=== keypad_scanner_flat ===
### Wires at chosen ports, followed through buffers, keypad_scanner_flat

Scale bar: 20 microns.
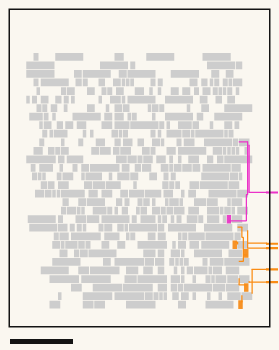

<file path="src/rtl/calc_pkg.sv">
// Shared calculator key codes and keypad scanner state encoding.
package calc_pkg;

  localparam logic [3:0] KEY_ADD  = 4'hA;
  localparam logic [3:0] KEY_SUB  = 4'hB;
  localparam logic [3:0] KEY_CE   = 4'hC;
  localparam logic [3:0] KEY_CA   = 4'hD;
  localparam logic [3:0] KEY_STAR = 4'hE;
  localparam logic [3:0] KEY_EQ   = 4'hF;

  typedef enum logic [2:0] {
    StScan,
    StDebounce,
    StEmit,
    StHold,
    StRelease
  } scan_state_e;

  // Returns {valid, index}; valid only when exactly one row is pulled low.
  function automatic logic [2:0] single_low_row(input logic [3:0] rs);
    logic [2:0] res;
    case (rs)
      4'b1110: res = 3'b100;
      4'b1101: res = 3'b101;
      4'b1011: res = 3'b110;
      4'b0111: res = 3'b111;
      default: res = 3'b000;
    endcase
    return res;
  endfunction

endpackage

</file>
<file path="src/rtl/keypad_scanner_if.sv">
// Keypad matrix lines plus the key-event outputs toward the control unit.
interface keypad_scanner_if;
  logic [3:0] row;
  logic [3:0] col;
  logic [3:0] value;
  logic       trig;
  logic       clr_entry;
  logic       clr_all;

  modport master (input row, output col, value, trig, clr_entry, clr_all);
  modport slave  (output row, input col, value, trig, clr_entry, clr_all);
endinterface

</file>
<file path="src/rtl/keypad_decode.sv">
// Combinational (row index, column index) to key code lookup.
module keypad_decode
  import calc_pkg::*;
(
  input  logic [1:0] row_idx_i,
  input  logic [1:0] col_idx_i,
  output logic [3:0] code_o
);

  always_comb begin
    code_o = 4'h0;
    unique case ({row_idx_i, col_idx_i})
      4'h0: code_o = 4'h1;
      4'h1: code_o = 4'h2;
      4'h2: code_o = 4'h3;
      4'h3: code_o = KEY_ADD;
      4'h4: code_o = 4'h4;
      4'h5: code_o = 4'h5;
      4'h6: code_o = 4'h6;
      4'h7: code_o = KEY_SUB;
      4'h8: code_o = 4'h7;
      4'h9: code_o = 4'h8;
      4'hA: code_o = 4'h9;
      4'hB: code_o = KEY_CE;
      4'hC: code_o = KEY_STAR;
      4'hD: code_o = 4'h0;
      4'hE: code_o = KEY_EQ;
      4'hF: code_o = KEY_CA;
    endcase
  end

endmodule

</file>
<file path="src/rtl/keypad_scanner.sv">
// 4x4 keypad scanner: column scan, press/release debounce, one trig pulse per accepted key.
module keypad_scanner
  import calc_pkg::*;
#(
  parameter int unsigned SCAN_CYCLES     = 1024,
  parameter int unsigned DEBOUNCE_CYCLES = 250000
) (
  input  logic            clk,
  input  logic            reset,
  keypad_scanner_if.master kp
);

  localparam int unsigned ScanW = $clog2(SCAN_CYCLES) + 1;
  localparam int unsigned DebW  = $clog2(DEBOUNCE_CYCLES) + 1;
  localparam logic [ScanW-1:0] ScanLast  = ScanW'(SCAN_CYCLES - 1);
  localparam logic [DebW-1:0]  DebTarget = DebW'(DEBOUNCE_CYCLES);

  scan_state_e      state_q, state_d;
  logic [3:0]       rs_meta_q, rs_q;
  logic [1:0]       col_idx_q, col_idx_d;
  logic [ScanW-1:0] scan_cnt_q, scan_cnt_d;
  logic [DebW-1:0]  deb_cnt_q, deb_cnt_d, deb_inc;
  logic [1:0]       key_row_q, key_row_d;
  logic [3:0]       key_pat_q, key_pat_d;
  logic [3:0]       value_q, value_d;
  logic [3:0]       key_code;
  logic [2:0]       row_hit;

  keypad_decode u_decode (
    .row_idx_i (key_row_q),
    .col_idx_i (col_idx_q),
    .code_o    (key_code)
  );

  always_ff @(posedge clk or posedge reset) begin
    if (reset) begin
      rs_meta_q  <= 4'b1111;
      rs_q       <= 4'b1111;
      state_q    <= StScan;
      col_idx_q  <= 2'd0;
      scan_cnt_q <= '0;
      deb_cnt_q  <= '0;
      key_row_q  <= 2'd0;
      key_pat_q  <= 4'b1111;
      value_q    <= 4'h0;
    end else begin
      rs_meta_q  <= kp.row;
      rs_q       <= rs_meta_q;
      state_q    <= state_d;
      col_idx_q  <= col_idx_d;
      scan_cnt_q <= scan_cnt_d;
      deb_cnt_q  <= deb_cnt_d;
      key_row_q  <= key_row_d;
      key_pat_q  <= key_pat_d;
      value_q    <= value_d;
    end
  end

  assign row_hit = single_low_row(rs_q);
  assign deb_inc = (deb_cnt_q >= DebTarget) ? deb_cnt_q : deb_cnt_q + 1'b1;

  always_comb begin
    state_d    = state_q;
    col_idx_d  = col_idx_q;
    scan_cnt_d = scan_cnt_q;
    deb_cnt_d  = deb_cnt_q;
    key_row_d  = key_row_q;
    key_pat_d  = key_pat_q;
    value_d    = value_q;
    unique case (state_q)
      StScan: begin
        if (row_hit[2]) begin
          // Freeze the column on the key; the scan count restarts when scanning resumes.
          key_row_d  = row_hit[1:0];
          key_pat_d  = rs_q;
          deb_cnt_d  = '0;
          scan_cnt_d = '0;
          state_d    = StDebounce;
        end else if (scan_cnt_q >= ScanLast) begin
          scan_cnt_d = '0;
          col_idx_d  = col_idx_q + 2'd1;
        end else begin
          scan_cnt_d = scan_cnt_q + 1'b1;
        end
      end
      StDebounce: begin
        if (rs_q != key_pat_q) begin
          state_d    = StScan;
          col_idx_d  = col_idx_q + 2'd1;
          scan_cnt_d = '0;
        end else begin
          deb_cnt_d = deb_inc;
          if (deb_inc >= DebTarget) begin
            state_d = StEmit;
            value_d = key_code;
          end
        end
      end
      StEmit: state_d = StHold;
      StHold: begin
        if (rs_q == 4'b1111) begin
          deb_cnt_d = '0;
          state_d   = StRelease;
        end
      end
      StRelease: begin
        if (rs_q != 4'b1111) begin
          deb_cnt_d = '0;
        end else begin
          deb_cnt_d = deb_inc;
          if (deb_inc >= DebTarget) begin
            state_d    = StScan;
            col_idx_d  = col_idx_q + 2'd1;
            scan_cnt_d = '0;
          end
        end
      end
      default: state_d = StScan;
    endcase
  end

  always_comb begin
    kp.col       = ~(4'b0001 << col_idx_q);
    kp.value     = value_q;
    kp.trig      = (state_q == StEmit);
    kp.clr_entry = ~((state_q == StEmit) && (value_q == KEY_CE));
    kp.clr_all   = ~((state_q == StEmit) && (value_q == KEY_CA));
  end

endmodule

</file>
<file path="src/flat_wrapper.sv">
// flat-port wrapper written by rule: the top's interface ports become plain ports
module keypad_scanner_flat import calc_pkg::*;
#(
  parameter int unsigned SCAN_CYCLES     = 1024,
  parameter int unsigned DEBOUNCE_CYCLES = 250000
)
  (clk, reset, kp_row, kp_col, kp_value, kp_trig, kp_clr_entry, kp_clr_all);
  keypad_scanner_if kp_i ();
  input  logic clk;
  input  logic reset;
  input wire logic [$bits(kp_i.row)-1:0] kp_row;
  output wire logic [$bits(kp_i.col)-1:0] kp_col;
  output wire logic [$bits(kp_i.value)-1:0] kp_value;
  output wire logic [$bits(kp_i.trig)-1:0] kp_trig;
  output wire logic [$bits(kp_i.clr_entry)-1:0] kp_clr_entry;
  output wire logic [$bits(kp_i.clr_all)-1:0] kp_clr_all;
  assign kp_i.row = kp_row;
  assign kp_col = kp_i.col;
  assign kp_value = kp_i.value;
  assign kp_trig = kp_i.trig;
  assign kp_clr_entry = kp_i.clr_entry;
  assign kp_clr_all = kp_i.clr_all;
  keypad_scanner #(.SCAN_CYCLES(SCAN_CYCLES), .DEBOUNCE_CYCLES(DEBOUNCE_CYCLES)) u_core (.clk(clk), .reset(reset), .kp(kp_i));
endmodule
</file>
<file path="config.mk">
export PLATFORM = sky130hd
export DESIGN_NAME = keypad_scanner_flat
export DESIGN_NICKNAME = d
export VERILOG_FILES = /design/src/rtl/calc_pkg.sv /design/src/rtl/keypad_scanner_if.sv /design/src/rtl/keypad_decode.sv /design/src/rtl/keypad_scanner.sv /design/src/flat_wrapper.sv
export SDC_FILE = /design/constraint.sdc
export NUM_CORES = 1
export LEC_CHECK = 0
export ABC_AREA = 0
export CORE_ASPECT_RATIO = 1.25
export CORE_MARGIN = 5
export CORE_UTILIZATION = 55
export DETAILED_ROUTE_END_ITERATION = 8
export PLACE_DENSITY = 0.8
export SLEW_MARGIN = 5
export SYNTH_ARGS = -nofsm -noshare
export SYNTH_HDL_FRONTEND = slang
export SYNTH_SLANG_ARGS = --single-unit
</file>
<file path="constraint.sdc">
create_clock -name clk -period 3.2 [get_ports clk]
set_input_delay 0.48 -clock clk [delete_from_list [all_inputs] [get_ports clk]]
set_output_delay 0.48 -clock clk [all_outputs]
set_load 0.03 [all_outputs]
</file>
=== u_bfly_collect ===
**src/rtl/u_bfly_collect.sv**
```systemverilog
// u_bfly_collect: counts ones on four butterfly bitstreams over a 2^BITWIDTH-sample window
module u_bfly_collect #(
  parameter int BITWIDTH = 8
) (
  input  logic                iClk,
  input  logic                iRstN,
  input  logic                iStart,
  input  logic                iEn,
  input  logic                iClr,
  input  logic                iReal0,
  input  logic                iImg0,
  input  logic                iReal1,
  input  logic                iImg1,
  input  logic                iReady,
  output logic                oBusy,
  output logic                oValid,
  output logic [BITWIDTH-1:0] oReal0,
  output logic [BITWIDTH-1:0] oImg0,
  output logic [BITWIDTH-1:0] oReal1,
  output logic [BITWIDTH-1:0] oImg1
);
  localparam int AW = BITWIDTH + 1;
  localparam logic [1:0] IDLE = 2'd0;
  localparam logic [1:0] ACC  = 2'd1;
  localparam logic [1:0] HOLD = 2'd2;

  logic [1:0]          state, nxtState;
  logic [AW-1:0]       accReal0, accImg0, accReal1, accImg1;
  logic [AW-1:0]       nxtReal0, nxtImg0, nxtReal1, nxtImg1;
  logic [BITWIDTH-1:0] cnt;
  logic                sample, lastSample, restart;

  // A count of exactly 2^BITWIDTH does not fit the result width, so clamp it
  function automatic logic [BITWIDTH-1:0] sat(input logic [AW-1:0] v);
    return v[BITWIDTH] ? '1 : v[BITWIDTH-1:0];
  endfunction

  assign sample     = (state == ACC) && iEn;
  assign lastSample = sample && (cnt == '1);
  assign restart    = iStart && ((state == IDLE) || ((state == HOLD) && iReady));
  assign nxtReal0   = accReal0 + AW'(iReal0);
  assign nxtImg0    = accImg0 + AW'(iImg0);
  assign nxtReal1   = accReal1 + AW'(iReal1);
  assign nxtImg1    = accImg1 + AW'(iImg1);

  // Next-state decode; abort is handled in the state register
  always_comb begin
    nxtState = state;
    if ((state == IDLE) && iStart) nxtState = ACC;
    else if ((state == ACC) && lastSample) nxtState = HOLD;
    else if ((state == HOLD) && iReady) nxtState = iStart ? ACC : IDLE;
  end

  // State plus registered status flags derived from the next state
  always_ff @(posedge iClk or negedge iRstN) begin
    if (!iRstN) begin
      state  <= IDLE;
      oBusy  <= 1'b0;
      oValid <= 1'b0;
    end else if (iClr) begin
      state  <= IDLE;
      oBusy  <= 1'b0;
      oValid <= 1'b0;
    end else begin
      state  <= nxtState;
      oBusy  <= nxtState == ACC;
      oValid <= nxtState == HOLD;
    end
  end

  // Accumulators and sample counter; the counter wrap marks window completion
  always_ff @(posedge iClk or negedge iRstN) begin
    if (!iRstN) begin
      accReal0 <= '0;
      accImg0  <= '0;
      accReal1 <= '0;
      accImg1  <= '0;
      cnt      <= '0;
    end else if (iClr || restart) begin
      accReal0 <= '0;
      accImg0  <= '0;
      accReal1 <= '0;
      accImg1  <= '0;
      cnt      <= '0;
    end else if (sample) begin
      accReal0 <= nxtReal0;
      accImg0  <= nxtImg0;
      accReal1 <= nxtReal1;
      accImg1  <= nxtImg1;
      cnt      <= cnt + BITWIDTH'(1);
    end
  end

  // Result registers load the final counts, including the last sample
  always_ff @(posedge iClk or negedge iRstN) begin
    if (!iRstN) begin
      oReal0 <= '0;
      oImg0  <= '0;
      oReal1 <= '0;
      oImg1  <= '0;
    end else if (iClr) begin
      oReal0 <= '0;
      oImg0  <= '0;
      oReal1 <= '0;
      oImg1  <= '0;
    end else if (lastSample) begin
      oReal0 <= sat(nxtReal0);
      oImg0  <= sat(nxtImg0);
      oReal1 <= sat(nxtReal1);
      oImg1  <= sat(nxtImg1);
    end
  end
endmodule

```
**config.mk**
```make
export PLATFORM = sky130hd
export DESIGN_NAME = u_bfly_collect
export DESIGN_NICKNAME = d
export VERILOG_FILES = /design/src/rtl/u_bfly_collect.sv
export SDC_FILE = /design/constraint.sdc
export NUM_CORES = 1
export LEC_CHECK = 0
export CORE_ASPECT_RATIO = 0.7
export CORE_MARGIN = 5
export CORE_UTILIZATION = 50
export DETAILED_ROUTE_END_ITERATION = 12
export DONT_BUFFER_PORTS = 1
export PLACE_DENSITY = 0.78
export SLEW_MARGIN = 20
export SYNTH_ARGS = -nofsm -noshare
export SYNTH_HDL_FRONTEND = slang
export SYNTH_SLANG_ARGS = --single-unit
```
**constraint.sdc**
```tcl
create_clock -name iClk -period 1.7 [get_ports iClk]
set_clock_uncertainty 0.05 [all_clocks]
set_input_delay 0.17 -clock iClk [delete_from_list [all_inputs] [get_ports iClk]]
set_output_delay 0.17 -clock iClk [all_outputs]
set_load 0.1 [all_outputs]
```
### Sequential cells colored by netlist name, keypad_scanner_flat

Scale bar: 20 microns.
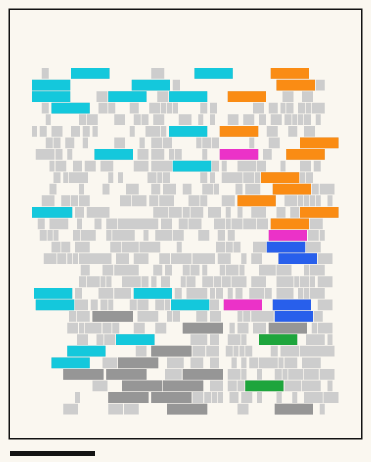
- u_core.key_row_q: green (flops 2)
- u_core.deb_cnt_q: cyan (flops 19)
- u_core.scan_cnt_q: orange (flops 11)
- u_core.kp.value: blue (flops 4)
- u_core.state_q: magenta (flops 3)

About 'Wires at chosen ports, followed through buffers' of keypad_scanner_flat:
- kp_col: orange (bits 4; direction output; end cells 4; buffers 4; wire 60.8 microns)
- kp_trig: magenta (bits 1; direction output; end cells 1; buffers 1; wire 55.0 microns)
IO Port Bufs: 16
ports placed on the boundary: 17

==> results.rst, keypad_scanner_flat <==
Metrics
=======

.. list-table::
   :header-rows: 1

   * - Metric
     - Value
   * - Register bit count reported by yosys
     - 53
   * - Clock Tree Root
     - sky130_fd_sc_hd__clkbuf_8
   * - CP Cell Sequence
     - o31ai_4 > a311oi_4 > a21o_1 > o31ai_1 > o311a_1 > o2111ai_1 > a221oi_2 > buf_4 > o211ai_1 > a21o_1
   * - Post-Place Worst Slack
     - roughly 0.21 ns
   * - Total placed instance area
     - 3770 sq um
   * - Async set-or-reset flop fraction in the synthesized netlist
     - 1.00
   * - Post-synth top flop
     - sky130_fd_sc_hd__dfrtp_1
   * - Total CTS buffers
     - 5
   * - Met3 wire len
     - about 350 microns
   * - Final Skew
     - between 0.004 and 0.005 ns
   * - Post-synth EDFFs
     - 0
   * - Count of unresolved DRC violations after routing
     - 0
   * - Most frequent logic cell in the layout
     - sky130_fd_sc_hd__nand2_1
   * - FP Rows
     - 33
   * - Core Util at FP
     - 0.557
   * - Aggregate negative setup slack
     - 0 ns
   * - Run status
     - finished, final reports clean
   * - Clock Pin Slew Worst Setup and Hold Paths
     - 0.09 ns
   * - Worst reg2reg path startpoint
     - u_core.deb_cnt_q[5]
   * - Endpoint type of the worst setup path
     - register
   * - Count of non-filler cells in the finished layout
     - 491
[keypad_scanner_flat: worst paths after layout]
path                                        endpoint  slack [ns]  depth (start not counted)
min in group asynchronous        u_core.deb_cnt_q[4]        0.70                          2
worst min-delay path                  u_core.rs_q[1]        0.36                          0
worst min register to register        u_core.rs_q[1]        0.36                          0
worst max-delay path            u_core.scan_cnt_q[3]        0.17                         10
max in group asynchronous        u_core.rs_meta_q[2]        1.77                          3
worst max register to register  u_core.scan_cnt_q[3]        0.17                         10
[keypad_scanner_flat: kinds of logic after synthesis]
logic type | Yosys count | synth area share
adder cells (fa/ha/maj) | 9 | 0.0312
buffers and inverters | 47 | 0.0835
flip-flops | 53 | 0.371
AND-OR/OR-AND | 113 | 0.229
XOR/XNOR | 12 | 0.0291
AND/OR/NAND/NOR | 143 | 0.210
multiplexers | 14 | 0.0461
[keypad_scanner_flat: what timing repair did]
action                                  4_1_cts  5_1_grt
endpoints found under the setup margin        0        1
gates resized                                 0        3
setup buffers                                 0        0
endpoints found under the hold margin         0        0
[keypad_scanner_flat: report_power, final]
part	internal (W)	switching [W]
Clock	0.000155	0.000217
Sequential	0.000770	0.000112
Combinational	0.000291	0.000376
Total	0.00122	0.000705
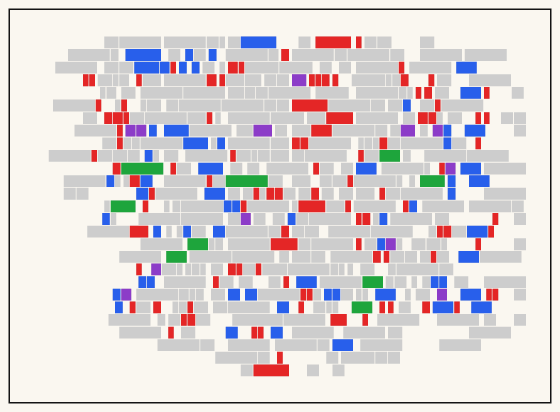
*Gate-type map, u_bfly_collect*
- aoi and oai cells: blue (cells 60; most used a21oi_1; where widely spread)
- fa/ha/maj cells: green (cells 9; most used ha_1)
- and/or cells: purple (cells 12; most used or3_1)
- nor cells: red (cells 103; most used nor2_1)

==> results.rst, u_bfly_collect <==
Metrics
=======

.. list-table::
   :header-rows: 1

   * - Metric
     - Value
   * - Cell Area, Synth
     - just under 4000 sq um
   * - Count of distinct cell types in the synthesized netlist
     - 33
   * - Grt peak-use layer
     - met2
   * - Via count of the first global-routing pass
     - about 3,400
   * - Aggregate negative setup slack
     - -4.61 ns
   * - Via Count
     - roughly 3,400
   * - Total placed instance area
     - approximately 4600 sq um
   * - Post-synthesis share of cell area spent on full adders, half adders and majority gates
     - 0.0284
   * - Run status
     - finished with violations
   * - And-or/or-and share of the synthesized area
     - 0.106
   * - Quantity of gates resized following cts
     - 28
   * - Clock tree from TritonCTS
     - built
   * - Count of non-filler cells in the finished layout
     - 592
   * - Crit path setup slack, layout
     - -0.203 ns
   * - Setup violators final
     - 34
   * - Sequential Power
     - 0.00192 W
   * - Tally of nets with antenna violations remaining after routing
     - 0
   * - Core Util at FP
     - 0.508
   * - Buffer and inverter count on the worst path
     - 3
   * - Unrepaired setup endpoints after global routing
     - true
   * - Wire length on met1
     - 4.38 mm
   * - Violated checks
     - negative hold slack, negative setup slack
   * - Combinational fraction of the cell area
     - 0.394
   * - Routed wire length on met2
     - 5.40 mm
   * - Clock Pin Slew Worst Setup and Hold Paths
     - 0.06 ns
   * - Fin. Hold Viols
     - 80
   * - Worst slack on hold paths
     - -0.525 ns
   * - Normalized max-slew margin
     - 0.757
-- u_bfly_collect: worst register-to-register path: stages, from the launching register on --
cell,delay [ns]
sky130_fd_sc_hd__dfrtp_1,0.39
sky130_fd_sc_hd__nand4_1,0.18
sky130_fd_sc_hd__buf_4,0.21
sky130_fd_sc_hd__nor4_4,0.30
sky130_fd_sc_hd__buf_6,0.19
sky130_fd_sc_hd__buf_4,0.18
sky130_fd_sc_hd__nor2_1,0.06
sky130_fd_sc_hd__a211oi_1,0.23
-- u_bfly_collect: layout by cell type (no fill, tap or decap), drive strengths merged, types with 4 or more instances in the layout --
cell type,count
a21oi,20
a311oi,4
inv,7
nor3,25
o21ai,10
nand3,17
clkbuf,12
xnor2,33
dfrtp,80
nand2,35
nor2,71
buf,84
or3,8
nand4,7
a211oi,23
nor4,6
xor2,19
ha,9
-- u_bfly_collect: path summary, 6_finish.rpt --
check,start,end,cells past startpoint
setup / recovery,cnt[6],oReal1[4],7
hold / removal,iRstN,oImg0[6],0
setup reg to reg,cnt[6],oReal1[4],7
hold reg to reg,accReal1[0],accReal1[0],2
max in group asynchronous,iRstN,accReal1[5],0
min in group iClk,iClr,oBusy,2

=== align_job_ctrl ===
### Cell outlines without signal wires, align_job_ctrl

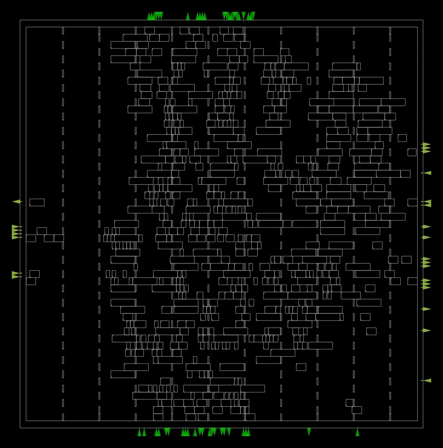

==> config.mk <==
export PLATFORM = sky130hd
export DESIGN_NAME = align_job_ctrl
export DESIGN_NICKNAME = d
export VERILOG_FILES = /design/src/rtl/align_job_ctrl.sv
export SDC_FILE = /design/constraint.sdc
export NUM_CORES = 1
export LEC_CHECK = 0
export CORE_AREA = 2 2 151 153
export DETAILED_ROUTE_END_ITERATION = 8
export DIE_AREA = 0 0 153 155
export GPL_TIMING_DRIVEN = 0
export PLACE_DENSITY = 0.46
export SLEW_MARGIN = 0
export SYNTH_ARGS = -nofsm -noshare
export SYNTH_HDL_FRONTEND = slang
export SYNTH_SLANG_ARGS = --single-unit
==> constraint.sdc <==
create_clock -name clk -period 3.4 [get_ports clk]
set_input_delay 1.02 -clock clk [delete_from_list [all_inputs] [get_ports clk]]
set_output_delay 1.02 -clock clk [all_outputs]
set_load 0.05 [all_outputs]
==> src/rtl/align_job_ctrl.sv <==
// align_job_ctrl: sequences one alignment job through the DP array and the
// traceback unit, then buffers the traceback beats for the host.
//
// Ports
//   clk, reset_i                      clock, async active-high reset
//   job_start, len_s, len_t           job request (lengths are minus 1)
//   job_idle, job_done, overflow      job status
//   seq_rd, seq_sel, seq_addr,        sequence buffer read port
//   seq_data                          (read data returns 1 cycle after seq_rd)
//   S, s_update, PE_end               query load into the PE array
//   T, valid, busy                    reference stream (busy = back-pressure)
//   new_seq, ack                      DP control strobes
//   tb_valid, done, alignment_out,
//   alignment_valid                   traceback side
//   res_data, res_valid, res_ready    result FIFO head toward the host
//
// state       | meaning
// ST_IDLE     | waiting for job_start
// ST_LOAD_S   | reading S buffer, loading PEs
// ST_NEW      | one-cycle new_seq pulse
// ST_STREAM_T | streaming T under busy back-pressure
// ST_ACK      | waiting for busy low, then ack
// ST_WAIT_TB  | waiting for traceback to start
// ST_DRAIN    | collecting alignment beats into the FIFO
// ST_FIN      | waiting for the host to empty the FIFO
module align_job_ctrl #(
   parameter int BP_W       = 3,
   parameter int LOG_N      = 6,
   parameter int LEN_W      = 12,
   parameter int FIFO_DEPTH = 8
) (
   input  logic             clk,
   input  logic             reset_i,
   input  logic             job_start,
   input  logic [LOG_N-1:0] len_s,
   input  logic [LEN_W-1:0] len_t,
   output logic             job_idle,
   output logic             job_done,
   output logic             overflow,
   output logic             seq_rd,
   output logic             seq_sel,
   output logic [LEN_W-1:0] seq_addr,
   input  logic [BP_W-1:0]  seq_data,
   output logic [BP_W-1:0]  S,
   output logic             s_update,
   output logic [BP_W-1:0]  T,
   output logic             valid,
   output logic             new_seq,
   output logic [LOG_N-1:0] PE_end,
   output logic             ack,
   input  logic             busy,
   input  logic             tb_valid,
   input  logic             done,
   input  logic [BP_W-1:0]  alignment_out,
   input  logic             alignment_valid,
   output logic [BP_W-1:0]  res_data,
   output logic             res_valid,
   input  logic             res_ready
);

   localparam int PTR_W = $clog2(FIFO_DEPTH);
   localparam logic [PTR_W:0] FIFO_FULL = (PTR_W+1)'(FIFO_DEPTH);

   typedef enum logic [2:0] {
      ST_IDLE, ST_LOAD_S, ST_NEW, ST_STREAM_T, ST_ACK, ST_WAIT_TB, ST_DRAIN, ST_FIN
   } state_t;

   state_t state, state_nxt;

   logic [LOG_N-1:0] len_s_q;
   logic [LEN_W-1:0] len_t_q;
   logic [LEN_W-1:0] rd_addr;
   logic [LEN_W-1:0] rd_last;
   logic             rd_active;
   logic             rd_pend;
   logic [LOG_N-1:0] s_cnt;
   logic [LEN_W-1:0] t_cnt;
   logic             s_upd_q;
   logic [BP_W-1:0]  s_q;
   logic             t_valid_q;
   logic [BP_W-1:0]  t_q;
   logic             skid_valid;
   logic [BP_W-1:0]  skid_data;
   logic [BP_W-1:0]  fifo_mem [FIFO_DEPTH];
   logic [PTR_W-1:0] wr_ptr, rd_ptr;
   logic [PTR_W:0]   fifo_cnt;
   logic             ovf_q;

   logic             xfer, out_free, credit, push, pop, push_ok;
   logic [1:0]       t_occ;

   assign job_idle  = (state == ST_IDLE);
   assign seq_sel   = (state == ST_STREAM_T);
   assign seq_addr  = rd_addr;
   assign S         = s_q;
   assign s_update  = s_upd_q;
   assign T         = t_q;
   assign valid     = t_valid_q;
   assign PE_end    = len_s_q;
   assign overflow  = ovf_q;
   assign res_valid = (fifo_cnt != '0);
   assign res_data  = fifo_mem[rd_ptr];

   assign xfer     = t_valid_q & ~busy;
   assign out_free = ~t_valid_q | ~busy;
   assign rd_last  = (state == ST_LOAD_S) ? LEN_W'(len_s_q) : len_t_q;

   // Beats held or in flight after this edge must fit output reg + skid,
   // counting the read issued now, assuming no transfer next cycle.
   assign t_occ  = {1'b0, t_valid_q} + {1'b0, skid_valid} + {1'b0, rd_pend};
   assign credit = (t_occ <= ({1'b0, xfer} + 2'd1));

   assign pop     = res_valid & res_ready;
   assign push_ok = push & ((fifo_cnt != FIFO_FULL) | pop);

   always_comb begin
      state_nxt = state;
      seq_rd    = 1'b0;
      new_seq   = 1'b0;
      ack       = 1'b0;
      job_done  = 1'b0;
      push      = 1'b0;
      case (state)
         ST_IDLE:     if (job_start) state_nxt = ST_LOAD_S;
         ST_LOAD_S: begin
            seq_rd = rd_active;
            if (s_upd_q && s_cnt == len_s_q) state_nxt = ST_NEW;
         end
         ST_NEW: begin
            new_seq   = 1'b1;
            state_nxt = ST_STREAM_T;
         end
         ST_STREAM_T: begin
            seq_rd = rd_active & credit;
            if (xfer && t_cnt == len_t_q) state_nxt = ST_ACK;
         end
         ST_ACK: begin
            if (!busy) begin
               ack       = 1'b1;
               state_nxt = ST_WAIT_TB;
            end
         end
         ST_WAIT_TB:  if (tb_valid) state_nxt = ST_DRAIN;
         ST_DRAIN: begin
            push = alignment_valid;
            if (done) state_nxt = ST_FIN;
         end
         ST_FIN: begin
            if (fifo_cnt == '0) begin
               job_done  = 1'b1;
               state_nxt = ST_IDLE;
            end
         end
         default:     state_nxt = ST_IDLE;
      endcase
   end

   always_ff @(posedge clk or posedge reset_i) begin
      if (reset_i) begin
         state     <= ST_IDLE;
         len_s_q   <= '0;
         len_t_q   <= '0;
         rd_addr   <= '0;
         rd_active <= 1'b0;
         rd_pend   <= 1'b0;
         s_cnt     <= '0;
         t_cnt     <= '0;
         s_upd_q   <= 1'b0;
         s_q       <= '0;
      end else begin
         state   <= state_nxt;
         rd_pend <= seq_rd;
         s_upd_q <= 1'b0;
         if (state == ST_IDLE && job_start) begin
            len_s_q   <= len_s;
            len_t_q   <= len_t;
            rd_addr   <= '0;
            rd_active <= 1'b1;
            s_cnt     <= '0;
            t_cnt     <= '0;
         end
         if (state == ST_NEW) begin
            rd_addr   <= '0;
            rd_active <= 1'b1;
         end
         // Address stops on the last index instead of wrapping past it.
         if (seq_rd) begin
            if (rd_addr == rd_last) rd_active <= 1'b0;
            else                    rd_addr   <= rd_addr + 1'b1;
         end
         if (state == ST_LOAD_S && rd_pend) begin
            s_q     <= seq_data;
            s_upd_q <= 1'b1;
         end
         if (s_upd_q) s_cnt <= s_cnt + 1'b1;
         if (xfer)    t_cnt <= t_cnt + 1'b1;
      end
   end

   always_ff @(posedge clk or posedge reset_i) begin
      if (reset_i) begin
         t_valid_q  <= 1'b0;
         t_q        <= '0;
         skid_valid <= 1'b0;
         skid_data  <= '0;
      end else if (state != ST_STREAM_T) begin
         t_valid_q  <= 1'b0;
         skid_valid <= 1'b0;
      end else if (out_free) begin
         if (skid_valid) begin
            t_q        <= skid_data;
            t_valid_q  <= 1'b1;
            skid_valid <= rd_pend;
            skid_data  <= seq_data;
         end else begin
            t_valid_q <= rd_pend;
            if (rd_pend) t_q <= seq_data;
         end
      end else if (rd_pend) begin
         skid_valid <= 1'b1;
         skid_data  <= seq_data;
      end
   end

   always_ff @(posedge clk or posedge reset_i) begin
      if (reset_i) begin
         for (int i = 0; i < FIFO_DEPTH; i++) fifo_mem[i] <= '0;
         wr_ptr   <= '0;
         rd_ptr   <= '0;
         fifo_cnt <= '0;
         ovf_q    <= 1'b0;
      end else begin
         if (push_ok) begin
            fifo_mem[wr_ptr] <= alignment_out;
            wr_ptr           <= wr_ptr + 1'b1;
         end
         if (pop) rd_ptr <= rd_ptr + 1'b1;
         case ({push_ok, pop})
            2'b10:   fifo_cnt <= fifo_cnt + 1'b1;
            2'b01:   fifo_cnt <= fifo_cnt - 1'b1;
            default: fifo_cnt <= fifo_cnt;
         endcase
         if (state == ST_IDLE && job_start) ovf_q <= 1'b0;
         else if (push && !push_ok)         ovf_q <= 1'b1;
      end
   end

endmodule

=== sample_sweep_ctrl ===
==> config.mk <==
export PLATFORM = sky130hd
export DESIGN_NAME = sample_sweep_ctrl
export DESIGN_NICKNAME = d
export VERILOG_FILES = /design/src/rtl/sample_sweep_ctrl.sv
export SDC_FILE = /design/constraint.sdc
export NUM_CORES = 1
export LEC_CHECK = 0
export CORE_ASPECT_RATIO = 0.9
export CORE_MARGIN = 4
export CORE_UTILIZATION = 55
export CTS_CLUSTER_DIAMETER = 80
export DETAILED_ROUTE_END_ITERATION = 8
export PLACE_DENSITY = 0.82
export SYNTH_ARGS = -nofsm -noshare
export SYNTH_HDL_FRONTEND = slang
export SYNTH_SLANG_ARGS = --single-unit
==> constraint.sdc <==
create_clock -name clk -period 19.6 [get_ports clk]
set_input_delay 5.88 -clock clk [delete_from_list [all_inputs] [get_ports clk]]
set_output_delay 5.88 -clock clk [all_outputs]
set_load 0.02 [all_outputs]
==> src/rtl/sample_sweep_ctrl.sv <==
// Constrained-random sample sweeper: drives LFSR candidates to a combinational
// checker, waits a settle time, and streams satisfying candidates out.
module sample_sweep_ctrl #(
    parameter int CAND_W = 32,
    parameter int SETTLE = 1
) (
    input  logic              clk,
    input  logic              rst,
    input  logic              start,
    input  logic              abort,
    input  logic [CAND_W-1:0] seed,
    input  logic [15:0]       target_count,
    input  logic [31:0]       max_attempts,
    output logic [CAND_W-1:0] cand,
    input  logic              chk_x,
    output logic              smp_valid,
    input  logic              smp_ready,
    output logic [CAND_W-1:0] smp_data,
    output logic              busy,
    output logic              done,
    output logic              exhausted,
    output logic [15:0]       hit_count,
    output logic [31:0]       attempt_count
);

    // state  | meaning
    // IDLE   | no sweep, waiting for start
    // DRIVE  | present next LFSR value on cand, count the attempt
    // WAIT   | let the checker settle, sample chk_x on the last settle cycle
    // EMIT   | hold a satisfying sample until the consumer accepts it
    // DONE   | sweep finished; results hold until the next start
    typedef enum logic [2:0] {
        S_IDLE,
        S_DRIVE,
        S_WAIT,
        S_EMIT,
        S_DONE
    } state_t;

    localparam logic [CAND_W-1:0] LFSR_MASK   = CAND_W'(32'h80200003);
    localparam logic [3:0]        SETTLE_INIT = 4'(SETTLE);

    state_t            state;
    state_t            state_nxt;
    logic [CAND_W-1:0] lfsr;
    logic [CAND_W-1:0] lfsr_step;
    logic [15:0]       tgt_r;
    logic [31:0]       max_r;
    logic [3:0]        settle_cnt;
    logic              budget_out;

    logic do_start;
    logic do_drive;
    logic do_adv;
    logic do_hit;
    logic do_hs;
    logic do_exh;
    logic enter_done;

    assign lfsr_step  = (lfsr >> 1) ^ (lfsr[0] ? LFSR_MASK : '0);
    assign budget_out = (max_r != 32'd0) && (attempt_count == max_r);
    assign busy       = (state == S_DRIVE) || (state == S_WAIT) || (state == S_EMIT);

    always_comb begin
        state_nxt  = state;
        do_start   = 1'b0;
        do_drive   = 1'b0;
        do_adv     = 1'b0;
        do_hit     = 1'b0;
        do_hs      = 1'b0;
        do_exh     = 1'b0;
        enter_done = 1'b0;
        if (abort) begin
            state_nxt = S_IDLE;
        end else begin
            case (state)
                S_IDLE, S_DONE: begin
                    if (start) begin
                        do_start = 1'b1;
                        if (target_count == 16'd0) begin
                            state_nxt  = S_DONE;
                            enter_done = 1'b1;
                        end else begin
                            state_nxt = S_DRIVE;
                        end
                    end
                end
                S_DRIVE: begin
                    do_drive  = 1'b1;
                    state_nxt = S_WAIT;
                end
                S_WAIT: begin
                    if (settle_cnt == 4'd1) begin
                        do_adv = 1'b1;
                        if (chk_x) begin
                            do_hit    = 1'b1;
                            state_nxt = S_EMIT;
                        end else if (budget_out) begin
                            do_exh     = 1'b1;
                            enter_done = 1'b1;
                            state_nxt  = S_DONE;
                        end else begin
                            state_nxt = S_DRIVE;
                        end
                    end
                end
                S_EMIT: begin
                    if (smp_valid && smp_ready) begin
                        do_hs = 1'b1;
                        // reaching the target wins over a simultaneously spent budget
                        if (hit_count + 16'd1 == tgt_r) begin
                            enter_done = 1'b1;
                            state_nxt  = S_DONE;
                        end else if (budget_out) begin
                            do_exh     = 1'b1;
                            enter_done = 1'b1;
                            state_nxt  = S_DONE;
                        end else begin
                            state_nxt = S_DRIVE;
                        end
                    end
                end
                default: state_nxt = S_IDLE;
            endcase
        end
    end

    always_ff @(posedge clk or posedge rst) begin
        if (rst) begin
            state         <= S_IDLE;
            lfsr          <= '0;
            cand          <= '0;
            smp_data      <= '0;
            smp_valid     <= 1'b0;
            done          <= 1'b0;
            exhausted     <= 1'b0;
            hit_count     <= 16'd0;
            attempt_count <= 32'd0;
            tgt_r         <= 16'd0;
            max_r         <= 32'd0;
            settle_cnt    <= 4'd0;
        end else begin
            state <= state_nxt;
            done  <= enter_done;
            if (do_start) begin
                tgt_r         <= target_count;
                max_r         <= max_attempts;
                lfsr          <= (seed == '0) ? CAND_W'(1) : seed;
                hit_count     <= 16'd0;
                attempt_count <= 32'd0;
                exhausted     <= 1'b0;
            end
            if (do_drive) begin
                cand       <= lfsr;
                settle_cnt <= SETTLE_INIT;
                if (attempt_count != 32'hFFFF_FFFF) begin
                    attempt_count <= attempt_count + 32'd1;
                end
            end
            if (state == S_WAIT && !abort) begin
                settle_cnt <= settle_cnt - 4'd1;
            end
            if (do_adv) begin
                lfsr <= lfsr_step;
            end
            if (do_hit) begin
                smp_data  <= cand;
                smp_valid <= 1'b1;
            end
            if (do_hs) begin
                smp_valid <= 1'b0;
                hit_count <= hit_count + 16'd1;
            end
            if (do_exh) begin
                exhausted <= 1'b1;
            end
            if (abort) begin
                smp_valid <= 1'b0;
            end
        end
    end

endmodule
### Sequential cells colored by netlist name, sample_sweep_ctrl

Scale bar: 50 microns.
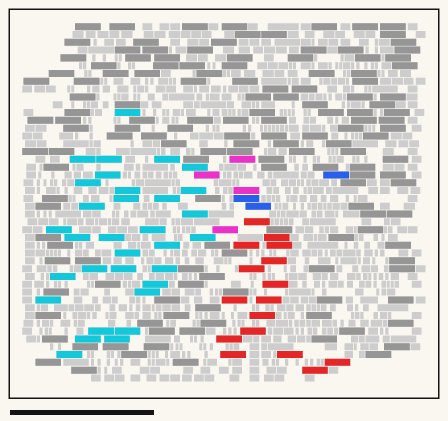
- settle_cnt: magenta (flops 4; where center)
- state: blue (flops 3)
- attempt_count: cyan (flops 32)
- tgt_r: red (flops 16; where south)

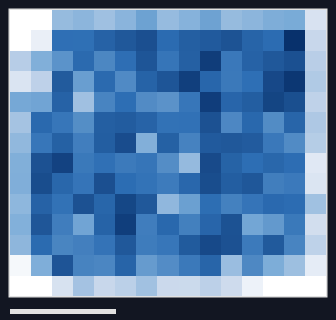
*Placement density heat map, sample_sweep_ctrl*
Scale bar: 50 microns. 15 x 14 tiles, from white (low) to dark blue (high), 0 to 100% covered.
- tiles over 75% full: 40%
- nearly empty tiles: 3.8%
- fullest tile: 100%
- mean over tiles: 62%

==> results.rst, sample_sweep_ctrl <==
Metrics
=======

.. list-table::
   :header-rows: 1

   * - Metric
     - Value
   * - Clock period minus final worst setup slack
     - 8.78 ns
   * - ClkCell Share
     - 0.0616
   * - Gp weighted congestion
     - 0.854
   * - Routed wire per std cell
     - 17.9 microns
   * - And-or/or-and share of the synthesized area
     - 0.109
   * - Net count reported at finish
     - about 1,300
   * - Final Skew
     - between 0.01 and 0.015 ns
   * - Number of warning messages in the yosys log
     - 0
   * - Top cell category
     - sequential cells
   * - Portion of the layout cell area used by non-clock buffers
     - 0.161
   * - Cell depth of the worst setup path
     - 8
   * - Cell Area, Synth
     - 9860 sq um
   * - Post-route cell area
     - 12,800 sq um
   * - Global-route wire length before repair
     - about 43 mm
   * - Setup violators final
     - 0
   * - Unrepaired setup endpoints after global routing
     - false
   * - Total wirelength of the detailed-routed design
     - 26.6 mm
   * - Hold Path Stages
     - 2
   * - Number of tap cells added at floorplan
     - 240
   * - Wire length on met1
     - approximately 11 mm
   * - Vias per std cell
     - 5.77
   * - Run status
     - finished, final reports clean
   * - Normalized max-slew margin
     - 0.174
   * - Buffer and inverter count on the worst path
     - 1
   * - Die height
     - approximately 140 microns
   * - Count of distinct cell types in the synthesized netlist
     - 74
   * - Cell count after synthesis
     - between 1,000 and 1,500
   * - Number of cells in the yosys synthesis report
     - ~1,100
   * - CP max stage delay
     - 0.91 ns
   * - CP Cell Sequence
     - clkdlybuf4s50_1 > nor3b_2 > o211ai_1 > nand4_1 > nand2_1 > o21ai_0 > nand2_1 > o31ai_1
   * - Tool warnings
     - 29
   * - Cell with the most instances after synthesis
     - sky130_fd_sc_hd__nand2_1
   * - Area enclosed by the die boundary
     - roughly 20,000 sq um
   * - Aggregate negative setup slack
     - 0 ns
   * - Async set-or-reset flop fraction in the synthesized netlist
     - 1.00
   * - Core region area
     - 17,600 sq um
-- sample_sweep_ctrl: power breakdown --
part | switching [W] | internal (W)
registers | 0.000137 | 0.000567
clock network | 0.000164 | 0.000279
logic | 0.000318 | 0.000268
total | 0.000618 | 0.00111
-- sample_sweep_ctrl: through the flow --
| stage | std cells | power, W | utilization | setup WS, ns |
|---|---|---|---|---|
| 2_1_floorplan | 1061 | 0.00103 | - | 8.21 |
| 3_5_place_dp | 1447 | 0.00129 | 0.680 | 10.41 |
| 3_3_place_gp | 1447 | 0.00127 | 0.680 | 10.51 |
| 6_report | 1486 | 0.00173 | 0.725 | 10.82 |
| 4_1_cts | 1486 | 0.00174 | 0.725 | 10.93 |
| 5_1_grt | 1486 | 0.00184 | 0.725 | 10.45 |
-- sample_sweep_ctrl: final timing paths --
check | startpoint | to | slack (ns)
setup / recovery | abort | hit_count[12] | 10.82
hold / removal | lfsr[23] | cand[23] | 0.50
min in group asynchronous | rst | smp_data[4] | 5.96
hold reg to reg | lfsr[23] | cand[23] | 0.50
max in group asynchronous | rst | smp_data[20] | 12.06
setup reg to reg | settle_cnt[1] | hit_count[12] | 16.03
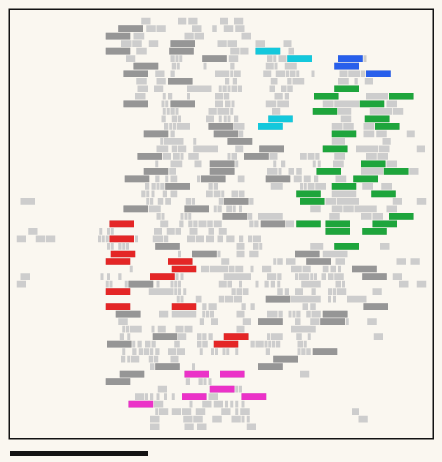
*Sequential cells colored by netlist name, align_job_ctrl*
Scale bar: 50 microns.
- fifo_cnt: cyan (flops 4)
- rd_ptr: blue (flops 3)
- len_t_q: red (flops 12)
- fifo_mem: green (flops 24)
- PE_end: magenta (flops 6; where south)
Sequential Power: 0.00195 W
area taken by flip-flops and latches: 2500 sq um
sequential fraction of total cell area: 0.374
final standard cell utilization of the core: 0.301

About 'Cell outlines without signal wires' of align_job_ctrl:
number of tap cells added at floorplan: 285
count of filler cells inserted in the layout: 2,293

==> results.rst, align_job_ctrl <==
Metrics
=======

.. list-table::
   :header-rows: 1

   * - Metric
     - Value
   * - Run status
     - finished with violations
   * - Violated checks
     - negative setup slack
   * - Uppermost metal layer occupied by signal nets
     - met4
   * - R2R cell count
     - 8
   * - HPWL after DPL
     - 10.2 mm
   * - Layout cell share with drive strength beyond 1
     - 0.142
   * - Signal buffers
     - ~96
   * - GRT overflow
     - 0
   * - Global-route usage over all layers
     - 0.119
   * - Die height
     - 155 microns
   * - FMAX
     - 0.290 GHz
   * - Crit path kind
     - input port to primary output
   * - Buffer and inverter count on the worst path
     - 3
   * - Cell count after synthesis
     - 514
   * - Average instance area after synthesis
     - 10.2 sq um
   * - Power density cells
     - 836 nW/um^2
   * - Post-route cell area
     - roughly 6700 sq um
   * - Tally of nets with antenna violations remaining after routing
     - 0
   * - Via count of the first global-routing pass
     - 4,074
   * - Clock Pin Slew Worst Setup and Hold Paths
     - 0.06 ns
   * - Number of clock buffer instances in the layout
     - 14
   * - Crit path setup slack, layout
     - -0.0536 ns
   * - Setup violators final
     - 1
   * - Clock sink count
     - 100
   * - Worst reg2reg path startpoint
     - state[2]
   * - Clock Tree Root
     - sky130_fd_sc_hd__clkbuf_16
   * - Maximum Capacitance Violations
     - 0
   * - Endpoint type of the worst setup path
     - primary output
   * - Clock period minus final worst setup slack
     - 3.45 ns
align_job_ctrl: through the flow:
step / std cells / hold WS [ns] / util
after floorplan: 514 / 0.450 / -
after global placement: 867 / 0.469 / 0.283
after detailed placement: 869 / 0.476 / 0.285
after CTS: 888 / 0.487 / 0.300
after global routing: 889 / 0.519 / 0.301
final: 889 / 0.492 / 0.301
align_job_ctrl: cell families after synthesis:
family / Yosys count
AND-OR/OR-AND: 70
XOR/XNOR: 41
adder cells (fa/ha/maj): 11
buffers and inverters: 38
flip-flops: 100
multiplexers: 51
AND/OR/NAND/NOR: 203
align_job_ctrl: where the power goes:
part | switching [W] | total [W] | internal (W)
Clock | 0.000444 | 0.00107 | 0.000628
Sequential | 0.000385 | 0.00195 | 0.00157
Combinational | 0.00151 | 0.00257 | 0.00106
align_job_ctrl: state kept, by name (all words and copies together) (netlist names), 4 cells and up:
| signal | cells |
|---|---|
| PE_end | 6 |
| fifo_cnt | 4 |
| fifo_mem | 24 |
| len_t_q | 12 |
| s_cnt | 6 |
| seq_addr | 12 |
| t_cnt | 12 |
align_job_ctrl: per-layer routing:
metal	track usage	up-vias
met5	0	-
met2	0.206	56
met1	0.148	1965
met3	0.0267	15
li1	-	1957
met4	0.0366	0

==> gallery <==
Wires at chosen ports, followed through buffers.
Scale bar: 50 microns.
image #1
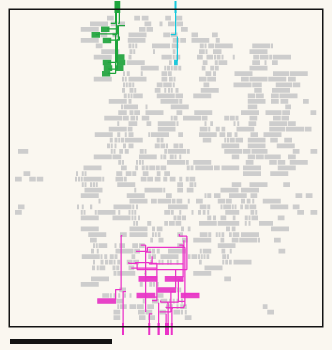
image #2
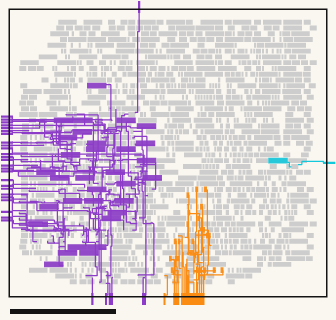
For align_job_ctrl, see image #1.
For sample_sweep_ctrl, see image #2.
Of these, most cells: image #2
Of these, largest die: image #1

Key to image #2:
- attempt_count: purple (bits 32; direction output; end cells 32; buffers 32; wire 2,660 microns)
- done: cyan (bits 1; direction output; end cells 1; buffers 1; wire 18.7 microns)
- target_count: orange (bits 16; direction input; end cells 20; buffers 16; wire 586 microns)


=== shared_delay_scheduler ===
### Placement density heat map, shared_delay_scheduler

Scale bar: 20 microns. 9 x 9 tiles, from white (low) to dark blue (high), 0 to 100% covered.
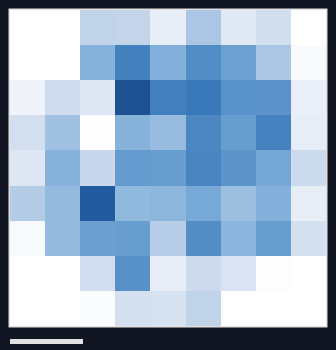

--- config.mk ---
export PLATFORM = sky130hd
export DESIGN_NAME = shared_delay_scheduler
export DESIGN_NICKNAME = d
export VERILOG_FILES = /design/src/rtl/shared_delay_scheduler_pkg.sv /design/src/rtl/shared_delay_scheduler_rr_arbiter.sv /design/src/rtl/shared_delay_scheduler.sv
export SDC_FILE = /design/constraint.sdc
export NUM_CORES = 1
export LEC_CHECK = 0
export CAP_MARGIN = 20
export CORE_MARGIN = 4
export CORE_UTILIZATION = 30
export CTS_CLUSTER_SIZE = 8
export DETAILED_ROUTE_END_ITERATION = 7
export PLACE_DENSITY = 0.55
export SETUP_SLACK_MARGIN = 0.02
export SLEW_MARGIN = 20
export SYNTH_ARGS = -nofsm -noshare
export SYNTH_HDL_FRONTEND = slang
export SYNTH_SLANG_ARGS = --single-unit
--- constraint.sdc ---
create_clock -name i_clk -period 4.8 [get_ports i_clk]
set_input_delay 0.48 -clock i_clk [delete_from_list [all_inputs] [get_ports i_clk]]
set_output_delay 0.48 -clock i_clk [all_outputs]
set_load 0.05 [all_outputs]
--- src/rtl/shared_delay_scheduler_pkg.sv ---
// Shared types and helpers for the shared delay scheduler.
// The localparams give the default build configuration; the typedefs
// describe one pipeline entry at that configuration.
package shared_delay_scheduler_pkg;

    localparam int SDS_N   = 4;
    localparam int SDS_W   = 8;
    localparam int SDS_LAT = 2;
    localparam int SDS_IDW = $clog2(SDS_N);

    typedef logic [SDS_IDW-1:0] id_t;

    typedef struct packed {
        logic              valid;
        logic [SDS_W-1:0]  data;
        id_t               id;
    } stage_t;

    // Round-robin pointer after granting requester g: the slot just past
    // the winner, wrapping from n-1 back to 0. An out-of-range g leaves
    // the pointer where it was.
    function automatic int next_ptr(input int ptr, input int g, input int n);
        if (g < 0 || g >= n) begin
            return ptr;
        end
        return (g == n - 1) ? 0 : g + 1;
    endfunction

endpackage

--- src/rtl/shared_delay_scheduler_rr_arbiter.sv ---
// Combinational round-robin arbiter: searches from ptr upward with
// wrap-around and grants the first active request (one-hot).
module rr_arbiter #(
    parameter int N = 4
) (
    input  logic [N-1:0]         req,
    input  logic [$clog2(N)-1:0] ptr,
    output logic [N-1:0]         grant,
    output logic [$clog2(N)-1:0] gidx,
    output logic                 any
);

    localparam int IDW = $clog2(N);

    // First requester at or after ptr, in circular order, wins.
    always_comb begin
        int idx;
        idx   = 0;
        grant = '0;
        gidx  = '0;
        any   = 1'b0;
        for (int k = 0; k < N; k++) begin
            idx = int'(ptr) + k;
            if (idx >= N) begin
                idx = idx - N;
            end
            if (!any && req[idx]) begin
                any        = 1'b1;
                grant[idx] = 1'b1;
                gidx       = IDW'(idx);
            end
        end
    end

endmodule

--- src/rtl/shared_delay_scheduler.sv ---
// Round-robin front end sharing one fixed-latency delay pipeline among
// N requesters. A stalled response freezes every stage, so the accept
// path and the pointer both hinge on the single advance signal.
module shared_delay_scheduler
    import shared_delay_scheduler_pkg::*;
#(
    parameter int N   = SDS_N,
    parameter int W   = SDS_W,
    parameter int LAT = SDS_LAT
) (
    input  logic                 i_clk,
    input  logic                 i_rst,
    input  logic [N-1:0]         i_req_valid,
    input  logic [N*W-1:0]       i_req_data,
    output logic [N-1:0]         o_req_ready,
    output logic                 o_resp_valid,
    output logic [W-1:0]         o_resp_data,
    output logic [$clog2(N)-1:0] o_resp_id,
    input  logic                 i_resp_ready,
    output logic                 o_busy
);

    localparam int IDW = $clog2(N);

    // Entry layout at this instance's N and W.
    typedef struct packed {
        logic            valid;
        logic [W-1:0]    data;
        logic [IDW-1:0]  id;
    } pipe_stage_t;

    pipe_stage_t     stage [LAT];
    logic [IDW-1:0]  ptr;
    logic [N-1:0]    grant;
    logic [IDW-1:0]  gidx;
    logic            any;
    logic            advance;
    logic            accept;
    logic [W-1:0]    gdata;

    rr_arbiter #(.N(N)) u_arb (
        .req   (i_req_valid),
        .ptr   (ptr),
        .grant (grant),
        .gidx  (gidx),
        .any   (any)
    );

    // The head can only be replaced when it is empty or being consumed.
    assign advance     = !stage[LAT-1].valid || i_resp_ready;
    assign o_req_ready = advance ? grant : '0;
    assign accept      = advance && any;
    assign gdata       = i_req_data[int'(gidx)*W +: W];

    // Shift register of entries; everything holds while the head is stalled.
    always_ff @(posedge i_clk or posedge i_rst) begin
        if (i_rst) begin
            for (int i = 0; i < LAT; i++) begin
                stage[i] <= '0;
            end
        end else if (advance) begin
            stage[0].valid <= accept;
            stage[0].data  <= accept ? gdata : '0;
            stage[0].id    <= accept ? gidx  : '0;
            for (int i = 1; i < LAT; i++) begin
                stage[i] <= stage[i-1];
            end
        end
    end

    // Pointer moves just past the winner on every accept, holds otherwise.
    always_ff @(posedge i_clk or posedge i_rst) begin
        if (i_rst) begin
            ptr <= '0;
        end else if (accept) begin
            ptr <= IDW'(next_ptr(int'(ptr), int'(gidx), N));
        end
    end

    assign o_resp_valid = stage[LAT-1].valid;
    assign o_resp_data  = stage[LAT-1].data;
    assign o_resp_id    = stage[LAT-1].id;

    // Busy whenever any stage carries a live entry.
    always_comb begin
        o_busy = 1'b0;
        for (int i = 0; i < LAT; i++) begin
            o_busy = o_busy | stage[i].valid;
        end
    end

endmodule

=== uart_rx_controller ===
--- src/rtl/uart_rx_controller.sv ---
// UART receiver control: sequences Rx_EN/baud_select around baud changes and
// buffers received frames with their error flags in a small FWFT FIFO.
//
// state   | meaning
// IDLE    | receiver disabled, waiting for cfg_enable
// RUN     | receiver enabled, frames accepted
// QUIESCE | receiver held off while the quiesce timer counts down
// APPLY   | new baud code latched, receiver still off for this cycle
module uart_rx_controller #(
    parameter int FIFO_DEPTH     = 4,
    parameter int QUIESCE_CYCLES = 16
) (
    input  logic                         Clk,
    input  logic                         reset,
    input  logic                         cfg_enable,
    input  logic [2:0]                   cfg_baud,
    input  logic                         cfg_drop_errors,
    input  logic                         Rx_VALID,
    input  logic                         Rx_PERROR,
    input  logic                         Rx_FERROR,
    input  logic [7:0]                   Rx_DATA,
    output logic                         Rx_EN,
    output logic [2:0]                   baud_select,
    input  logic                         rd_en,
    output logic [7:0]                   rd_data,
    output logic [1:0]                   rd_err,
    output logic                         empty,
    output logic                         full,
    output logic [$clog2(FIFO_DEPTH):0]  count,
    output logic                         overrun,
    output logic [7:0]                   perr_cnt,
    output logic [7:0]                   ferr_cnt,
    input  logic                         clr_status
);

    localparam int AW = $clog2(FIFO_DEPTH);
    localparam int CW = AW + 1;
    localparam int QW = (QUIESCE_CYCLES > 1) ? $clog2(QUIESCE_CYCLES) : 1;

    typedef enum logic [1:0] {IDLE, RUN, QUIESCE, APPLY} state_t;

    state_t        state, state_n;
    logic [QW-1:0] qcnt, qcnt_n;
    logic [2:0]    baud_n;

    always_ff @(posedge Clk) begin
        if (reset) begin
            state       <= IDLE;
            qcnt        <= '0;
            baud_select <= 3'b000;
        end else begin
            state       <= state_n;
            qcnt        <= qcnt_n;
            baud_select <= baud_n;
        end
    end

    always_comb begin
        state_n = state;
        qcnt_n  = qcnt;
        baud_n  = baud_select;
        case (state)
            IDLE: begin
                if (cfg_enable) begin
                    baud_n  = cfg_baud;
                    state_n = RUN;
                end
            end
            RUN: begin
                if (!cfg_enable) begin
                    state_n = IDLE;
                end else if (cfg_baud != baud_select) begin
                    state_n = QUIESCE;
                    qcnt_n  = QW'(QUIESCE_CYCLES - 1);
                end
            end
            QUIESCE: begin
                if (!cfg_enable) begin
                    state_n = IDLE;
                end else if (qcnt == '0) begin
                    state_n = APPLY;
                end else begin
                    qcnt_n = qcnt - QW'(1);
                end
            end
            APPLY: begin
                baud_n  = cfg_baud;
                state_n = cfg_enable ? RUN : IDLE;
            end
            default: state_n = IDLE;
        endcase
    end

    assign Rx_EN = (state == RUN);

    logic       any_q;
    logic       any_now, accept, wr_cand, pop, ovf, wr;
    logic [9:0] wdata;

    assign any_now = Rx_VALID | Rx_PERROR | Rx_FERROR;
    assign accept  = any_now & ~any_q & (state == RUN);
    assign wr_cand = accept & ~(cfg_drop_errors & (Rx_PERROR | Rx_FERROR));
    assign pop     = rd_en & ~empty;
    assign ovf     = wr_cand & full & ~pop;
    assign wr      = wr_cand & ~ovf;
    assign wdata   = {Rx_FERROR, Rx_PERROR, Rx_DATA};

    logic [9:0]    mem [FIFO_DEPTH];
    logic [AW-1:0] wptr, rptr, rptr_n;
    logic [CW-1:0] count_n;
    logic [9:0]    head_n;

    assign empty  = (count == '0);
    assign full   = (count == CW'(FIFO_DEPTH));
    assign rptr_n = pop ? rptr + AW'(1) : rptr;

    always_comb begin
        count_n = count;
        if (wr && !pop)
            count_n = count + CW'(1);
        else if (!wr && pop)
            count_n = count - CW'(1);
    end

    // The incoming word becomes the head when nothing older survives this cycle.
    always_comb begin
        head_n = {rd_err, rd_data};
        if (count_n != '0) begin
            if (wr && ((count == '0) || (pop && count == CW'(1))))
                head_n = wdata;
            else
                head_n = mem[rptr_n];
        end
    end

    always_ff @(posedge Clk) begin
        if (wr)
            mem[wptr] <= wdata;
    end

    always_ff @(posedge Clk) begin
        if (reset) begin
            wptr    <= '0;
            rptr    <= '0;
            count   <= '0;
            rd_data <= 8'h00;
            rd_err  <= 2'b00;
        end else begin
            if (wr)
                wptr <= wptr + AW'(1);
            rptr              <= rptr_n;
            count             <= count_n;
            {rd_err, rd_data} <= head_n;
        end
    end

    logic [7:0] perr_n, ferr_n;

    always_comb begin
        perr_n = clr_status ? 8'h00 : perr_cnt;
        ferr_n = clr_status ? 8'h00 : ferr_cnt;
        if (accept && Rx_PERROR && perr_n != 8'hFF)
            perr_n = perr_n + 8'd1;
        if (accept && Rx_FERROR && ferr_n != 8'hFF)
            ferr_n = ferr_n + 8'd1;
    end

    always_ff @(posedge Clk) begin
        if (reset) begin
            any_q    <= 1'b0;
            overrun  <= 1'b0;
            perr_cnt <= 8'h00;
            ferr_cnt <= 8'h00;
        end else begin
            any_q    <= any_now;
            overrun  <= (overrun & ~clr_status) | ovf;
            perr_cnt <= perr_n;
            ferr_cnt <= ferr_n;
        end
    end

endmodule

--- config.mk ---
export PLATFORM = sky130hd
export DESIGN_NAME = uart_rx_controller
export DESIGN_NICKNAME = d
export VERILOG_FILES = /design/src/rtl/uart_rx_controller.sv
export SDC_FILE = /design/constraint.sdc
export NUM_CORES = 1
export LEC_CHECK = 0
export CAP_MARGIN = 30
export CORE_UTILIZATION = 35
export CTS_CLUSTER_SIZE = 10
export DETAILED_ROUTE_END_ITERATION = 8
export PLACE_DENSITY = 0.64
export SETUP_SLACK_MARGIN = 0.05
export SLEW_MARGIN = 10
export SYNTH_ARGS = -nofsm -noshare
export SYNTH_HDL_FRONTEND = slang
export SYNTH_SLANG_ARGS = --single-unit
--- constraint.sdc ---
create_clock -name Clk -period 7.5 [get_ports Clk]
set_input_delay 1.875 -clock Clk [delete_from_list [all_inputs] [get_ports Clk]]
set_output_delay 1.875 -clock Clk [all_outputs]
set_load 0.02 [all_outputs]
=== rx_frame_buf ===
### config.mk
export PLATFORM = sky130hd
export DESIGN_NAME = rx_frame_buf
export DESIGN_NICKNAME = d
export VERILOG_FILES = /design/src/rtl/rx_frame_buf.sv
export SDC_FILE = /design/constraint.sdc
export NUM_CORES = 1
export LEC_CHECK = 0
export ABC_AREA = 1
export CAP_MARGIN = 20
export CORE_MARGIN = 1.5
export CORE_UTILIZATION = 56
export DETAILED_ROUTE_END_ITERATION = 10
export GPL_ROUTABILITY_DRIVEN = 0
export PLACE_DENSITY_LB_ADDON = 0.3
export REMOVE_ABC_BUFFERS = 1
export SLEW_MARGIN = 10
export SYNTH_ARGS = -nofsm -noshare
export SYNTH_HDL_FRONTEND = slang
export SYNTH_SLANG_ARGS = --single-unit
### constraint.sdc
create_clock -name clk -period 2.7 [get_ports clk]
set_input_delay 0.405 -clock clk [delete_from_list [all_inputs] [get_ports clk]]
set_output_delay 0.405 -clock clk [all_outputs]
set_load 0.01 [all_outputs]
### src/rtl/rx_frame_buf.sv
// rtl/rx_frame_buf.sv - serial rx frame assembler with parity/stop checking
// and a first-word-fall-through word queue toward the bus interface.
module rx_frame_buf #(
  parameter int DATA_W     = 8,
  parameter int PARITY_EN  = 0,
  parameter int PARITY_ODD = 0,
  parameter int MSB_FIRST  = 0,
  parameter int DEPTH      = 4
) (
  input  logic                     clk,
  input  logic                     rst,
  input  logic                     start,
  input  logic                     shift,
  input  logic                     rx_in_avg,
  input  logic                     rd,
  input  logic                     clr_ovr,
  output logic [DATA_W-1:0]        rx_data,
  output logic                     rx_valid,
  output logic                     parity_err,
  output logic                     frame_err,
  output logic                     overrun,
  output logic                     busy,
  output logic [$clog2(DEPTH):0]   fill
);

  localparam int AW = $clog2(DEPTH);
  localparam int CW = $clog2(DATA_W + 1);

  localparam logic [1:0] S_IDLE   = 2'd0;
  localparam logic [1:0] S_DATA   = 2'd1;
  localparam logic [1:0] S_PARITY = 2'd2;
  localparam logic [1:0] S_STOP   = 2'd3;

  logic [1:0]        state;
  logic [DATA_W-1:0] sr;
  logic [DATA_W-1:0] sr_next;
  logic [CW-1:0]     bit_cnt;
  logic              perr;
  logic              last_bit;

  // Entry layout: {parity error, frame error, data word}
  logic [DATA_W+1:0] mem [DEPTH];
  logic [AW-1:0]     wr_ptr;
  logic [AW-1:0]     rd_ptr;
  logic [AW:0]       count;
  logic              push;
  logic              pop;
  logic              full;
  logic              accept;

  assign last_bit = (bit_cnt == CW'(DATA_W - 1));

  always_comb begin
    sr_next = sr;
    if (MSB_FIRST != 0) sr_next = {sr[DATA_W-2:0], rx_in_avg};
    else                sr_next = {rx_in_avg, sr[DATA_W-1:1]};
  end

  always_ff @(posedge clk) begin
    if (rst) begin
      state   <= S_IDLE;
      sr      <= '1;
      bit_cnt <= '0;
      perr    <= 1'b0;
    end else begin
      case (state)
        S_IDLE: begin
          if (start) begin
            state   <= S_DATA;
            bit_cnt <= '0;
            perr    <= 1'b0;
          end
        end
        S_DATA: begin
          if (shift) begin
            sr      <= sr_next;
            bit_cnt <= bit_cnt + 1'b1;
            if (last_bit) state <= (PARITY_EN != 0) ? S_PARITY : S_STOP;
          end
        end
        S_PARITY: begin
          if (shift) begin
            perr  <= ((^sr) ^ rx_in_avg) != (PARITY_ODD != 0);
            state <= S_STOP;
          end
        end
        default: begin
          if (shift) state <= S_IDLE;
        end
      endcase
    end
  end

  assign push   = (state == S_STOP) && shift;
  assign pop    = rd && (count != '0);
  assign full   = (count == (AW + 1)'(DEPTH));
  // A same-cycle pop frees the slot, so a full queue still accepts
  assign accept = push && (!full || pop);

  always_ff @(posedge clk) begin
    if (accept && !rst) mem[wr_ptr] <= {perr, ~rx_in_avg, sr};
  end

  always_ff @(posedge clk) begin
    if (rst) begin
      wr_ptr  <= '0;
      rd_ptr  <= '0;
      count   <= '0;
      overrun <= 1'b0;
    end else begin
      if (accept) wr_ptr <= wr_ptr + 1'b1;
      if (pop)    rd_ptr <= rd_ptr + 1'b1;
      if (accept && !pop)      count <= count + 1'b1;
      else if (!accept && pop) count <= count - 1'b1;
      if (push && !accept) overrun <= 1'b1;
      else if (clr_ovr)    overrun <= 1'b0;
    end
  end

  assign rx_valid   = (count != '0);
  assign rx_data    = rx_valid ? mem[rd_ptr][DATA_W-1:0] : '1;
  assign frame_err  = rx_valid & mem[rd_ptr][DATA_W];
  assign parity_err = rx_valid & mem[rd_ptr][DATA_W+1];
  assign busy       = (state != S_IDLE);
  assign fill       = count;

endmodule


==> layout pictures side by side <==
Cell outlines without signal wires.
(a)
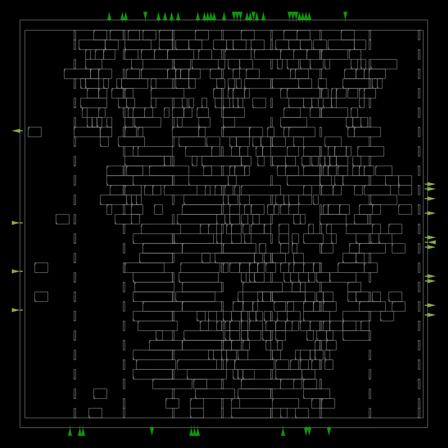
(b)
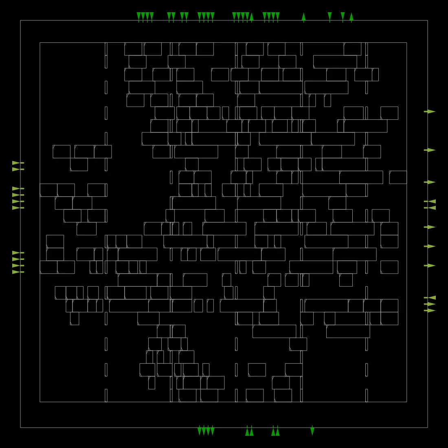
(c)
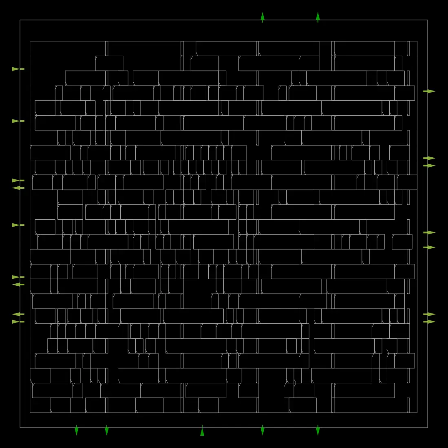
shared_delay_scheduler is (b).
rx_frame_buf is (c).
uart_rx_controller is (a).
Of these, highest utilization: (c)
Of these, most cells: (a)

### Wires at chosen ports, followed through buffers, uart_rx_controller

Scale bar: 20 microns.
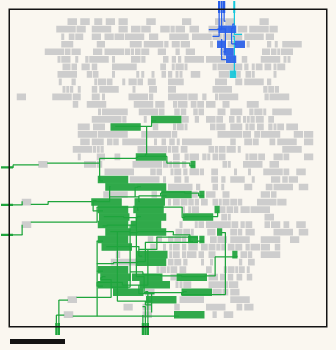
- Rx_DATA: green (bits 8; direction input; end cells 40; buffers 8; wire 833 microns)
- Rx_EN: cyan (bits 1; direction output; end cells 1; buffers 1; wire 25.9 microns)
- cfg_baud: blue (bits 3; direction input; end cells 6; buffers 3; wire 58.5 microns)

==> results.rst, uart_rx_controller <==
Metrics
=======

.. list-table::
   :header-rows: 1

   * - Metric
     - Value
   * - Total CTS buffers
     - 9
   * - IO Port Bufs
     - 55
   * - Cell with the most instances after synthesis
     - sky130_fd_sc_hd__nand2b_1
   * - Met1 track demand over resource in global routing
     - 0.221
   * - Required time worst endpoint
     - approximately 5.6 ns
   * - Leakage
     - between 1.5 and 2 nW
   * - Register bit count reported by yosys
     - between 80 and 90
   * - Antenna violations before repair
     - 0
   * - Sequential Power
     - 0.000542 W
   * - Final Skew
     - 0.00855 ns
   * - Buffer and inverter count on the worst path
     - 3
   * - Number of warning messages in the yosys log
     - 0
   * - Total wirelength of the detailed-routed design
     - about 10 mm
   * - Post-synthesis share of cell area spent on full adders, half adders and majority gates
     - 0.0311
   * - Post-synthesis mux area share
     - 0.0385
   * - Run status
     - finished, final reports clean
==> uart_rx_controller: placed cells by master (no fill, tap or decap), types with 4 or more instances in the layout <==
cell type and n:
sky130_fd_sc_hd__xor2_1 5, sky130_fd_sc_hd__a21oi_1 8, sky130_fd_sc_hd__nor2b_1 7, sky130_fd_sc_hd__o21ai_0 23, sky130_fd_sc_hd__a311oi_1 4, sky130_fd_sc_hd__nand3_1 5
sky130_fd_sc_hd__a311o_1 10, sky130_fd_sc_hd__a22oi_1 20, sky130_fd_sc_hd__a211oi_1 20, sky130_fd_sc_hd__nand4_1 4, sky130_fd_sc_hd__clkbuf_16 9, sky130_fd_sc_hd__nor2_1 34
sky130_fd_sc_hd__edfxtp_1 40, sky130_fd_sc_hd__nand2b_1 50, sky130_fd_sc_hd__xnor2_1 16, sky130_fd_sc_hd__clkdlybuf4s50_1 54, sky130_fd_sc_hd__inv_1 13, sky130_fd_sc_hd__ha_1 11
sky130_fd_sc_hd__mux2i_1 17, sky130_fd_sc_hd__and2_1 7, sky130_fd_sc_hd__dfxtp_1 44, sky130_fd_sc_hd__nand2_1 37, sky130_fd_sc_hd__nor3_1 19
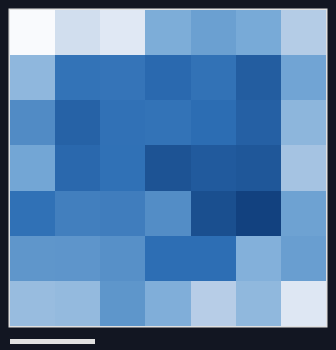
*Placement density heat map, rx_frame_buf*
Scale bar: 20 microns. 7 x 7 tiles, from white (low) to dark blue (high), 0 to 100% covered.
- fullest tile: 93%
- tiles over 75% full: 22%
- mean over tiles: 59%
- densest ninth of the die: center
- emptiest ninth of the die: north-west

==> results.rst, rx_frame_buf <==
Metrics
=======

.. list-table::
   :header-rows: 1

   * - Metric
     - Value
   * - Total design power
     - 0.00321 W
   * - Hold Path Sink
     - overrun
   * - Global-route wire length before repair
     - 8.64 mm
   * - Top cell types by occurrence after synthesis
     - sky130_fd_sc_hd__nor2_1, sky130_fd_sc_hd__nand2_1, sky130_fd_sc_hd__edfxtp_1, sky130_fd_sc_hd__inv_1, sky130_fd_sc_hd__dfxtp_1
   * - Largest driver fanout on the critical path
     - 20
   * - CP Cell Sequence
     - buf_4 > nor2_1 > o311ai_0 > clkdlybuf4s50_1
   * - Run status
     - finished, final reports clean
   * - Clock sink count
     - between 60 and 70
   * - Leakage
     - around 1.3 nW
   * - Power share of the combinational group
     - 0.383
   * - Count of distinct cell types in the synthesized netlist
     - 31
   * - Hold Path Stages
     - 2
   * - Final Skew
     - 0.00580 ns
   * - Register bit count reported by yosys
     - approximately 65
   * - Grt peak-use layer
     - met2
   * - Crit path setup slack, layout
     - 0.245 ns
   * - Post-synthesis share of cell area spent on full adders, half adders and majority gates
     - 0.0506
   * - Count of buffers added by post-CTS timing repair for setup
     - 0
   * - Core Util at FP
     - 0.596
   * - Clock Pin Slew Worst Setup and Hold Paths
     - ~0.070 ns
   * - Register share after synthesis
     - 0.593
   * - HPWL after DPL
     - 3.51 mm
   * - Number of slew-limit violations in the final report
     - 0
   * - FMAX
     - 0.407 GHz
   * - Post-Place Worst Slack
     - approximately 0.27 ns
   * - Endpoint arrival time on the critical path
     - 2.05 ns
   * - FP Rows
     - 25
[rx_frame_buf: logic make-up (layout without fill, tap and decap cells)]
group / after synthesis / count (layout)
simple gates: 107 / 107
flops: 65 / 65
compound gates: 59 / 59
buf+inv: 45 / 84
fa+ha+maj: 11 / 11
xor+xnor: 4 / 4
[rx_frame_buf: cell type report]
cell class	instances	share of cell area
Sequential cell	65	0.506
Inverter	38	0.0435
Tap cell	67	0.0249
Timing Repair Buffer	30	0.0834
Clock buffer	12	0.0402
Multi-Input combinational cell	181	0.296
Clock inverter	4	0.00595
[rx_frame_buf: sequential cells by signal, summed over array words and instances, names as in the netlist, named ones only]
signal,flops
bit_cnt,4
rd_ptr,2
mem,40
state,2
fill,3
overrun,1
sr,8
wr_ptr,2
perr,1
[rx_frame_buf: critical path: cells and delay by family (launching register included)]
kind | cells | cell delay (ns)
buffers and inverters | 2 | 0.87
flip-flops | 1 | 0.39
AND-OR/OR-AND | 1 | 0.38
AND/OR/NAND/NOR | 1 | 0.08
[rx_frame_buf: per-layer routing]
layer | part of all wire | up-vias
met4 | 0.022 | 0
li1 | - | 1048
met3 | 0.050 | 11
met1 | 0.43 | 990
met5 | 0 | -
met2 | 0.50 | 50
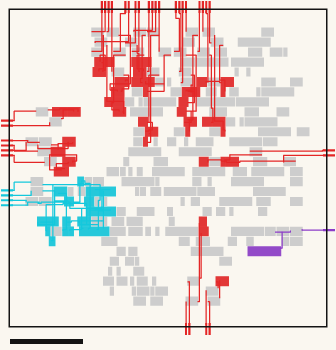
*Wires at chosen ports, followed through buffers, shared_delay_scheduler*
Scale bar: 20 microns.
- o_resp_valid: purple (bits 1; direction output; end cells 1; buffers 1; wire 15.7 microns)
- i_req_data: red (bits 32; direction input; end cells 38; buffers 32; wire 859 microns)
- i_req_valid: cyan (bits 4; direction input; end cells 17; buffers 4; wire 233 microns)

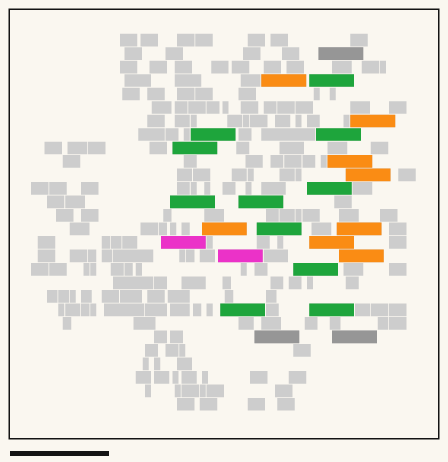
*Sequential cells colored by netlist name, shared_delay_scheduler*
Scale bar: 20 microns.
- o_resp_data: orange (flops 8; where east)
- ptr: magenta (flops 2)
- stage: green (flops 11)
- not colored: 3
area taken by flip-flops and latches: 601 sq um
final standard cell utilization of the core: 0.410
sequential fraction of total cell area: 0.248

## Picture notes: 'Placement density heat map' of shared_delay_scheduler
- mean over tiles: 31%
- nearly empty tiles: 19%
- fullest tile: 87%
- tiles over 75% full: 2.5%
core region area: 5920 sq um
Core Util at FP: 0.311

==> results.rst, shared_delay_scheduler <==
Metrics
=======

.. list-table::
   :header-rows: 1

   * - Metric
     - Value
   * - Run status
     - finished, final reports clean
   * - Power density cells
     - 699 nW/um^2
   * - Routed wire per std cell
     - 15.3 microns
   * - Number of tap cells added at floorplan
     - 75
   * - Crit path kind
     - register to primary output
   * - Global-route usage over all layers
     - 0.122
   * - Die height
     - 86.3 microns
   * - Number of slew-limit violations in the final report
     - 0
   * - Tightest Pin Transition
     - ~0.91 ns
   * - Worst slack on hold paths
     - 0.481 ns
   * - Origin of the worst min-delay path
     - stage[12]
   * - Maximum number of pins on one net before global-route repair
     - 28
   * - Post-synthesis mux area share
     - 0.201
   * - Net switching fraction of the power
     - 0.474
   * - Type of the worst min-delay path
     - register to register
   * - Cell Area, Synth
     - between 1500 and 2000 sq um
   * - Clock network power consumption
     - ~0.00018 W
   * - Crit path setup slack, layout
     - 0.952 ns
   * - Top cell types by occurrence after synthesis
     - sky130_fd_sc_hd__dfrtp_1, sky130_fd_sc_hd__nor2_1, sky130_fd_sc_hd__mux2_2, sky130_fd_sc_hd__nand2_1
   * - Via count of the first global-routing pass
     - roughly 1,500
   * - Cell with the most instances after synthesis
     - sky130_fd_sc_hd__dfrtp_1
[shared_delay_scheduler: cell usage in the layout, fill, tap and decap left out, types with 3 or more instances in the layout]
master                            count
sky130_fd_sc_hd__a211o_1              7
sky130_fd_sc_hd__a21oi_1              5
sky130_fd_sc_hd__a221oi_1             4
sky130_fd_sc_hd__a222oi_1             7
sky130_fd_sc_hd__a22oi_1              4
sky130_fd_sc_hd__clkbuf_8             3
sky130_fd_sc_hd__clkdlybuf4s50_1     54
sky130_fd_sc_hd__dfrtp_1             24
sky130_fd_sc_hd__ha_1                 4
sky130_fd_sc_hd__inv_1                5
sky130_fd_sc_hd__mux2_2              14
sky130_fd_sc_hd__mux2_4               3
sky130_fd_sc_hd__mux2i_1             10
sky130_fd_sc_hd__mux4_2               3
sky130_fd_sc_hd__nand2_1             13
sky130_fd_sc_hd__nor2_1              19
sky130_fd_sc_hd__o211ai_1             8
sky130_fd_sc_hd__o21ai_0              3
sky130_fd_sc_hd__o21bai_1             9
[shared_delay_scheduler: layer usage]
layer | GRT usage | part of all wire
met1 | 0.179 | 0.48
met2 | 0.196 | 0.48
met3 | 0.00856 | 0.038
met4 | 0.0297 | 0.0067
met5 | 0 | 0

=== muldiv_sequencer ===
### Wires at chosen ports, followed through buffers, muldiv_sequencer

Scale bar: 20 microns.
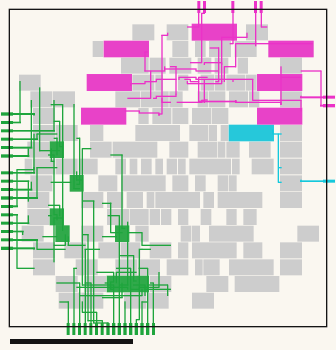

===== src/rtl/muldiv_pkg.sv =====
// rtl/muldiv_pkg.sv - shared states, selector constants and defaults for the mult/div sequencer
package muldiv_pkg;

  typedef enum logic [2:0] {
    IDLE  = 3'd0,
    START = 3'd1,
    RUN   = 3'd2,
    WB    = 3'd3,
    EXC   = 3'd4,
    TMO   = 3'd5
  } state_e;

  localparam logic SEL_MULT = 1'b0;
  localparam logic SEL_DIV  = 1'b1;

  localparam int TIMEOUT_CYCLES_DEFAULT = 64;
  localparam int CNT_W_DEFAULT          = 7;

endpackage


===== src/rtl/muldiv_cycle_cnt.sv =====
// rtl/muldiv_cycle_cnt.sv - saturating up-counter with synchronous clear and count enable
module muldiv_cycle_cnt
  import muldiv_pkg::*;
#(
  parameter int CNT_W = CNT_W_DEFAULT
) (
  input  logic             clk,
  input  logic             reset,
  input  logic             clr,
  input  logic             en,
  output logic [CNT_W-1:0] count
);

  logic [CNT_W-1:0] count_q, count_d;

  // Clear has priority so a new op always starts counting from zero.
  always_comb begin
    count_d = count_q;
    if (clr) begin
      count_d = '0;
    end else if (en && (count_q != {CNT_W{1'b1}})) begin
      count_d = count_q + CNT_W'(1);
    end
  end

  always_ff @(posedge clk) begin
    if (reset) begin
      count_q <= '0;
    end else begin
      count_q <= count_d;
    end
  end

  assign count = count_q;

endmodule


===== src/rtl/muldiv_sequencer.sv =====
// rtl/muldiv_sequencer.sv - start/wait/writeback sequencer between main FSM and mult/div units
// Optional RUN-state abort is compiled in with MULDIV_TIMEOUT_EN.
module muldiv_sequencer
  import muldiv_pkg::*;
#(
  parameter int TIMEOUT_CYCLES = TIMEOUT_CYCLES_DEFAULT,
  parameter int CNT_W          = CNT_W_DEFAULT
) (
  input  logic             clk,
  input  logic             reset,
  input  logic             op_mult,
  input  logic             op_div,
  input  logic [31:0]      divisor,
  input  logic             mult_done,
  input  logic             div_done,
  output logic             mult_start,
  output logic             div_start,
  output logic             hilo_src,
  output logic             high_load,
  output logic             low_load,
  output logic             busy,
  output logic             done,
  output logic             div0_exc,
  output logic [CNT_W-1:0] run_cycles,
  output logic             timeout_exc
);

  if (TIMEOUT_CYCLES >= (1 << CNT_W)) begin : g_cfg_check
    $error("muldiv_sequencer: TIMEOUT_CYCLES must be below 2**CNT_W");
  end

  state_e state_q, state_d;
  logic   sel_q, sel_d;
  logic   unit_done;
  logic   tmo_hit;
  logic   cnt_clr, cnt_en;

  logic mult_start_q, mult_start_d;
  logic div_start_q, div_start_d;
  logic hilo_src_q, hilo_src_d;
  logic high_load_q, high_load_d;
  logic low_load_q, low_load_d;
  logic busy_q, busy_d;
  logic done_q, done_d;
  logic div0_exc_q, div0_exc_d;

  // Only the unit that was started may end the RUN wait.
  assign unit_done = (sel_q == SEL_DIV) ? div_done : mult_done;

`ifdef MULDIV_TIMEOUT_EN
  localparam logic [CNT_W-1:0] TMO_LIMIT = CNT_W'(TIMEOUT_CYCLES);
  logic timeout_exc_q, timeout_exc_d;

  assign tmo_hit       = (run_cycles == TMO_LIMIT);
  assign timeout_exc_d = (state_d == TMO);

  always_ff @(posedge clk) begin
    if (reset) begin
      timeout_exc_q <= 1'b0;
    end else begin
      timeout_exc_q <= timeout_exc_d;
    end
  end

  assign timeout_exc = timeout_exc_q;
`else
  assign tmo_hit     = 1'b0;
  assign timeout_exc = 1'b0;
`endif

  always_comb begin
    state_d = state_q;
    sel_d   = sel_q;
    case (state_q)
      IDLE: begin
        if (op_mult) begin
          sel_d   = SEL_MULT;
          state_d = START;
        end else if (op_div) begin
          if (divisor != 32'd0) begin
            sel_d   = SEL_DIV;
            state_d = START;
          end else begin
            state_d = EXC;
          end
        end
      end
      START: state_d = RUN;
      RUN: begin
        // A done in the same cycle as the limit still completes normally.
        if (unit_done) begin
          state_d = WB;
        end else if (tmo_hit) begin
          state_d = TMO;
        end
      end
      WB, EXC, TMO: state_d = IDLE;
      default: state_d = IDLE;
    endcase
  end

  // Outputs are decoded from the next state so every port comes straight from a flop.
  always_comb begin
    mult_start_d = (state_d == START) && (sel_d == SEL_MULT);
    div_start_d  = (state_d == START) && (sel_d == SEL_DIV);
    high_load_d  = (state_d == WB);
    low_load_d   = (state_d == WB);
    done_d       = (state_d == WB);
    busy_d       = (state_d != IDLE);
    div0_exc_d   = (state_d == EXC);
    hilo_src_d   = hilo_src_q;
    if (state_d inside {START, RUN, WB}) begin
      hilo_src_d = sel_d;
    end
  end

  assign cnt_clr = (state_d == START);
  assign cnt_en  = (state_q == RUN);

  muldiv_cycle_cnt #(
    .CNT_W (CNT_W)
  ) u_run_cnt (
    .clk   (clk),
    .reset (reset),
    .clr   (cnt_clr),
    .en    (cnt_en),
    .count (run_cycles)
  );

  always_ff @(posedge clk) begin
    if (reset) begin
      state_q      <= IDLE;
      sel_q        <= SEL_MULT;
      mult_start_q <= 1'b0;
      div_start_q  <= 1'b0;
      hilo_src_q   <= 1'b0;
      high_load_q  <= 1'b0;
      low_load_q   <= 1'b0;
      busy_q       <= 1'b0;
      done_q       <= 1'b0;
      div0_exc_q   <= 1'b0;
    end else begin
      state_q      <= state_d;
      sel_q        <= sel_d;
      mult_start_q <= mult_start_d;
      div_start_q  <= div_start_d;
      hilo_src_q   <= hilo_src_d;
      high_load_q  <= high_load_d;
      low_load_q   <= low_load_d;
      busy_q       <= busy_d;
      done_q       <= done_d;
      div0_exc_q   <= div0_exc_d;
    end
  end

  assign mult_start = mult_start_q;
  assign div_start  = div_start_q;
  assign hilo_src   = hilo_src_q;
  assign high_load  = high_load_q;
  assign low_load   = low_load_q;
  assign busy       = busy_q;
  assign done       = done_q;
  assign div0_exc   = div0_exc_q;

endmodule


===== config.mk =====
export PLATFORM = sky130hd
export DESIGN_NAME = muldiv_sequencer
export DESIGN_NICKNAME = d
export VERILOG_FILES = /design/src/rtl/muldiv_pkg.sv /design/src/rtl/muldiv_cycle_cnt.sv /design/src/rtl/muldiv_sequencer.sv
export SDC_FILE = /design/constraint.sdc
export NUM_CORES = 1
export LEC_CHECK = 0
export ABC_CLOCK_PERIOD_IN_PS = 2200
export CAP_MARGIN = 20
export CORE_UTILIZATION = 35
export CTS_CLUSTER_SIZE = 28
export DETAILED_ROUTE_END_ITERATION = 8
export PLACE_DENSITY = 0.83
export SYNTH_ARGS = -nofsm -noshare
export SYNTH_HDL_FRONTEND = slang
export SYNTH_SLANG_ARGS = --single-unit

===== constraint.sdc =====
create_clock -name clk -period 2.2 [get_ports clk]
set_input_delay 0.55 -clock clk [delete_from_list [all_inputs] [get_ports clk]]
set_output_delay 0.55 -clock clk [all_outputs]
set_load 0.02 [all_outputs]

=== spi_master ===
<file path="src/rtl/spi_pkg.sv">
// Shared types and constants for the SPI master: FSM state encoding and
// CPOL/CPHA mode helpers.
package spi_pkg;

    typedef enum logic [1:0] {
        IDLE  = 2'd0,
        SETUP = 2'd1,
        XFER  = 2'd2,
        HOLD  = 2'd3
    } spi_state_t;

    localparam int CPOL_BIT = 1;
    localparam int CPHA_BIT = 0;

    localparam logic [1:0] SPI_MODE0 = 2'b00;
    localparam logic [1:0] SPI_MODE1 = 2'b01;
    localparam logic [1:0] SPI_MODE2 = 2'b10;
    localparam logic [1:0] SPI_MODE3 = 2'b11;

endpackage

</file>
<file path="src/rtl/spi_clkgen.sv">
// SCLK timebase: a tick every div+1 clk cycles while running, plus
// leading/trailing edge strobes and the registered sclk level.
module spi_clkgen #(
    parameter int DIV_W = 8
) (
    input  logic             clk,
    input  logic             rst_n,
    input  logic [DIV_W-1:0] div_i,
    input  logic             run_i,
    input  logic             edge_en_i,
    input  logic             idle_lvl_i,
    output logic             tick_o,
    output logic             lead_o,
    output logic             trail_o,
    output logic             sclk_o
);

    logic [DIV_W-1:0] cnt_q;
    logic [DIV_W-1:0] cnt_d;
    logic             sclk_q;
    logic             sclk_d;
    logic             tick_s;
    logic             edge_s;

    assign tick_s  = run_i && (cnt_q == div_i);
    assign edge_s  = tick_s && edge_en_i;
    // The first edge away from the idle level is the leading one.
    assign lead_o  = edge_s && (sclk_q == idle_lvl_i);
    assign trail_o = edge_s && (sclk_q != idle_lvl_i);
    assign tick_o  = tick_s;
    assign sclk_o  = sclk_q;

    // Divider counter and sclk level next-state
    always_comb begin
        cnt_d  = cnt_q;
        sclk_d = sclk_q;
        if (!run_i) begin
            cnt_d  = {DIV_W{1'b0}};
            sclk_d = idle_lvl_i;
        end else if (tick_s) begin
            cnt_d = {DIV_W{1'b0}};
            if (edge_s) begin
                sclk_d = ~sclk_q;
            end else begin
                sclk_d = sclk_q;
            end
        end else begin
            cnt_d  = cnt_q + {{(DIV_W-1){1'b0}}, 1'b1};
            sclk_d = sclk_q;
        end
    end

    // Divider counter and sclk registers
    always_ff @(posedge clk or negedge rst_n) begin
        if (!rst_n) begin
            cnt_q  <= {DIV_W{1'b0}};
            sclk_q <= 1'b0;
        end else begin
            cnt_q  <= cnt_d;
            sclk_q <= sclk_d;
        end
    end

endmodule

</file>
<file path="src/rtl/spi_master.sv">
// Full-duplex SPI master: one transaction per accepted start, programmable
// divider, all four CPOL/CPHA modes, variable length and chip-select decode.
module spi_master
    import spi_pkg::*;
#(
    parameter int  DATA_W = 80,
    parameter int  NUM_CS = 2,
    parameter int  DIV_W  = 8,
    localparam int LEN_W  = $clog2(DATA_W + 1),
    localparam int CS_W   = (NUM_CS > 1) ? $clog2(NUM_CS) : 1
) (
    input  logic              clk,
    input  logic              rst_n,
    input  logic              start,
    input  logic [1:0]        mode,
    input  logic [DIV_W-1:0]  div,
    input  logic [LEN_W-1:0]  len,
    input  logic [CS_W-1:0]   cs_sel,
    input  logic [DATA_W-1:0] tx_data,
    output logic              busy,
    output logic              done,
    output logic [DATA_W-1:0] rx_data,
    output logic [NUM_CS-1:0] ss_n,
    output logic              sclk,
    output logic              mosi,
    input  logic              miso
);

    localparam logic [LEN_W-1:0] LEN_MAX = LEN_W'(DATA_W);

    // Out-of-range selects decode to all chip selects inactive.
    function automatic logic [NUM_CS-1:0] cs_decode(input logic [CS_W-1:0] sel);
        logic [NUM_CS-1:0] v;
        v = {NUM_CS{1'b1}};
        for (int i = 0; i < NUM_CS; i++) begin
            if (CS_W'(i) == sel) begin
                v[i] = 1'b0;
            end else begin
                v[i] = 1'b1;
            end
        end
        return v;
    endfunction

    spi_state_t        state_q, state_d;
    logic [1:0]        mode_q;
    logic [DIV_W-1:0]  div_q;
    logic [LEN_W-1:0]  len_q;
    logic [DATA_W-1:0] tx_q, tx_d;
    logic [DATA_W-1:0] rx_q, rx_d;
    logic [LEN_W:0]    edge_cnt_q, edge_cnt_d;
    logic [NUM_CS-1:0] ss_n_q, ss_n_d;
    logic              mosi_q, mosi_d;
    logic              busy_q, busy_d;
    logic              done_q, done_d;

    logic [LEN_W-1:0]  len_eff_s;
    logic [LEN_W:0]    last_idx_s;
    logic              accept_s;
    logic              last_edge_s;
    logic              cpha_s;
    logic              run_s;
    logic              edge_en_s;
    logic              idle_lvl_s;
    logic              tick_s;
    logic              lead_s;
    logic              trail_s;
    logic              drive_s;
    logic              sample_s;

    assign len_eff_s   = (len > LEN_MAX) ? LEN_MAX : len;
    assign accept_s    = (state_q == IDLE) && start;
    assign last_idx_s  = {len_q, 1'b0} - {{LEN_W{1'b0}}, 1'b1};
    assign last_edge_s = (edge_cnt_q == last_idx_s);
    assign cpha_s      = mode_q[CPHA_BIT];
    assign run_s       = (state_q != IDLE);
    assign edge_en_s   = (state_q == XFER);
    assign idle_lvl_s  = (state_q == IDLE) ? mode[CPOL_BIT] : mode_q[CPOL_BIT];
    // CPHA=0 shifts on the trailing edge (never after the final bit);
    // CPHA=1 shifts on the leading edge and samples on the trailing one.
    assign drive_s     = cpha_s ? lead_s : (trail_s && !last_edge_s);
    assign sample_s    = cpha_s ? trail_s : lead_s;

    spi_clkgen #(
        .DIV_W(DIV_W)
    ) u_clkgen (
        .clk       (clk),
        .rst_n     (rst_n),
        .div_i     (div_q),
        .run_i     (run_s),
        .edge_en_i (edge_en_s),
        .idle_lvl_i(idle_lvl_s),
        .tick_o    (tick_s),
        .lead_o    (lead_s),
        .trail_o   (trail_s),
        .sclk_o    (sclk)
    );

    // FSM state register
    always_ff @(posedge clk or negedge rst_n) begin
        if (!rst_n) begin
            state_q <= IDLE;
        end else begin
            state_q <= state_d;
        end
    end

    // FSM next-state logic
    always_comb begin
        state_d = state_q;
        case (state_q)
            IDLE: begin
                if (accept_s && (len_eff_s != {LEN_W{1'b0}})) begin
                    state_d = SETUP;
                end else begin
                    state_d = IDLE;
                end
            end
            SETUP: begin
                if (tick_s) begin
                    state_d = XFER;
                end else begin
                    state_d = SETUP;
                end
            end
            XFER: begin
                if (tick_s && last_edge_s) begin
                    state_d = HOLD;
                end else begin
                    state_d = XFER;
                end
            end
            HOLD: begin
                if (tick_s) begin
                    state_d = IDLE;
                end else begin
                    state_d = HOLD;
                end
            end
            default: state_d = IDLE;
        endcase
    end

    // FSM output next-values for the pin and handshake registers
    always_comb begin
        ss_n_d = ss_n_q;
        mosi_d = mosi_q;
        busy_d = busy_q;
        done_d = 1'b0;
        case (state_q)
            IDLE: begin
                ss_n_d = {NUM_CS{1'b1}};
                mosi_d = 1'b1;
                busy_d = 1'b0;
                if (accept_s && (len_eff_s != {LEN_W{1'b0}})) begin
                    ss_n_d = cs_decode(cs_sel);
                    busy_d = 1'b1;
                    if (mode[CPHA_BIT]) begin
                        mosi_d = 1'b1;
                    end else begin
                        mosi_d = tx_data[DATA_W-1];
                    end
                end else if (accept_s) begin
                    done_d = 1'b1;
                end else begin
                    done_d = 1'b0;
                end
            end
            SETUP: begin
                ss_n_d = ss_n_q;
            end
            XFER: begin
                if (drive_s) begin
                    mosi_d = tx_q[DATA_W-1];
                end else begin
                    mosi_d = mosi_q;
                end
            end
            HOLD: begin
                if (tick_s) begin
                    ss_n_d = {NUM_CS{1'b1}};
                    mosi_d = 1'b1;
                    busy_d = 1'b0;
                    done_d = 1'b1;
                end else begin
                    done_d = 1'b0;
                end
            end
            default: begin
                ss_n_d = {NUM_CS{1'b1}};
                mosi_d = 1'b1;
                busy_d = 1'b0;
            end
        endcase
    end

    // Shift registers and edge counter next-state
    always_comb begin
        tx_d       = tx_q;
        rx_d       = rx_q;
        edge_cnt_d = edge_cnt_q;
        if (accept_s) begin
            rx_d       = {DATA_W{1'b0}};
            edge_cnt_d = {(LEN_W+1){1'b0}};
            if (mode[CPHA_BIT]) begin
                tx_d = tx_data;
            end else begin
                tx_d = {tx_data[DATA_W-2:0], 1'b0};
            end
        end else if (edge_en_s && tick_s) begin
            edge_cnt_d = edge_cnt_q + {{LEN_W{1'b0}}, 1'b1};
            if (drive_s) begin
                tx_d = {tx_q[DATA_W-2:0], 1'b0};
            end else begin
                tx_d = tx_q;
            end
            if (sample_s) begin
                rx_d = {rx_q[DATA_W-2:0], miso};
            end else begin
                rx_d = rx_q;
            end
        end else begin
            edge_cnt_d = edge_cnt_q;
        end
    end

    // Transaction configuration latched on accept
    always_ff @(posedge clk or negedge rst_n) begin
        if (!rst_n) begin
            mode_q <= SPI_MODE0;
            div_q  <= {DIV_W{1'b0}};
            len_q  <= {LEN_W{1'b0}};
        end else if (accept_s) begin
            mode_q <= mode;
            div_q  <= div;
            len_q  <= len_eff_s;
        end else begin
            mode_q <= mode_q;
        end
    end

    // Datapath and output registers
    always_ff @(posedge clk or negedge rst_n) begin
        if (!rst_n) begin
            tx_q       <= {DATA_W{1'b0}};
            rx_q       <= {DATA_W{1'b0}};
            edge_cnt_q <= {(LEN_W+1){1'b0}};
            ss_n_q     <= {NUM_CS{1'b1}};
            mosi_q     <= 1'b1;
            busy_q     <= 1'b0;
            done_q     <= 1'b0;
        end else begin
            tx_q       <= tx_d;
            rx_q       <= rx_d;
            edge_cnt_q <= edge_cnt_d;
            ss_n_q     <= ss_n_d;
            mosi_q     <= mosi_d;
            busy_q     <= busy_d;
            done_q     <= done_d;
        end
    end

    assign rx_data = rx_q;
    assign ss_n    = ss_n_q;
    assign mosi    = mosi_q;
    assign busy    = busy_q;
    assign done    = done_q;

endmodule

</file>
<file path="config.mk">
export PLATFORM = sky130hd
export DESIGN_NAME = spi_master
export DESIGN_NICKNAME = d
export VERILOG_FILES = /design/src/rtl/spi_pkg.sv /design/src/rtl/spi_clkgen.sv /design/src/rtl/spi_master.sv
export SDC_FILE = /design/constraint.sdc
export NUM_CORES = 1
export LEC_CHECK = 0
export CAP_MARGIN = 20
export CORE_MARGIN = 1.5
export CORE_UTILIZATION = 54
export CTS_BUF_LIST = sky130_fd_sc_hd__clkbuf_4
export CTS_CLUSTER_DIAMETER = 150
export DETAILED_ROUTE_END_ITERATION = 16
export PLACE_DENSITY = 0.82
export SYNTH_ARGS = -nofsm -noshare
export SYNTH_HDL_FRONTEND = slang
export SYNTH_SLANG_ARGS = --single-unit
</file>
<file path="constraint.sdc">
create_clock -name clk -period 3.1 [get_ports clk]
set_input_delay 0.465 -clock clk [delete_from_list [all_inputs] [get_ports clk]]
set_output_delay 0.465 -clock clk [all_outputs]
set_load 0.01 [all_outputs]
</file>
### Cell outlines without signal wires, muldiv_sequencer

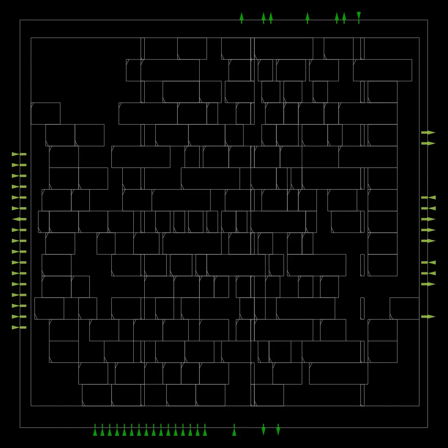
number of tap cells added at floorplan: 28
count of filler cells inserted in the layout: 226
core region area: 2250 sq um
sequential fraction of total cell area: 0.243

## Picture notes: 'Wires at chosen ports, followed through buffers' of muldiv_sequencer
- divisor: green (bits 32; direction input; end cells 8; buffers 32; wire 537 microns)
- run_cycles: magenta (bits 7; direction output; end cells 7; buffers 7; wire 224 microns)
- done: cyan (bits 1; direction output; end cells 1; buffers 1; wire 14.6 microns)
IO Port Bufs: 52
ports placed on the boundary: 54

==> results.rst, muldiv_sequencer <==
Metrics
=======

.. list-table::
   :header-rows: 1

   * - Metric
     - Value
   * - Run status
     - finished, final reports clean
   * - Combinational gate area
     - 472 sq um
   * - Count of distinct cell types in the synthesized netlist
     - 35
   * - Clock tree from TritonCTS
     - built
   * - Clock Tree Root
     - sky130_fd_sc_hd__clkbuf_4
   * - Combinational family with the most area after synthesis
     - simple AND/OR/NAND/NOR gates
   * - Number of cells in the yosys synthesis report
     - around 95
   * - Final Skew
     - 0.0101 ns
   * - CP Cell Sequence
     - clkdlybuf4s50_1
   * - Top cell types by occurrence after synthesis
     - sky130_fd_sc_hd__dfxtp_1, sky130_fd_sc_hd__nor3_1, sky130_fd_sc_hd__nor4_1, sky130_fd_sc_hd__nor2_1
   * - Layout cell share with drive strength beyond 1
     - 0.0680
   * - Total net switching power
     - approximately 0.00022 W
   * - Clock sink count
     - 17
   * - FP Rows
     - 17
   * - Count of unresolved DRC violations after routing
     - 0
   * - Net count reported at finish
     - 187
   * - Cell Area, Synth
     - 847 sq um
   * - ClkCell Share
     - 0.0196
   * - Area share of xor/xnor cells in the synthesized design
     - 0.0414
   * - Origin of the worst min-delay path
     - sel_q
   * - And-or/or-and share of the synthesized area
     - 0.160
   * - Tool warnings
     - 26
   * - Crit path launch type
     - register
   * - Global-route wire length before repair
     - 4.06 mm
   * - Clock network fraction of design power
     - 0.222
   * - Aggregate negative setup slack
     - 0 ns
   * - Maximum level of the CTS H-tree
     - 1
   * - Power attributed to combinational cells
     - 0.000230 W
   * - Tightest Pin Transition
     - 0.499 ns
   * - Core Util at FP
     - 0.376
   * - Post-synthesis share of cell area spent on full adders, half adders and majority gates
     - 0.0148
==> muldiv_sequencer: sequential cells by signal, indices dropped and copies added, names as in the netlist <==
| signal | cells |
|---|---|
| done | 1 |
| div0_exc | 1 |
| sel_q | 1 |
| hilo_src | 1 |
| state_q | 3 |
| div_start | 1 |
| busy | 1 |
| mult_start | 1 |
| u_run_cnt.count | 7 |
==> muldiv_sequencer: worst max path at each step <==
stage / start / endpoint / slack (ns) / depth (start not counted)
3_5_place_dp: divisor[1] / busy / 0.06 / 5
2_1_floorplan: u_run_cnt.count[0] / u_run_cnt.count[5] / 0.51 / 5
6_report: u_run_cnt.count[2] / run_cycles[2] / 0.26 / 1
5_1_grt: u_run_cnt.count[2] / run_cycles[2] / 0.21 / 1
4_1_cts: u_run_cnt.count[2] / run_cycles[2] / 0.25 / 1
3_3_place_gp: divisor[17] / busy / 0.15 / 5
==> muldiv_sequencer: per-layer routing <==
metal / wire [microns] / GRT usage / vias to the layer above / part of all wire
met5: 0 / 0 / - / 0
met4: 35 / 0.106 / 0 / 0.015
met3: 144 / 0.0446 / 4 / 0.064
met2: 1140 / 0.373 / 38 / 0.50
met1: 949 / 0.231 / 412 / 0.42
li1: - / - / 466 / -
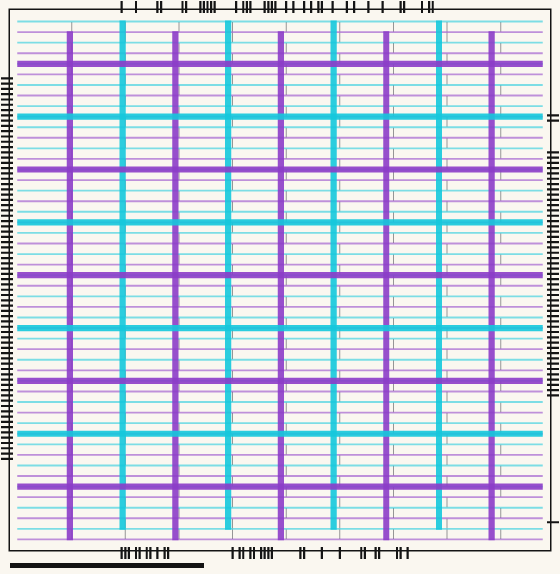
*Supply network, spi_master*
Scale bar: 50 microns. Pins as bars on the die edge. Tap cells in gray.
- VSS: purple
- VDD: cyan
- met4 straps: 9
- met5 straps: 9
- signal pins: 188
- rows: 49
core region area: 18,000 sq um
Max VDD drop: 0.000346 V

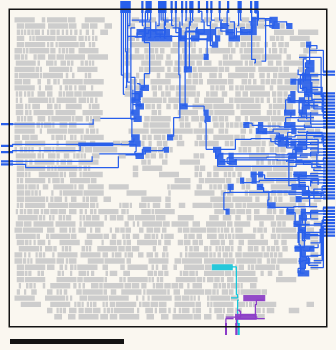
*Wires at chosen ports, followed through buffers, spi_master*
Scale bar: 50 microns.
- done: cyan (bits 1; direction output; end cells 1; buffers 1; wire 30.6 microns)
- tx_data: blue (bits 80; direction input; end cells 111; buffers 80; wire 2,750 microns)
- ss_n: purple (bits 2; direction output; end cells 2; buffers 2; wire 50.8 microns)
ports placed on the boundary: 188
IO Port Bufs: 187

==> results.rst, spi_master <==
Metrics
=======

.. list-table::
   :header-rows: 1

   * - Metric
     - Value
   * - Run status
     - finished, final reports clean
   * - Area enclosed by the die boundary
     - 19,300 sq um
   * - Placed cell count
     - 1,423
   * - Post-Place Worst Slack
     - 0.299 ns
   * - Quantity of gates resized following cts
     - 0
   * - Area figure in the yosys stat output
     - 9980 sq um
   * - Area contributors post-synth
     - sky130_fd_sc_hd__dfrtp_1, sky130_fd_sc_hd__nand2_1, sky130_fd_sc_hd__mux2i_1
   * - Clock network power consumption
     - 0.00241 W
   * - Layout inverter count without the clock tree
     - 10
   * - FP Rows
     - 49
   * - Total internal power
     - 0.00415 W
   * - Antenna violations before repair
     - 1
   * - Tightest Pin Transition
     - 0.644 ns
   * - Syn nets
     - 1,183
   * - Final Skew
     - between 0.02 and 0.03 ns
   * - Power attributed to combinational cells
     - 0.000365 W
   * - Power density cells
     - ~420 nW/um^2
   * - Routed wire per std cell
     - 17.1 microns
[spi_master: metal layers]
layer / vias up / GRT usage
met5: - / 0
met4: 2 / 0.0658
met3: 39 / 0.0991
met2: 339 / 0.397
met1: 4275 / 0.369
li1: 4202 / -
[spi_master: critical path: stages, from the launching register on]
cell and delay [ns]:
sky130_fd_sc_hd__dfrtp_1 0.38, sky130_fd_sc_hd__inv_1 0.09, sky130_fd_sc_hd__ha_1 0.31, sky130_fd_sc_hd__xor2_1 0.15, sky130_fd_sc_hd__and3_1 0.18, sky130_fd_sc_hd__o211ai_2 0.14, sky130_fd_sc_hd__or4_2 0.80, sky130_fd_sc_hd__buf_12 0.28
sky130_fd_sc_hd__a31oi_1 0.22, sky130_fd_sc_hd__a22oi_1 0.13
[spi_master: sequential cells by signal, indices dropped and copies added (netlist names)]
register and flops:
rx_data 80, tx_q 80, div_q 8, edge_cnt_q 8
u_clkgen.cnt_q 8, len_q 7, mode_q 2, ss_n 2
state_q 2, busy 1, done 1, mosi 1
u_clkgen.sclk_o 1

## Gallery

Placement density heat map.
panel A
Scale bar: 20 microns. 10 x 10 tiles, from white (low) to dark blue (high), 0 to 100% covered.
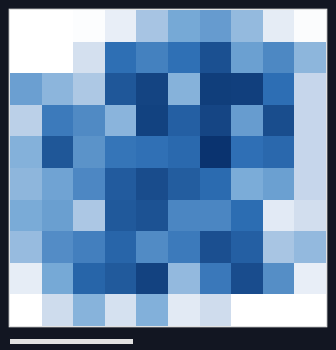
panel B
Scale bar: 50 microns. 14 x 14 tiles, from white (low) to dark blue (high), 0 to 100% covered.
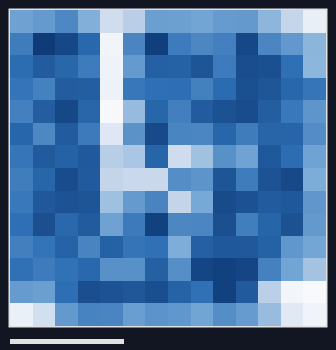
- largest die: panel B
| picture | from |
|---|---|
| panel B | spi_master |
| panel A | muldiv_sequencer |

Key to panel B:
- mean over tiles: 65%
- tiles over 75% full: 40%
- fullest tile: 95%


=== pixel_frame_reader_flat ===
File: config.mk
export PLATFORM = sky130hd
export DESIGN_NAME = pixel_frame_reader_flat
export DESIGN_NICKNAME = d
export VERILOG_FILES = /design/src/rtl/pixel_pkg.sv /design/src/rtl/pixel_frame_reader_if.sv /design/src/rtl/mu_ram_1r1w.sv /design/src/rtl/pixel_skid_fifo.sv /design/src/rtl/pixel_frame_reader.sv /design/src/flat_wrapper.sv
export SDC_FILE = /design/constraint.sdc
export NUM_CORES = 1
export LEC_CHECK = 0
export ABC_AREA = 0
export CAP_MARGIN = 0
export CELL_PAD_IN_SITES_DETAIL_PLACEMENT = 0
export CELL_PAD_IN_SITES_GLOBAL_PLACEMENT = 1
export CORE_MARGIN = 10
export CORE_UTILIZATION = 50
export DETAILED_ROUTE_END_ITERATION = 8
export DONT_BUFFER_PORTS = 1
export GPL_TIMING_DRIVEN = 0
export PLACE_DENSITY = 0.84
export SYNTH_ARGS = -nofsm -noshare
export SYNTH_HDL_FRONTEND = slang
export SYNTH_HIERARCHICAL = 1
export SYNTH_SLANG_ARGS = --single-unit
File: constraint.sdc
create_clock -name i_clk -period 3.8 [get_ports i_clk]
set_input_delay 0.38 -clock i_clk [delete_from_list [all_inputs] [get_ports i_clk]]
set_output_delay 0.38 -clock i_clk [all_outputs]
set_load 0.01 [all_outputs]
File: src/rtl/pixel_pkg.sv
// Shared types and sizing helpers for the frame reader: pixel/beat types and scan FSM states.
package pixel_pkg;

  function automatic int addr_w(input int max_addr);
    return $clog2(max_addr + 1);
  endfunction

  localparam int DEF_MAX_ADDR = 63;
  localparam int DEF_DATAW    = 8;
  localparam int DEF_ADDRW    = addr_w(DEF_MAX_ADDR);

  typedef logic [DEF_DATAW-1:0] pixel_t;

  typedef struct packed {
    logic [DEF_ADDRW-1:0] addr;
    pixel_t               data;
    logic                 last;
  } out_beat_t;

  typedef enum logic [1:0] {
    IDLE,
    READ,
    DRAIN,
    DONE
  } scan_state_t;

endpackage

File: src/rtl/pixel_frame_reader_if.sv
// Bundle of the write-capture, scan-control and output-stream signals of the frame reader.
interface pixel_frame_reader_if #(
  parameter int MAX_ADDR = 63,
  parameter int DATAW    = 8
);
  localparam int ADDRW = pixel_pkg::addr_w(MAX_ADDR);

  logic             i_wr_valid;
  logic [ADDRW-1:0] i_wr_addr;
  logic [DATAW-1:0] i_wr_data;
  logic             i_start;
  logic             i_ready;
  logic             o_valid;
  logic [ADDRW-1:0] o_addr;
  logic [DATAW-1:0] o_data;
  logic             o_last;
  logic             o_busy;
  logic             o_frame_done;

  modport master (
    output i_wr_valid, i_wr_addr, i_wr_data, i_start, i_ready,
    input  o_valid, o_addr, o_data, o_last, o_busy, o_frame_done
  );

  modport slave (
    input  i_wr_valid, i_wr_addr, i_wr_data, i_start, i_ready,
    output o_valid, o_addr, o_data, o_last, o_busy, o_frame_done
  );
endinterface

File: src/rtl/mu_ram_1r1w.sv
// Simple dual-port frame RAM: one write port, one registered read port, read-first on collision.
module mu_ram_1r1w #(
  parameter int DEPTH = 64,
  parameter int AW    = 6,
  parameter int DW    = 8
) (
  input  logic          clk,
  input  logic          we,
  input  logic [AW-1:0] waddr,
  input  logic [DW-1:0] wdata,
  input  logic          re,
  input  logic [AW-1:0] raddr,
  output logic [DW-1:0] rdata
);
  logic [DW-1:0] mem [DEPTH];

  // Both updates are non-blocking, so a same-address read sees the pre-write contents.
  always_ff @(posedge clk) begin
    if (we) begin
      mem[waddr] <= wdata;
    end
    if (re) begin
      rdata <= mem[raddr];
    end
  end
endmodule

File: src/rtl/pixel_skid_fifo.sv
// Two-entry output buffer with registered head; the writer must respect the reported level.
module pixel_skid_fifo #(
  parameter int W = 15
) (
  input  logic         clk,
  input  logic         rst_n,
  input  logic         in_valid,
  input  logic [W-1:0] in_data,
  output logic         out_valid,
  input  logic         out_ready,
  output logic [W-1:0] out_data,
  output logic [1:0]   level
);
  logic [W-1:0] head_reg;
  logic [W-1:0] skid_reg;
  logic [1:0]   count_reg;
  logic         push;
  logic         pop;

  assign push      = in_valid && (count_reg != 2'd2);
  assign out_valid = (count_reg != 2'd0);
  assign pop       = out_valid && out_ready;
  assign out_data  = head_reg;
  assign level     = count_reg;

  always_ff @(posedge clk or negedge rst_n) begin
    if (!rst_n) begin
      head_reg  <= '0;
      skid_reg  <= '0;
      count_reg <= 2'd0;
    end else begin
      case ({push, pop})
        2'b10: begin
          if (count_reg == 2'd0) begin
            head_reg <= in_data;
          end else begin
            skid_reg <= in_data;
          end
          count_reg <= count_reg + 2'd1;
        end
        2'b01: begin
          head_reg  <= skid_reg;
          count_reg <= count_reg - 2'd1;
        end
        2'b11: begin
          // Level is unchanged; the head advances and the new beat lands behind it.
          if (count_reg == 2'd1) begin
            head_reg <= in_data;
          end else begin
            head_reg <= skid_reg;
            skid_reg <= in_data;
          end
        end
        default: begin
        end
      endcase
    end
  end
endmodule

File: src/rtl/pixel_frame_reader.sv
// Captures smoothed-pixel writes into a frame RAM and, on request, streams the frame out in
// address order over valid/ready without dropping or repeating pixels.
module pixel_frame_reader #(
  parameter int MAX_ADDR = 63,
  parameter int DATAW    = 8
) (
  input logic                 i_clk,
  input logic                 i_rst_n,
  pixel_frame_reader_if.slave bus
);
  import pixel_pkg::*;

  localparam int ADDRW = addr_w(MAX_ADDR);
  localparam int BEATW = 1 + ADDRW + DATAW;
  localparam logic [ADDRW-1:0] LAST_ADDR = ADDRW'(MAX_ADDR);

  scan_state_t      state_reg;
  logic [ADDRW-1:0] rd_ptr_reg;
  logic [ADDRW-1:0] rd_addr_reg;
  logic             rd_vld_reg;
  logic             rd_last_reg;
  logic             busy_reg;
  logic             frame_done_reg;

  logic [DATAW-1:0] ram_rdata;
  logic             wr_en;
  logic             issue;
  logic             pop;
  logic             ptr_at_max;
  logic [1:0]       fifo_level;
  logic             fifo_valid;
  logic [BEATW-1:0] fifo_in;
  logic [BEATW-1:0] fifo_out;
  logic [2:0]       occ;

  // Out-of-range writes can only exist when the frame does not fill the address space.
  generate
    if ((MAX_ADDR + 1) == (1 << ADDRW)) begin : g_wr_full
      assign wr_en = bus.i_wr_valid;
    end else begin : g_wr_part
      assign wr_en = bus.i_wr_valid && (bus.i_wr_addr <= LAST_ADDR);
    end
  endgenerate

  mu_ram_1r1w #(
    .DEPTH (MAX_ADDR + 1),
    .AW    (ADDRW),
    .DW    (DATAW)
  ) u_ram (
    .clk   (i_clk),
    .we    (wr_en),
    .waddr (bus.i_wr_addr),
    .wdata (bus.i_wr_data),
    .re    (issue),
    .raddr (rd_ptr_reg),
    .rdata (ram_rdata)
  );

  // Occupancy counts the slot freed by this cycle's pop, so a steady stream has no bubbles.
  assign ptr_at_max = (rd_ptr_reg == LAST_ADDR);
  assign pop        = fifo_valid && bus.i_ready;
  assign occ        = 3'(fifo_level) + 3'(rd_vld_reg) - 3'(pop);
  assign issue      = (state_reg == READ) && (occ < 3'd2);
  assign fifo_in    = {rd_last_reg, rd_addr_reg, ram_rdata};

  pixel_skid_fifo #(
    .W (BEATW)
  ) u_fifo (
    .clk       (i_clk),
    .rst_n     (i_rst_n),
    .in_valid  (rd_vld_reg),
    .in_data   (fifo_in),
    .out_valid (fifo_valid),
    .out_ready (bus.i_ready),
    .out_data  (fifo_out),
    .level     (fifo_level)
  );

  assign bus.o_valid                          = fifo_valid;
  assign {bus.o_last, bus.o_addr, bus.o_data} = fifo_out;
  assign bus.o_busy                           = busy_reg;
  assign bus.o_frame_done                     = frame_done_reg;

  always_ff @(posedge i_clk or negedge i_rst_n) begin
    if (!i_rst_n) begin
      state_reg      <= IDLE;
      rd_ptr_reg     <= '0;
      rd_addr_reg    <= '0;
      rd_vld_reg     <= 1'b0;
      rd_last_reg    <= 1'b0;
      busy_reg       <= 1'b0;
      frame_done_reg <= 1'b0;
    end else begin
      rd_vld_reg     <= issue;
      frame_done_reg <= 1'b0;
      if (issue) begin
        rd_addr_reg <= rd_ptr_reg;
        rd_last_reg <= ptr_at_max;
      end
      case (state_reg)
        // DONE accepts a start too, so frames can run back to back.
        IDLE, DONE: begin
          if (bus.i_start) begin
            state_reg  <= READ;
            rd_ptr_reg <= '0;
            busy_reg   <= 1'b1;
          end else begin
            state_reg <= IDLE;
          end
        end
        READ: begin
          if (issue) begin
            if (ptr_at_max) begin
              state_reg <= DRAIN;
            end else begin
              rd_ptr_reg <= rd_ptr_reg + ADDRW'(1);
            end
          end
        end
        DRAIN: begin
          if (pop && fifo_out[BEATW-1]) begin
            state_reg      <= DONE;
            busy_reg       <= 1'b0;
            frame_done_reg <= 1'b1;
          end
        end
        default: state_reg <= IDLE;
      endcase
    end
  end
endmodule

File: src/flat_wrapper.sv
// flat-port wrapper written by rule: the top's interface ports become plain ports
module pixel_frame_reader_flat import pixel_pkg::*;
#(
  parameter int MAX_ADDR = 63,
  parameter int DATAW    = 8
)
  (i_clk, i_rst_n, bus_i_wr_valid, bus_i_wr_addr, bus_i_wr_data, bus_i_start, bus_i_ready, bus_o_valid, bus_o_addr, bus_o_data, bus_o_last, bus_o_busy, bus_o_frame_done);
  pixel_frame_reader_if #(.MAX_ADDR(MAX_ADDR), .DATAW(DATAW)) bus_i ();
  input logic i_clk;
  input logic i_rst_n;
  input wire logic [$bits(bus_i.i_wr_valid)-1:0] bus_i_wr_valid;
  input wire logic [$bits(bus_i.i_wr_addr)-1:0] bus_i_wr_addr;
  input wire logic [$bits(bus_i.i_wr_data)-1:0] bus_i_wr_data;
  input wire logic [$bits(bus_i.i_start)-1:0] bus_i_start;
  input wire logic [$bits(bus_i.i_ready)-1:0] bus_i_ready;
  output wire logic [$bits(bus_i.o_valid)-1:0] bus_o_valid;
  output wire logic [$bits(bus_i.o_addr)-1:0] bus_o_addr;
  output wire logic [$bits(bus_i.o_data)-1:0] bus_o_data;
  output wire logic [$bits(bus_i.o_last)-1:0] bus_o_last;
  output wire logic [$bits(bus_i.o_busy)-1:0] bus_o_busy;
  output wire logic [$bits(bus_i.o_frame_done)-1:0] bus_o_frame_done;
  assign bus_i.i_wr_valid = bus_i_wr_valid;
  assign bus_i.i_wr_addr = bus_i_wr_addr;
  assign bus_i.i_wr_data = bus_i_wr_data;
  assign bus_i.i_start = bus_i_start;
  assign bus_i.i_ready = bus_i_ready;
  assign bus_o_valid = bus_i.o_valid;
  assign bus_o_addr = bus_i.o_addr;
  assign bus_o_data = bus_i.o_data;
  assign bus_o_last = bus_i.o_last;
  assign bus_o_busy = bus_i.o_busy;
  assign bus_o_frame_done = bus_i.o_frame_done;
  pixel_frame_reader #(.MAX_ADDR(MAX_ADDR), .DATAW(DATAW)) u_core (.i_clk(i_clk), .i_rst_n(i_rst_n), .bus(bus_i));
endmodule
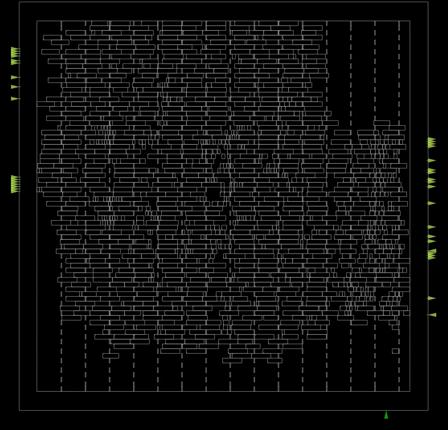
*Cell outlines without signal wires, pixel_frame_reader_flat*
final standard cell utilization of the core: 0.565
count of non-filler cells in the finished layout: 1,885
FP Rows: 78
count of filler cells inserted in the layout: 3,345

## layout by cell type, fill, tap and decap left out, drive strengths merged, types with 6 or more instances in the layout
| cell | count |
|---|---|
| edfxtp | 520 |
| mux4 | 126 |
| clkbuf | 93 |
| nor2 | 86 |
| buf | 51 |
| dfrtp | 50 |
| mux2 | 35 |
| mux2i | 27 |
| nand2 | 26 |
| nor3 | 26 |
| o21ai | 25 |
| clkinv | 25 |
| nand3 | 21 |
| nor2b | 17 |
| o211ai | 17 |
| a31oi | 16 |
| inv | 13 |
| ha | 12 |
| nand2b | 10 |
| o221ai | 8 |
| o22ai | 8 |
| a221oi | 6 |
## per-stage QoR
step,hold WS [ns],util,total power (W),setup slack (ns)
5_1_grt,0.0333,0.565,0.0149,0.0301
2_1_floorplan,0.0844,-,0.00883,0.846
6_report,0.0345,0.565,0.0144,0.0537
3_3_place_gp,0.0859,0.522,0.00931,0.227
4_1_cts,0.0168,0.564,0.0145,0.157
3_5_place_dp,0.0863,0.522,0.00936,0.229
## tightest hold or removal path: stages
cell	delay, ns
sky130_fd_sc_hd__nand3_1	0.07
sky130_fd_sc_hd__o21ai_0	0.08
sky130_fd_sc_hd__o21ai_0	0.07
==> results.rst <==
Metrics
=======

.. list-table::
   :header-rows: 1

   * - Metric
     - Value
   * - Combinational family with the most area after synthesis
     - multiplexers
   * - Count of buffers added by post-CTS timing repair for setup
     - 0
   * - Sequential fraction of total cell area
     - 0.660
   * - Number of cells in the yosys synthesis report
     - 1,176
   * - Global-route usage over all layers
     - 0.194
   * - Signal buffers
     - around 80
   * - Area contributors post-synth
     - sky130_fd_sc_hd__edfxtp_1, sky130_fd_sc_hd__mux4_2, sky130_fd_sc_hd__dfrtp_1
   * - Grt peak-use layer
     - met2
   * - Tightest Pin Transition
     - 1.06 ns
   * - Aggregate negative setup slack
     - 0 ns
   * - Power attributed to combinational cells
     - 0.00208 W
   * - Crit path launch type
     - register
   * - Fin. Hold Viols
     - 0
   * - Combinational fraction of the cell area
     - 0.218
   * - Layout inverter count without the clock tree
     - 11
   * - Hold Path Stages
     - 3
   * - Routed wire length on met2
     - roughly 25 mm
   * - Fin crit share
     - 0.986
   * - Run status
     - finished, final reports clean
   * - Portion of the layout cell area used by non-clock buffers
     - 0.0269
   * - Top cell types by occurrence after synthesis
     - sky130_fd_sc_hd__edfxtp_1, sky130_fd_sc_hd__mux4_2, sky130_fd_sc_hd__nor2_1, sky130_fd_sc_hd__dfrtp_1, sky130_fd_sc_hd__mux2i_1
   * - Unrepaired setup endpoints after global routing
     - false
   * - Vias per std cell
     - 6.29
   * - Number of clock buffer instances in the layout
     - approximately 66
   * - Tool warnings
     - 34
   * - Cell Area, Synth
     - 22,900 sq um
   * - Gp weighted congestion
     - 0.889
   * - IO Port Bufs
     - 0
   * - Setup violators final
     - 0
   * - GR met3 Demand/Resource
     - 0.0481
   * - Grt met2 use
     - 0.307
   * - Power share of the combinational group
     - 0.144
   * - First-pass DRT Iterations
     - 5


==> gallery <==
Cell outlines without signal wires.
picture 1
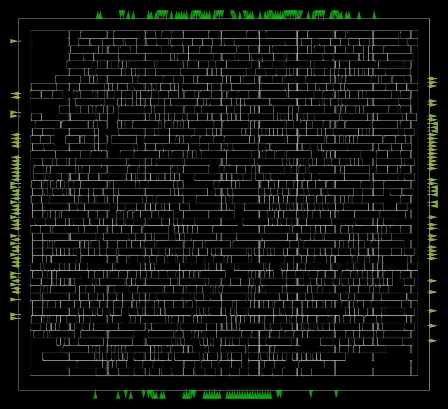
picture 2
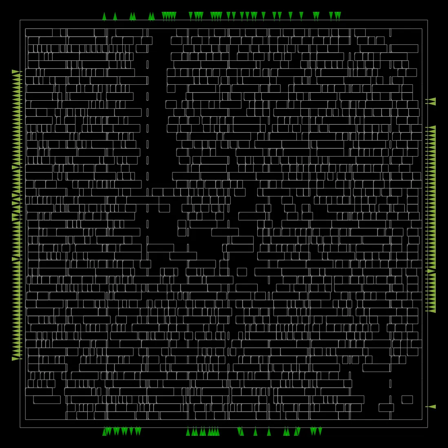
picture 3
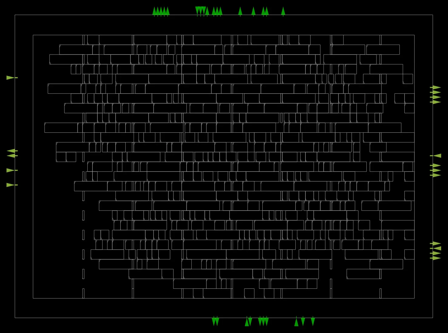
For sample_sweep_ctrl, see picture 1.
For spi_master, see picture 2.
For u_bfly_collect, see picture 3.
The one with the fewest sequential cells is picture 3.


==> notes/layouts.md <==
Pictures saved along the way, in no particular order.

Placement density heat map.
shot_01.png
Scale bar: 50 microns. 15 x 16 tiles, from white (low) to dark blue (high), 0 to 100% covered.
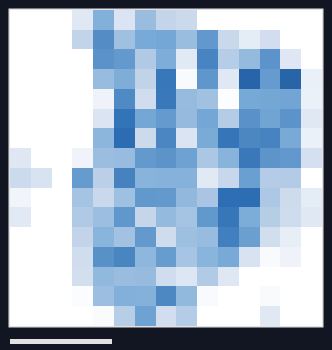
shot_02.png
Scale bar: 50 microns. 23 x 23 tiles, from white (low) to dark blue (high), 0 to 100% covered.
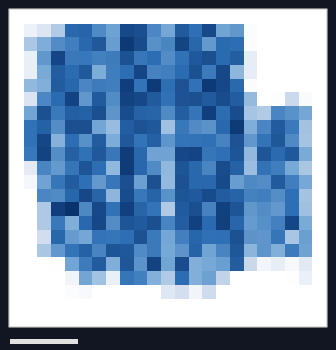
shot_03.png
Scale bar: 20 microns. 11 x 11 tiles, from white (low) to dark blue (high), 0 to 100% covered.
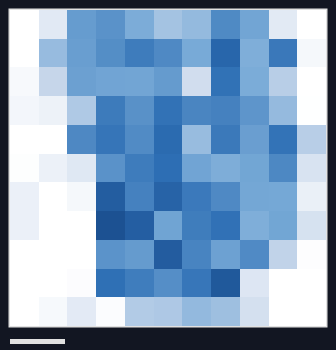
shot_04.png
Scale bar: 20 microns. 12 x 8 tiles, from white (low) to dark blue (high), 0 to 100% covered.
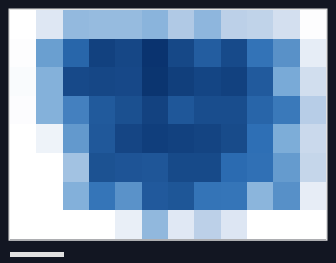
shot_05.png
Scale bar: 20 microns. 8 x 10 tiles, from white (low) to dark blue (high), 0 to 100% covered.
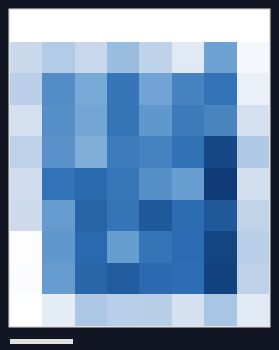
Of these, largest die: shot_02.png
Of these, lowest utilization: shot_01.png
| from | picture |
|---|---|
| align_job_ctrl | shot_01.png |
| u_bfly_collect | shot_04.png |
| uart_rx_controller | shot_03.png |
| pixel_frame_reader_flat | shot_02.png |
| keypad_scanner_flat | shot_05.png |

Key to shot_01.png:
- densest ninth of the die: center
- tiles over 75% full: 2.1%
- nearly empty tiles: 31%
- fullest tile: 79%
- mean over tiles: 27%

Power is estimated from default activity; no workload was simulated.
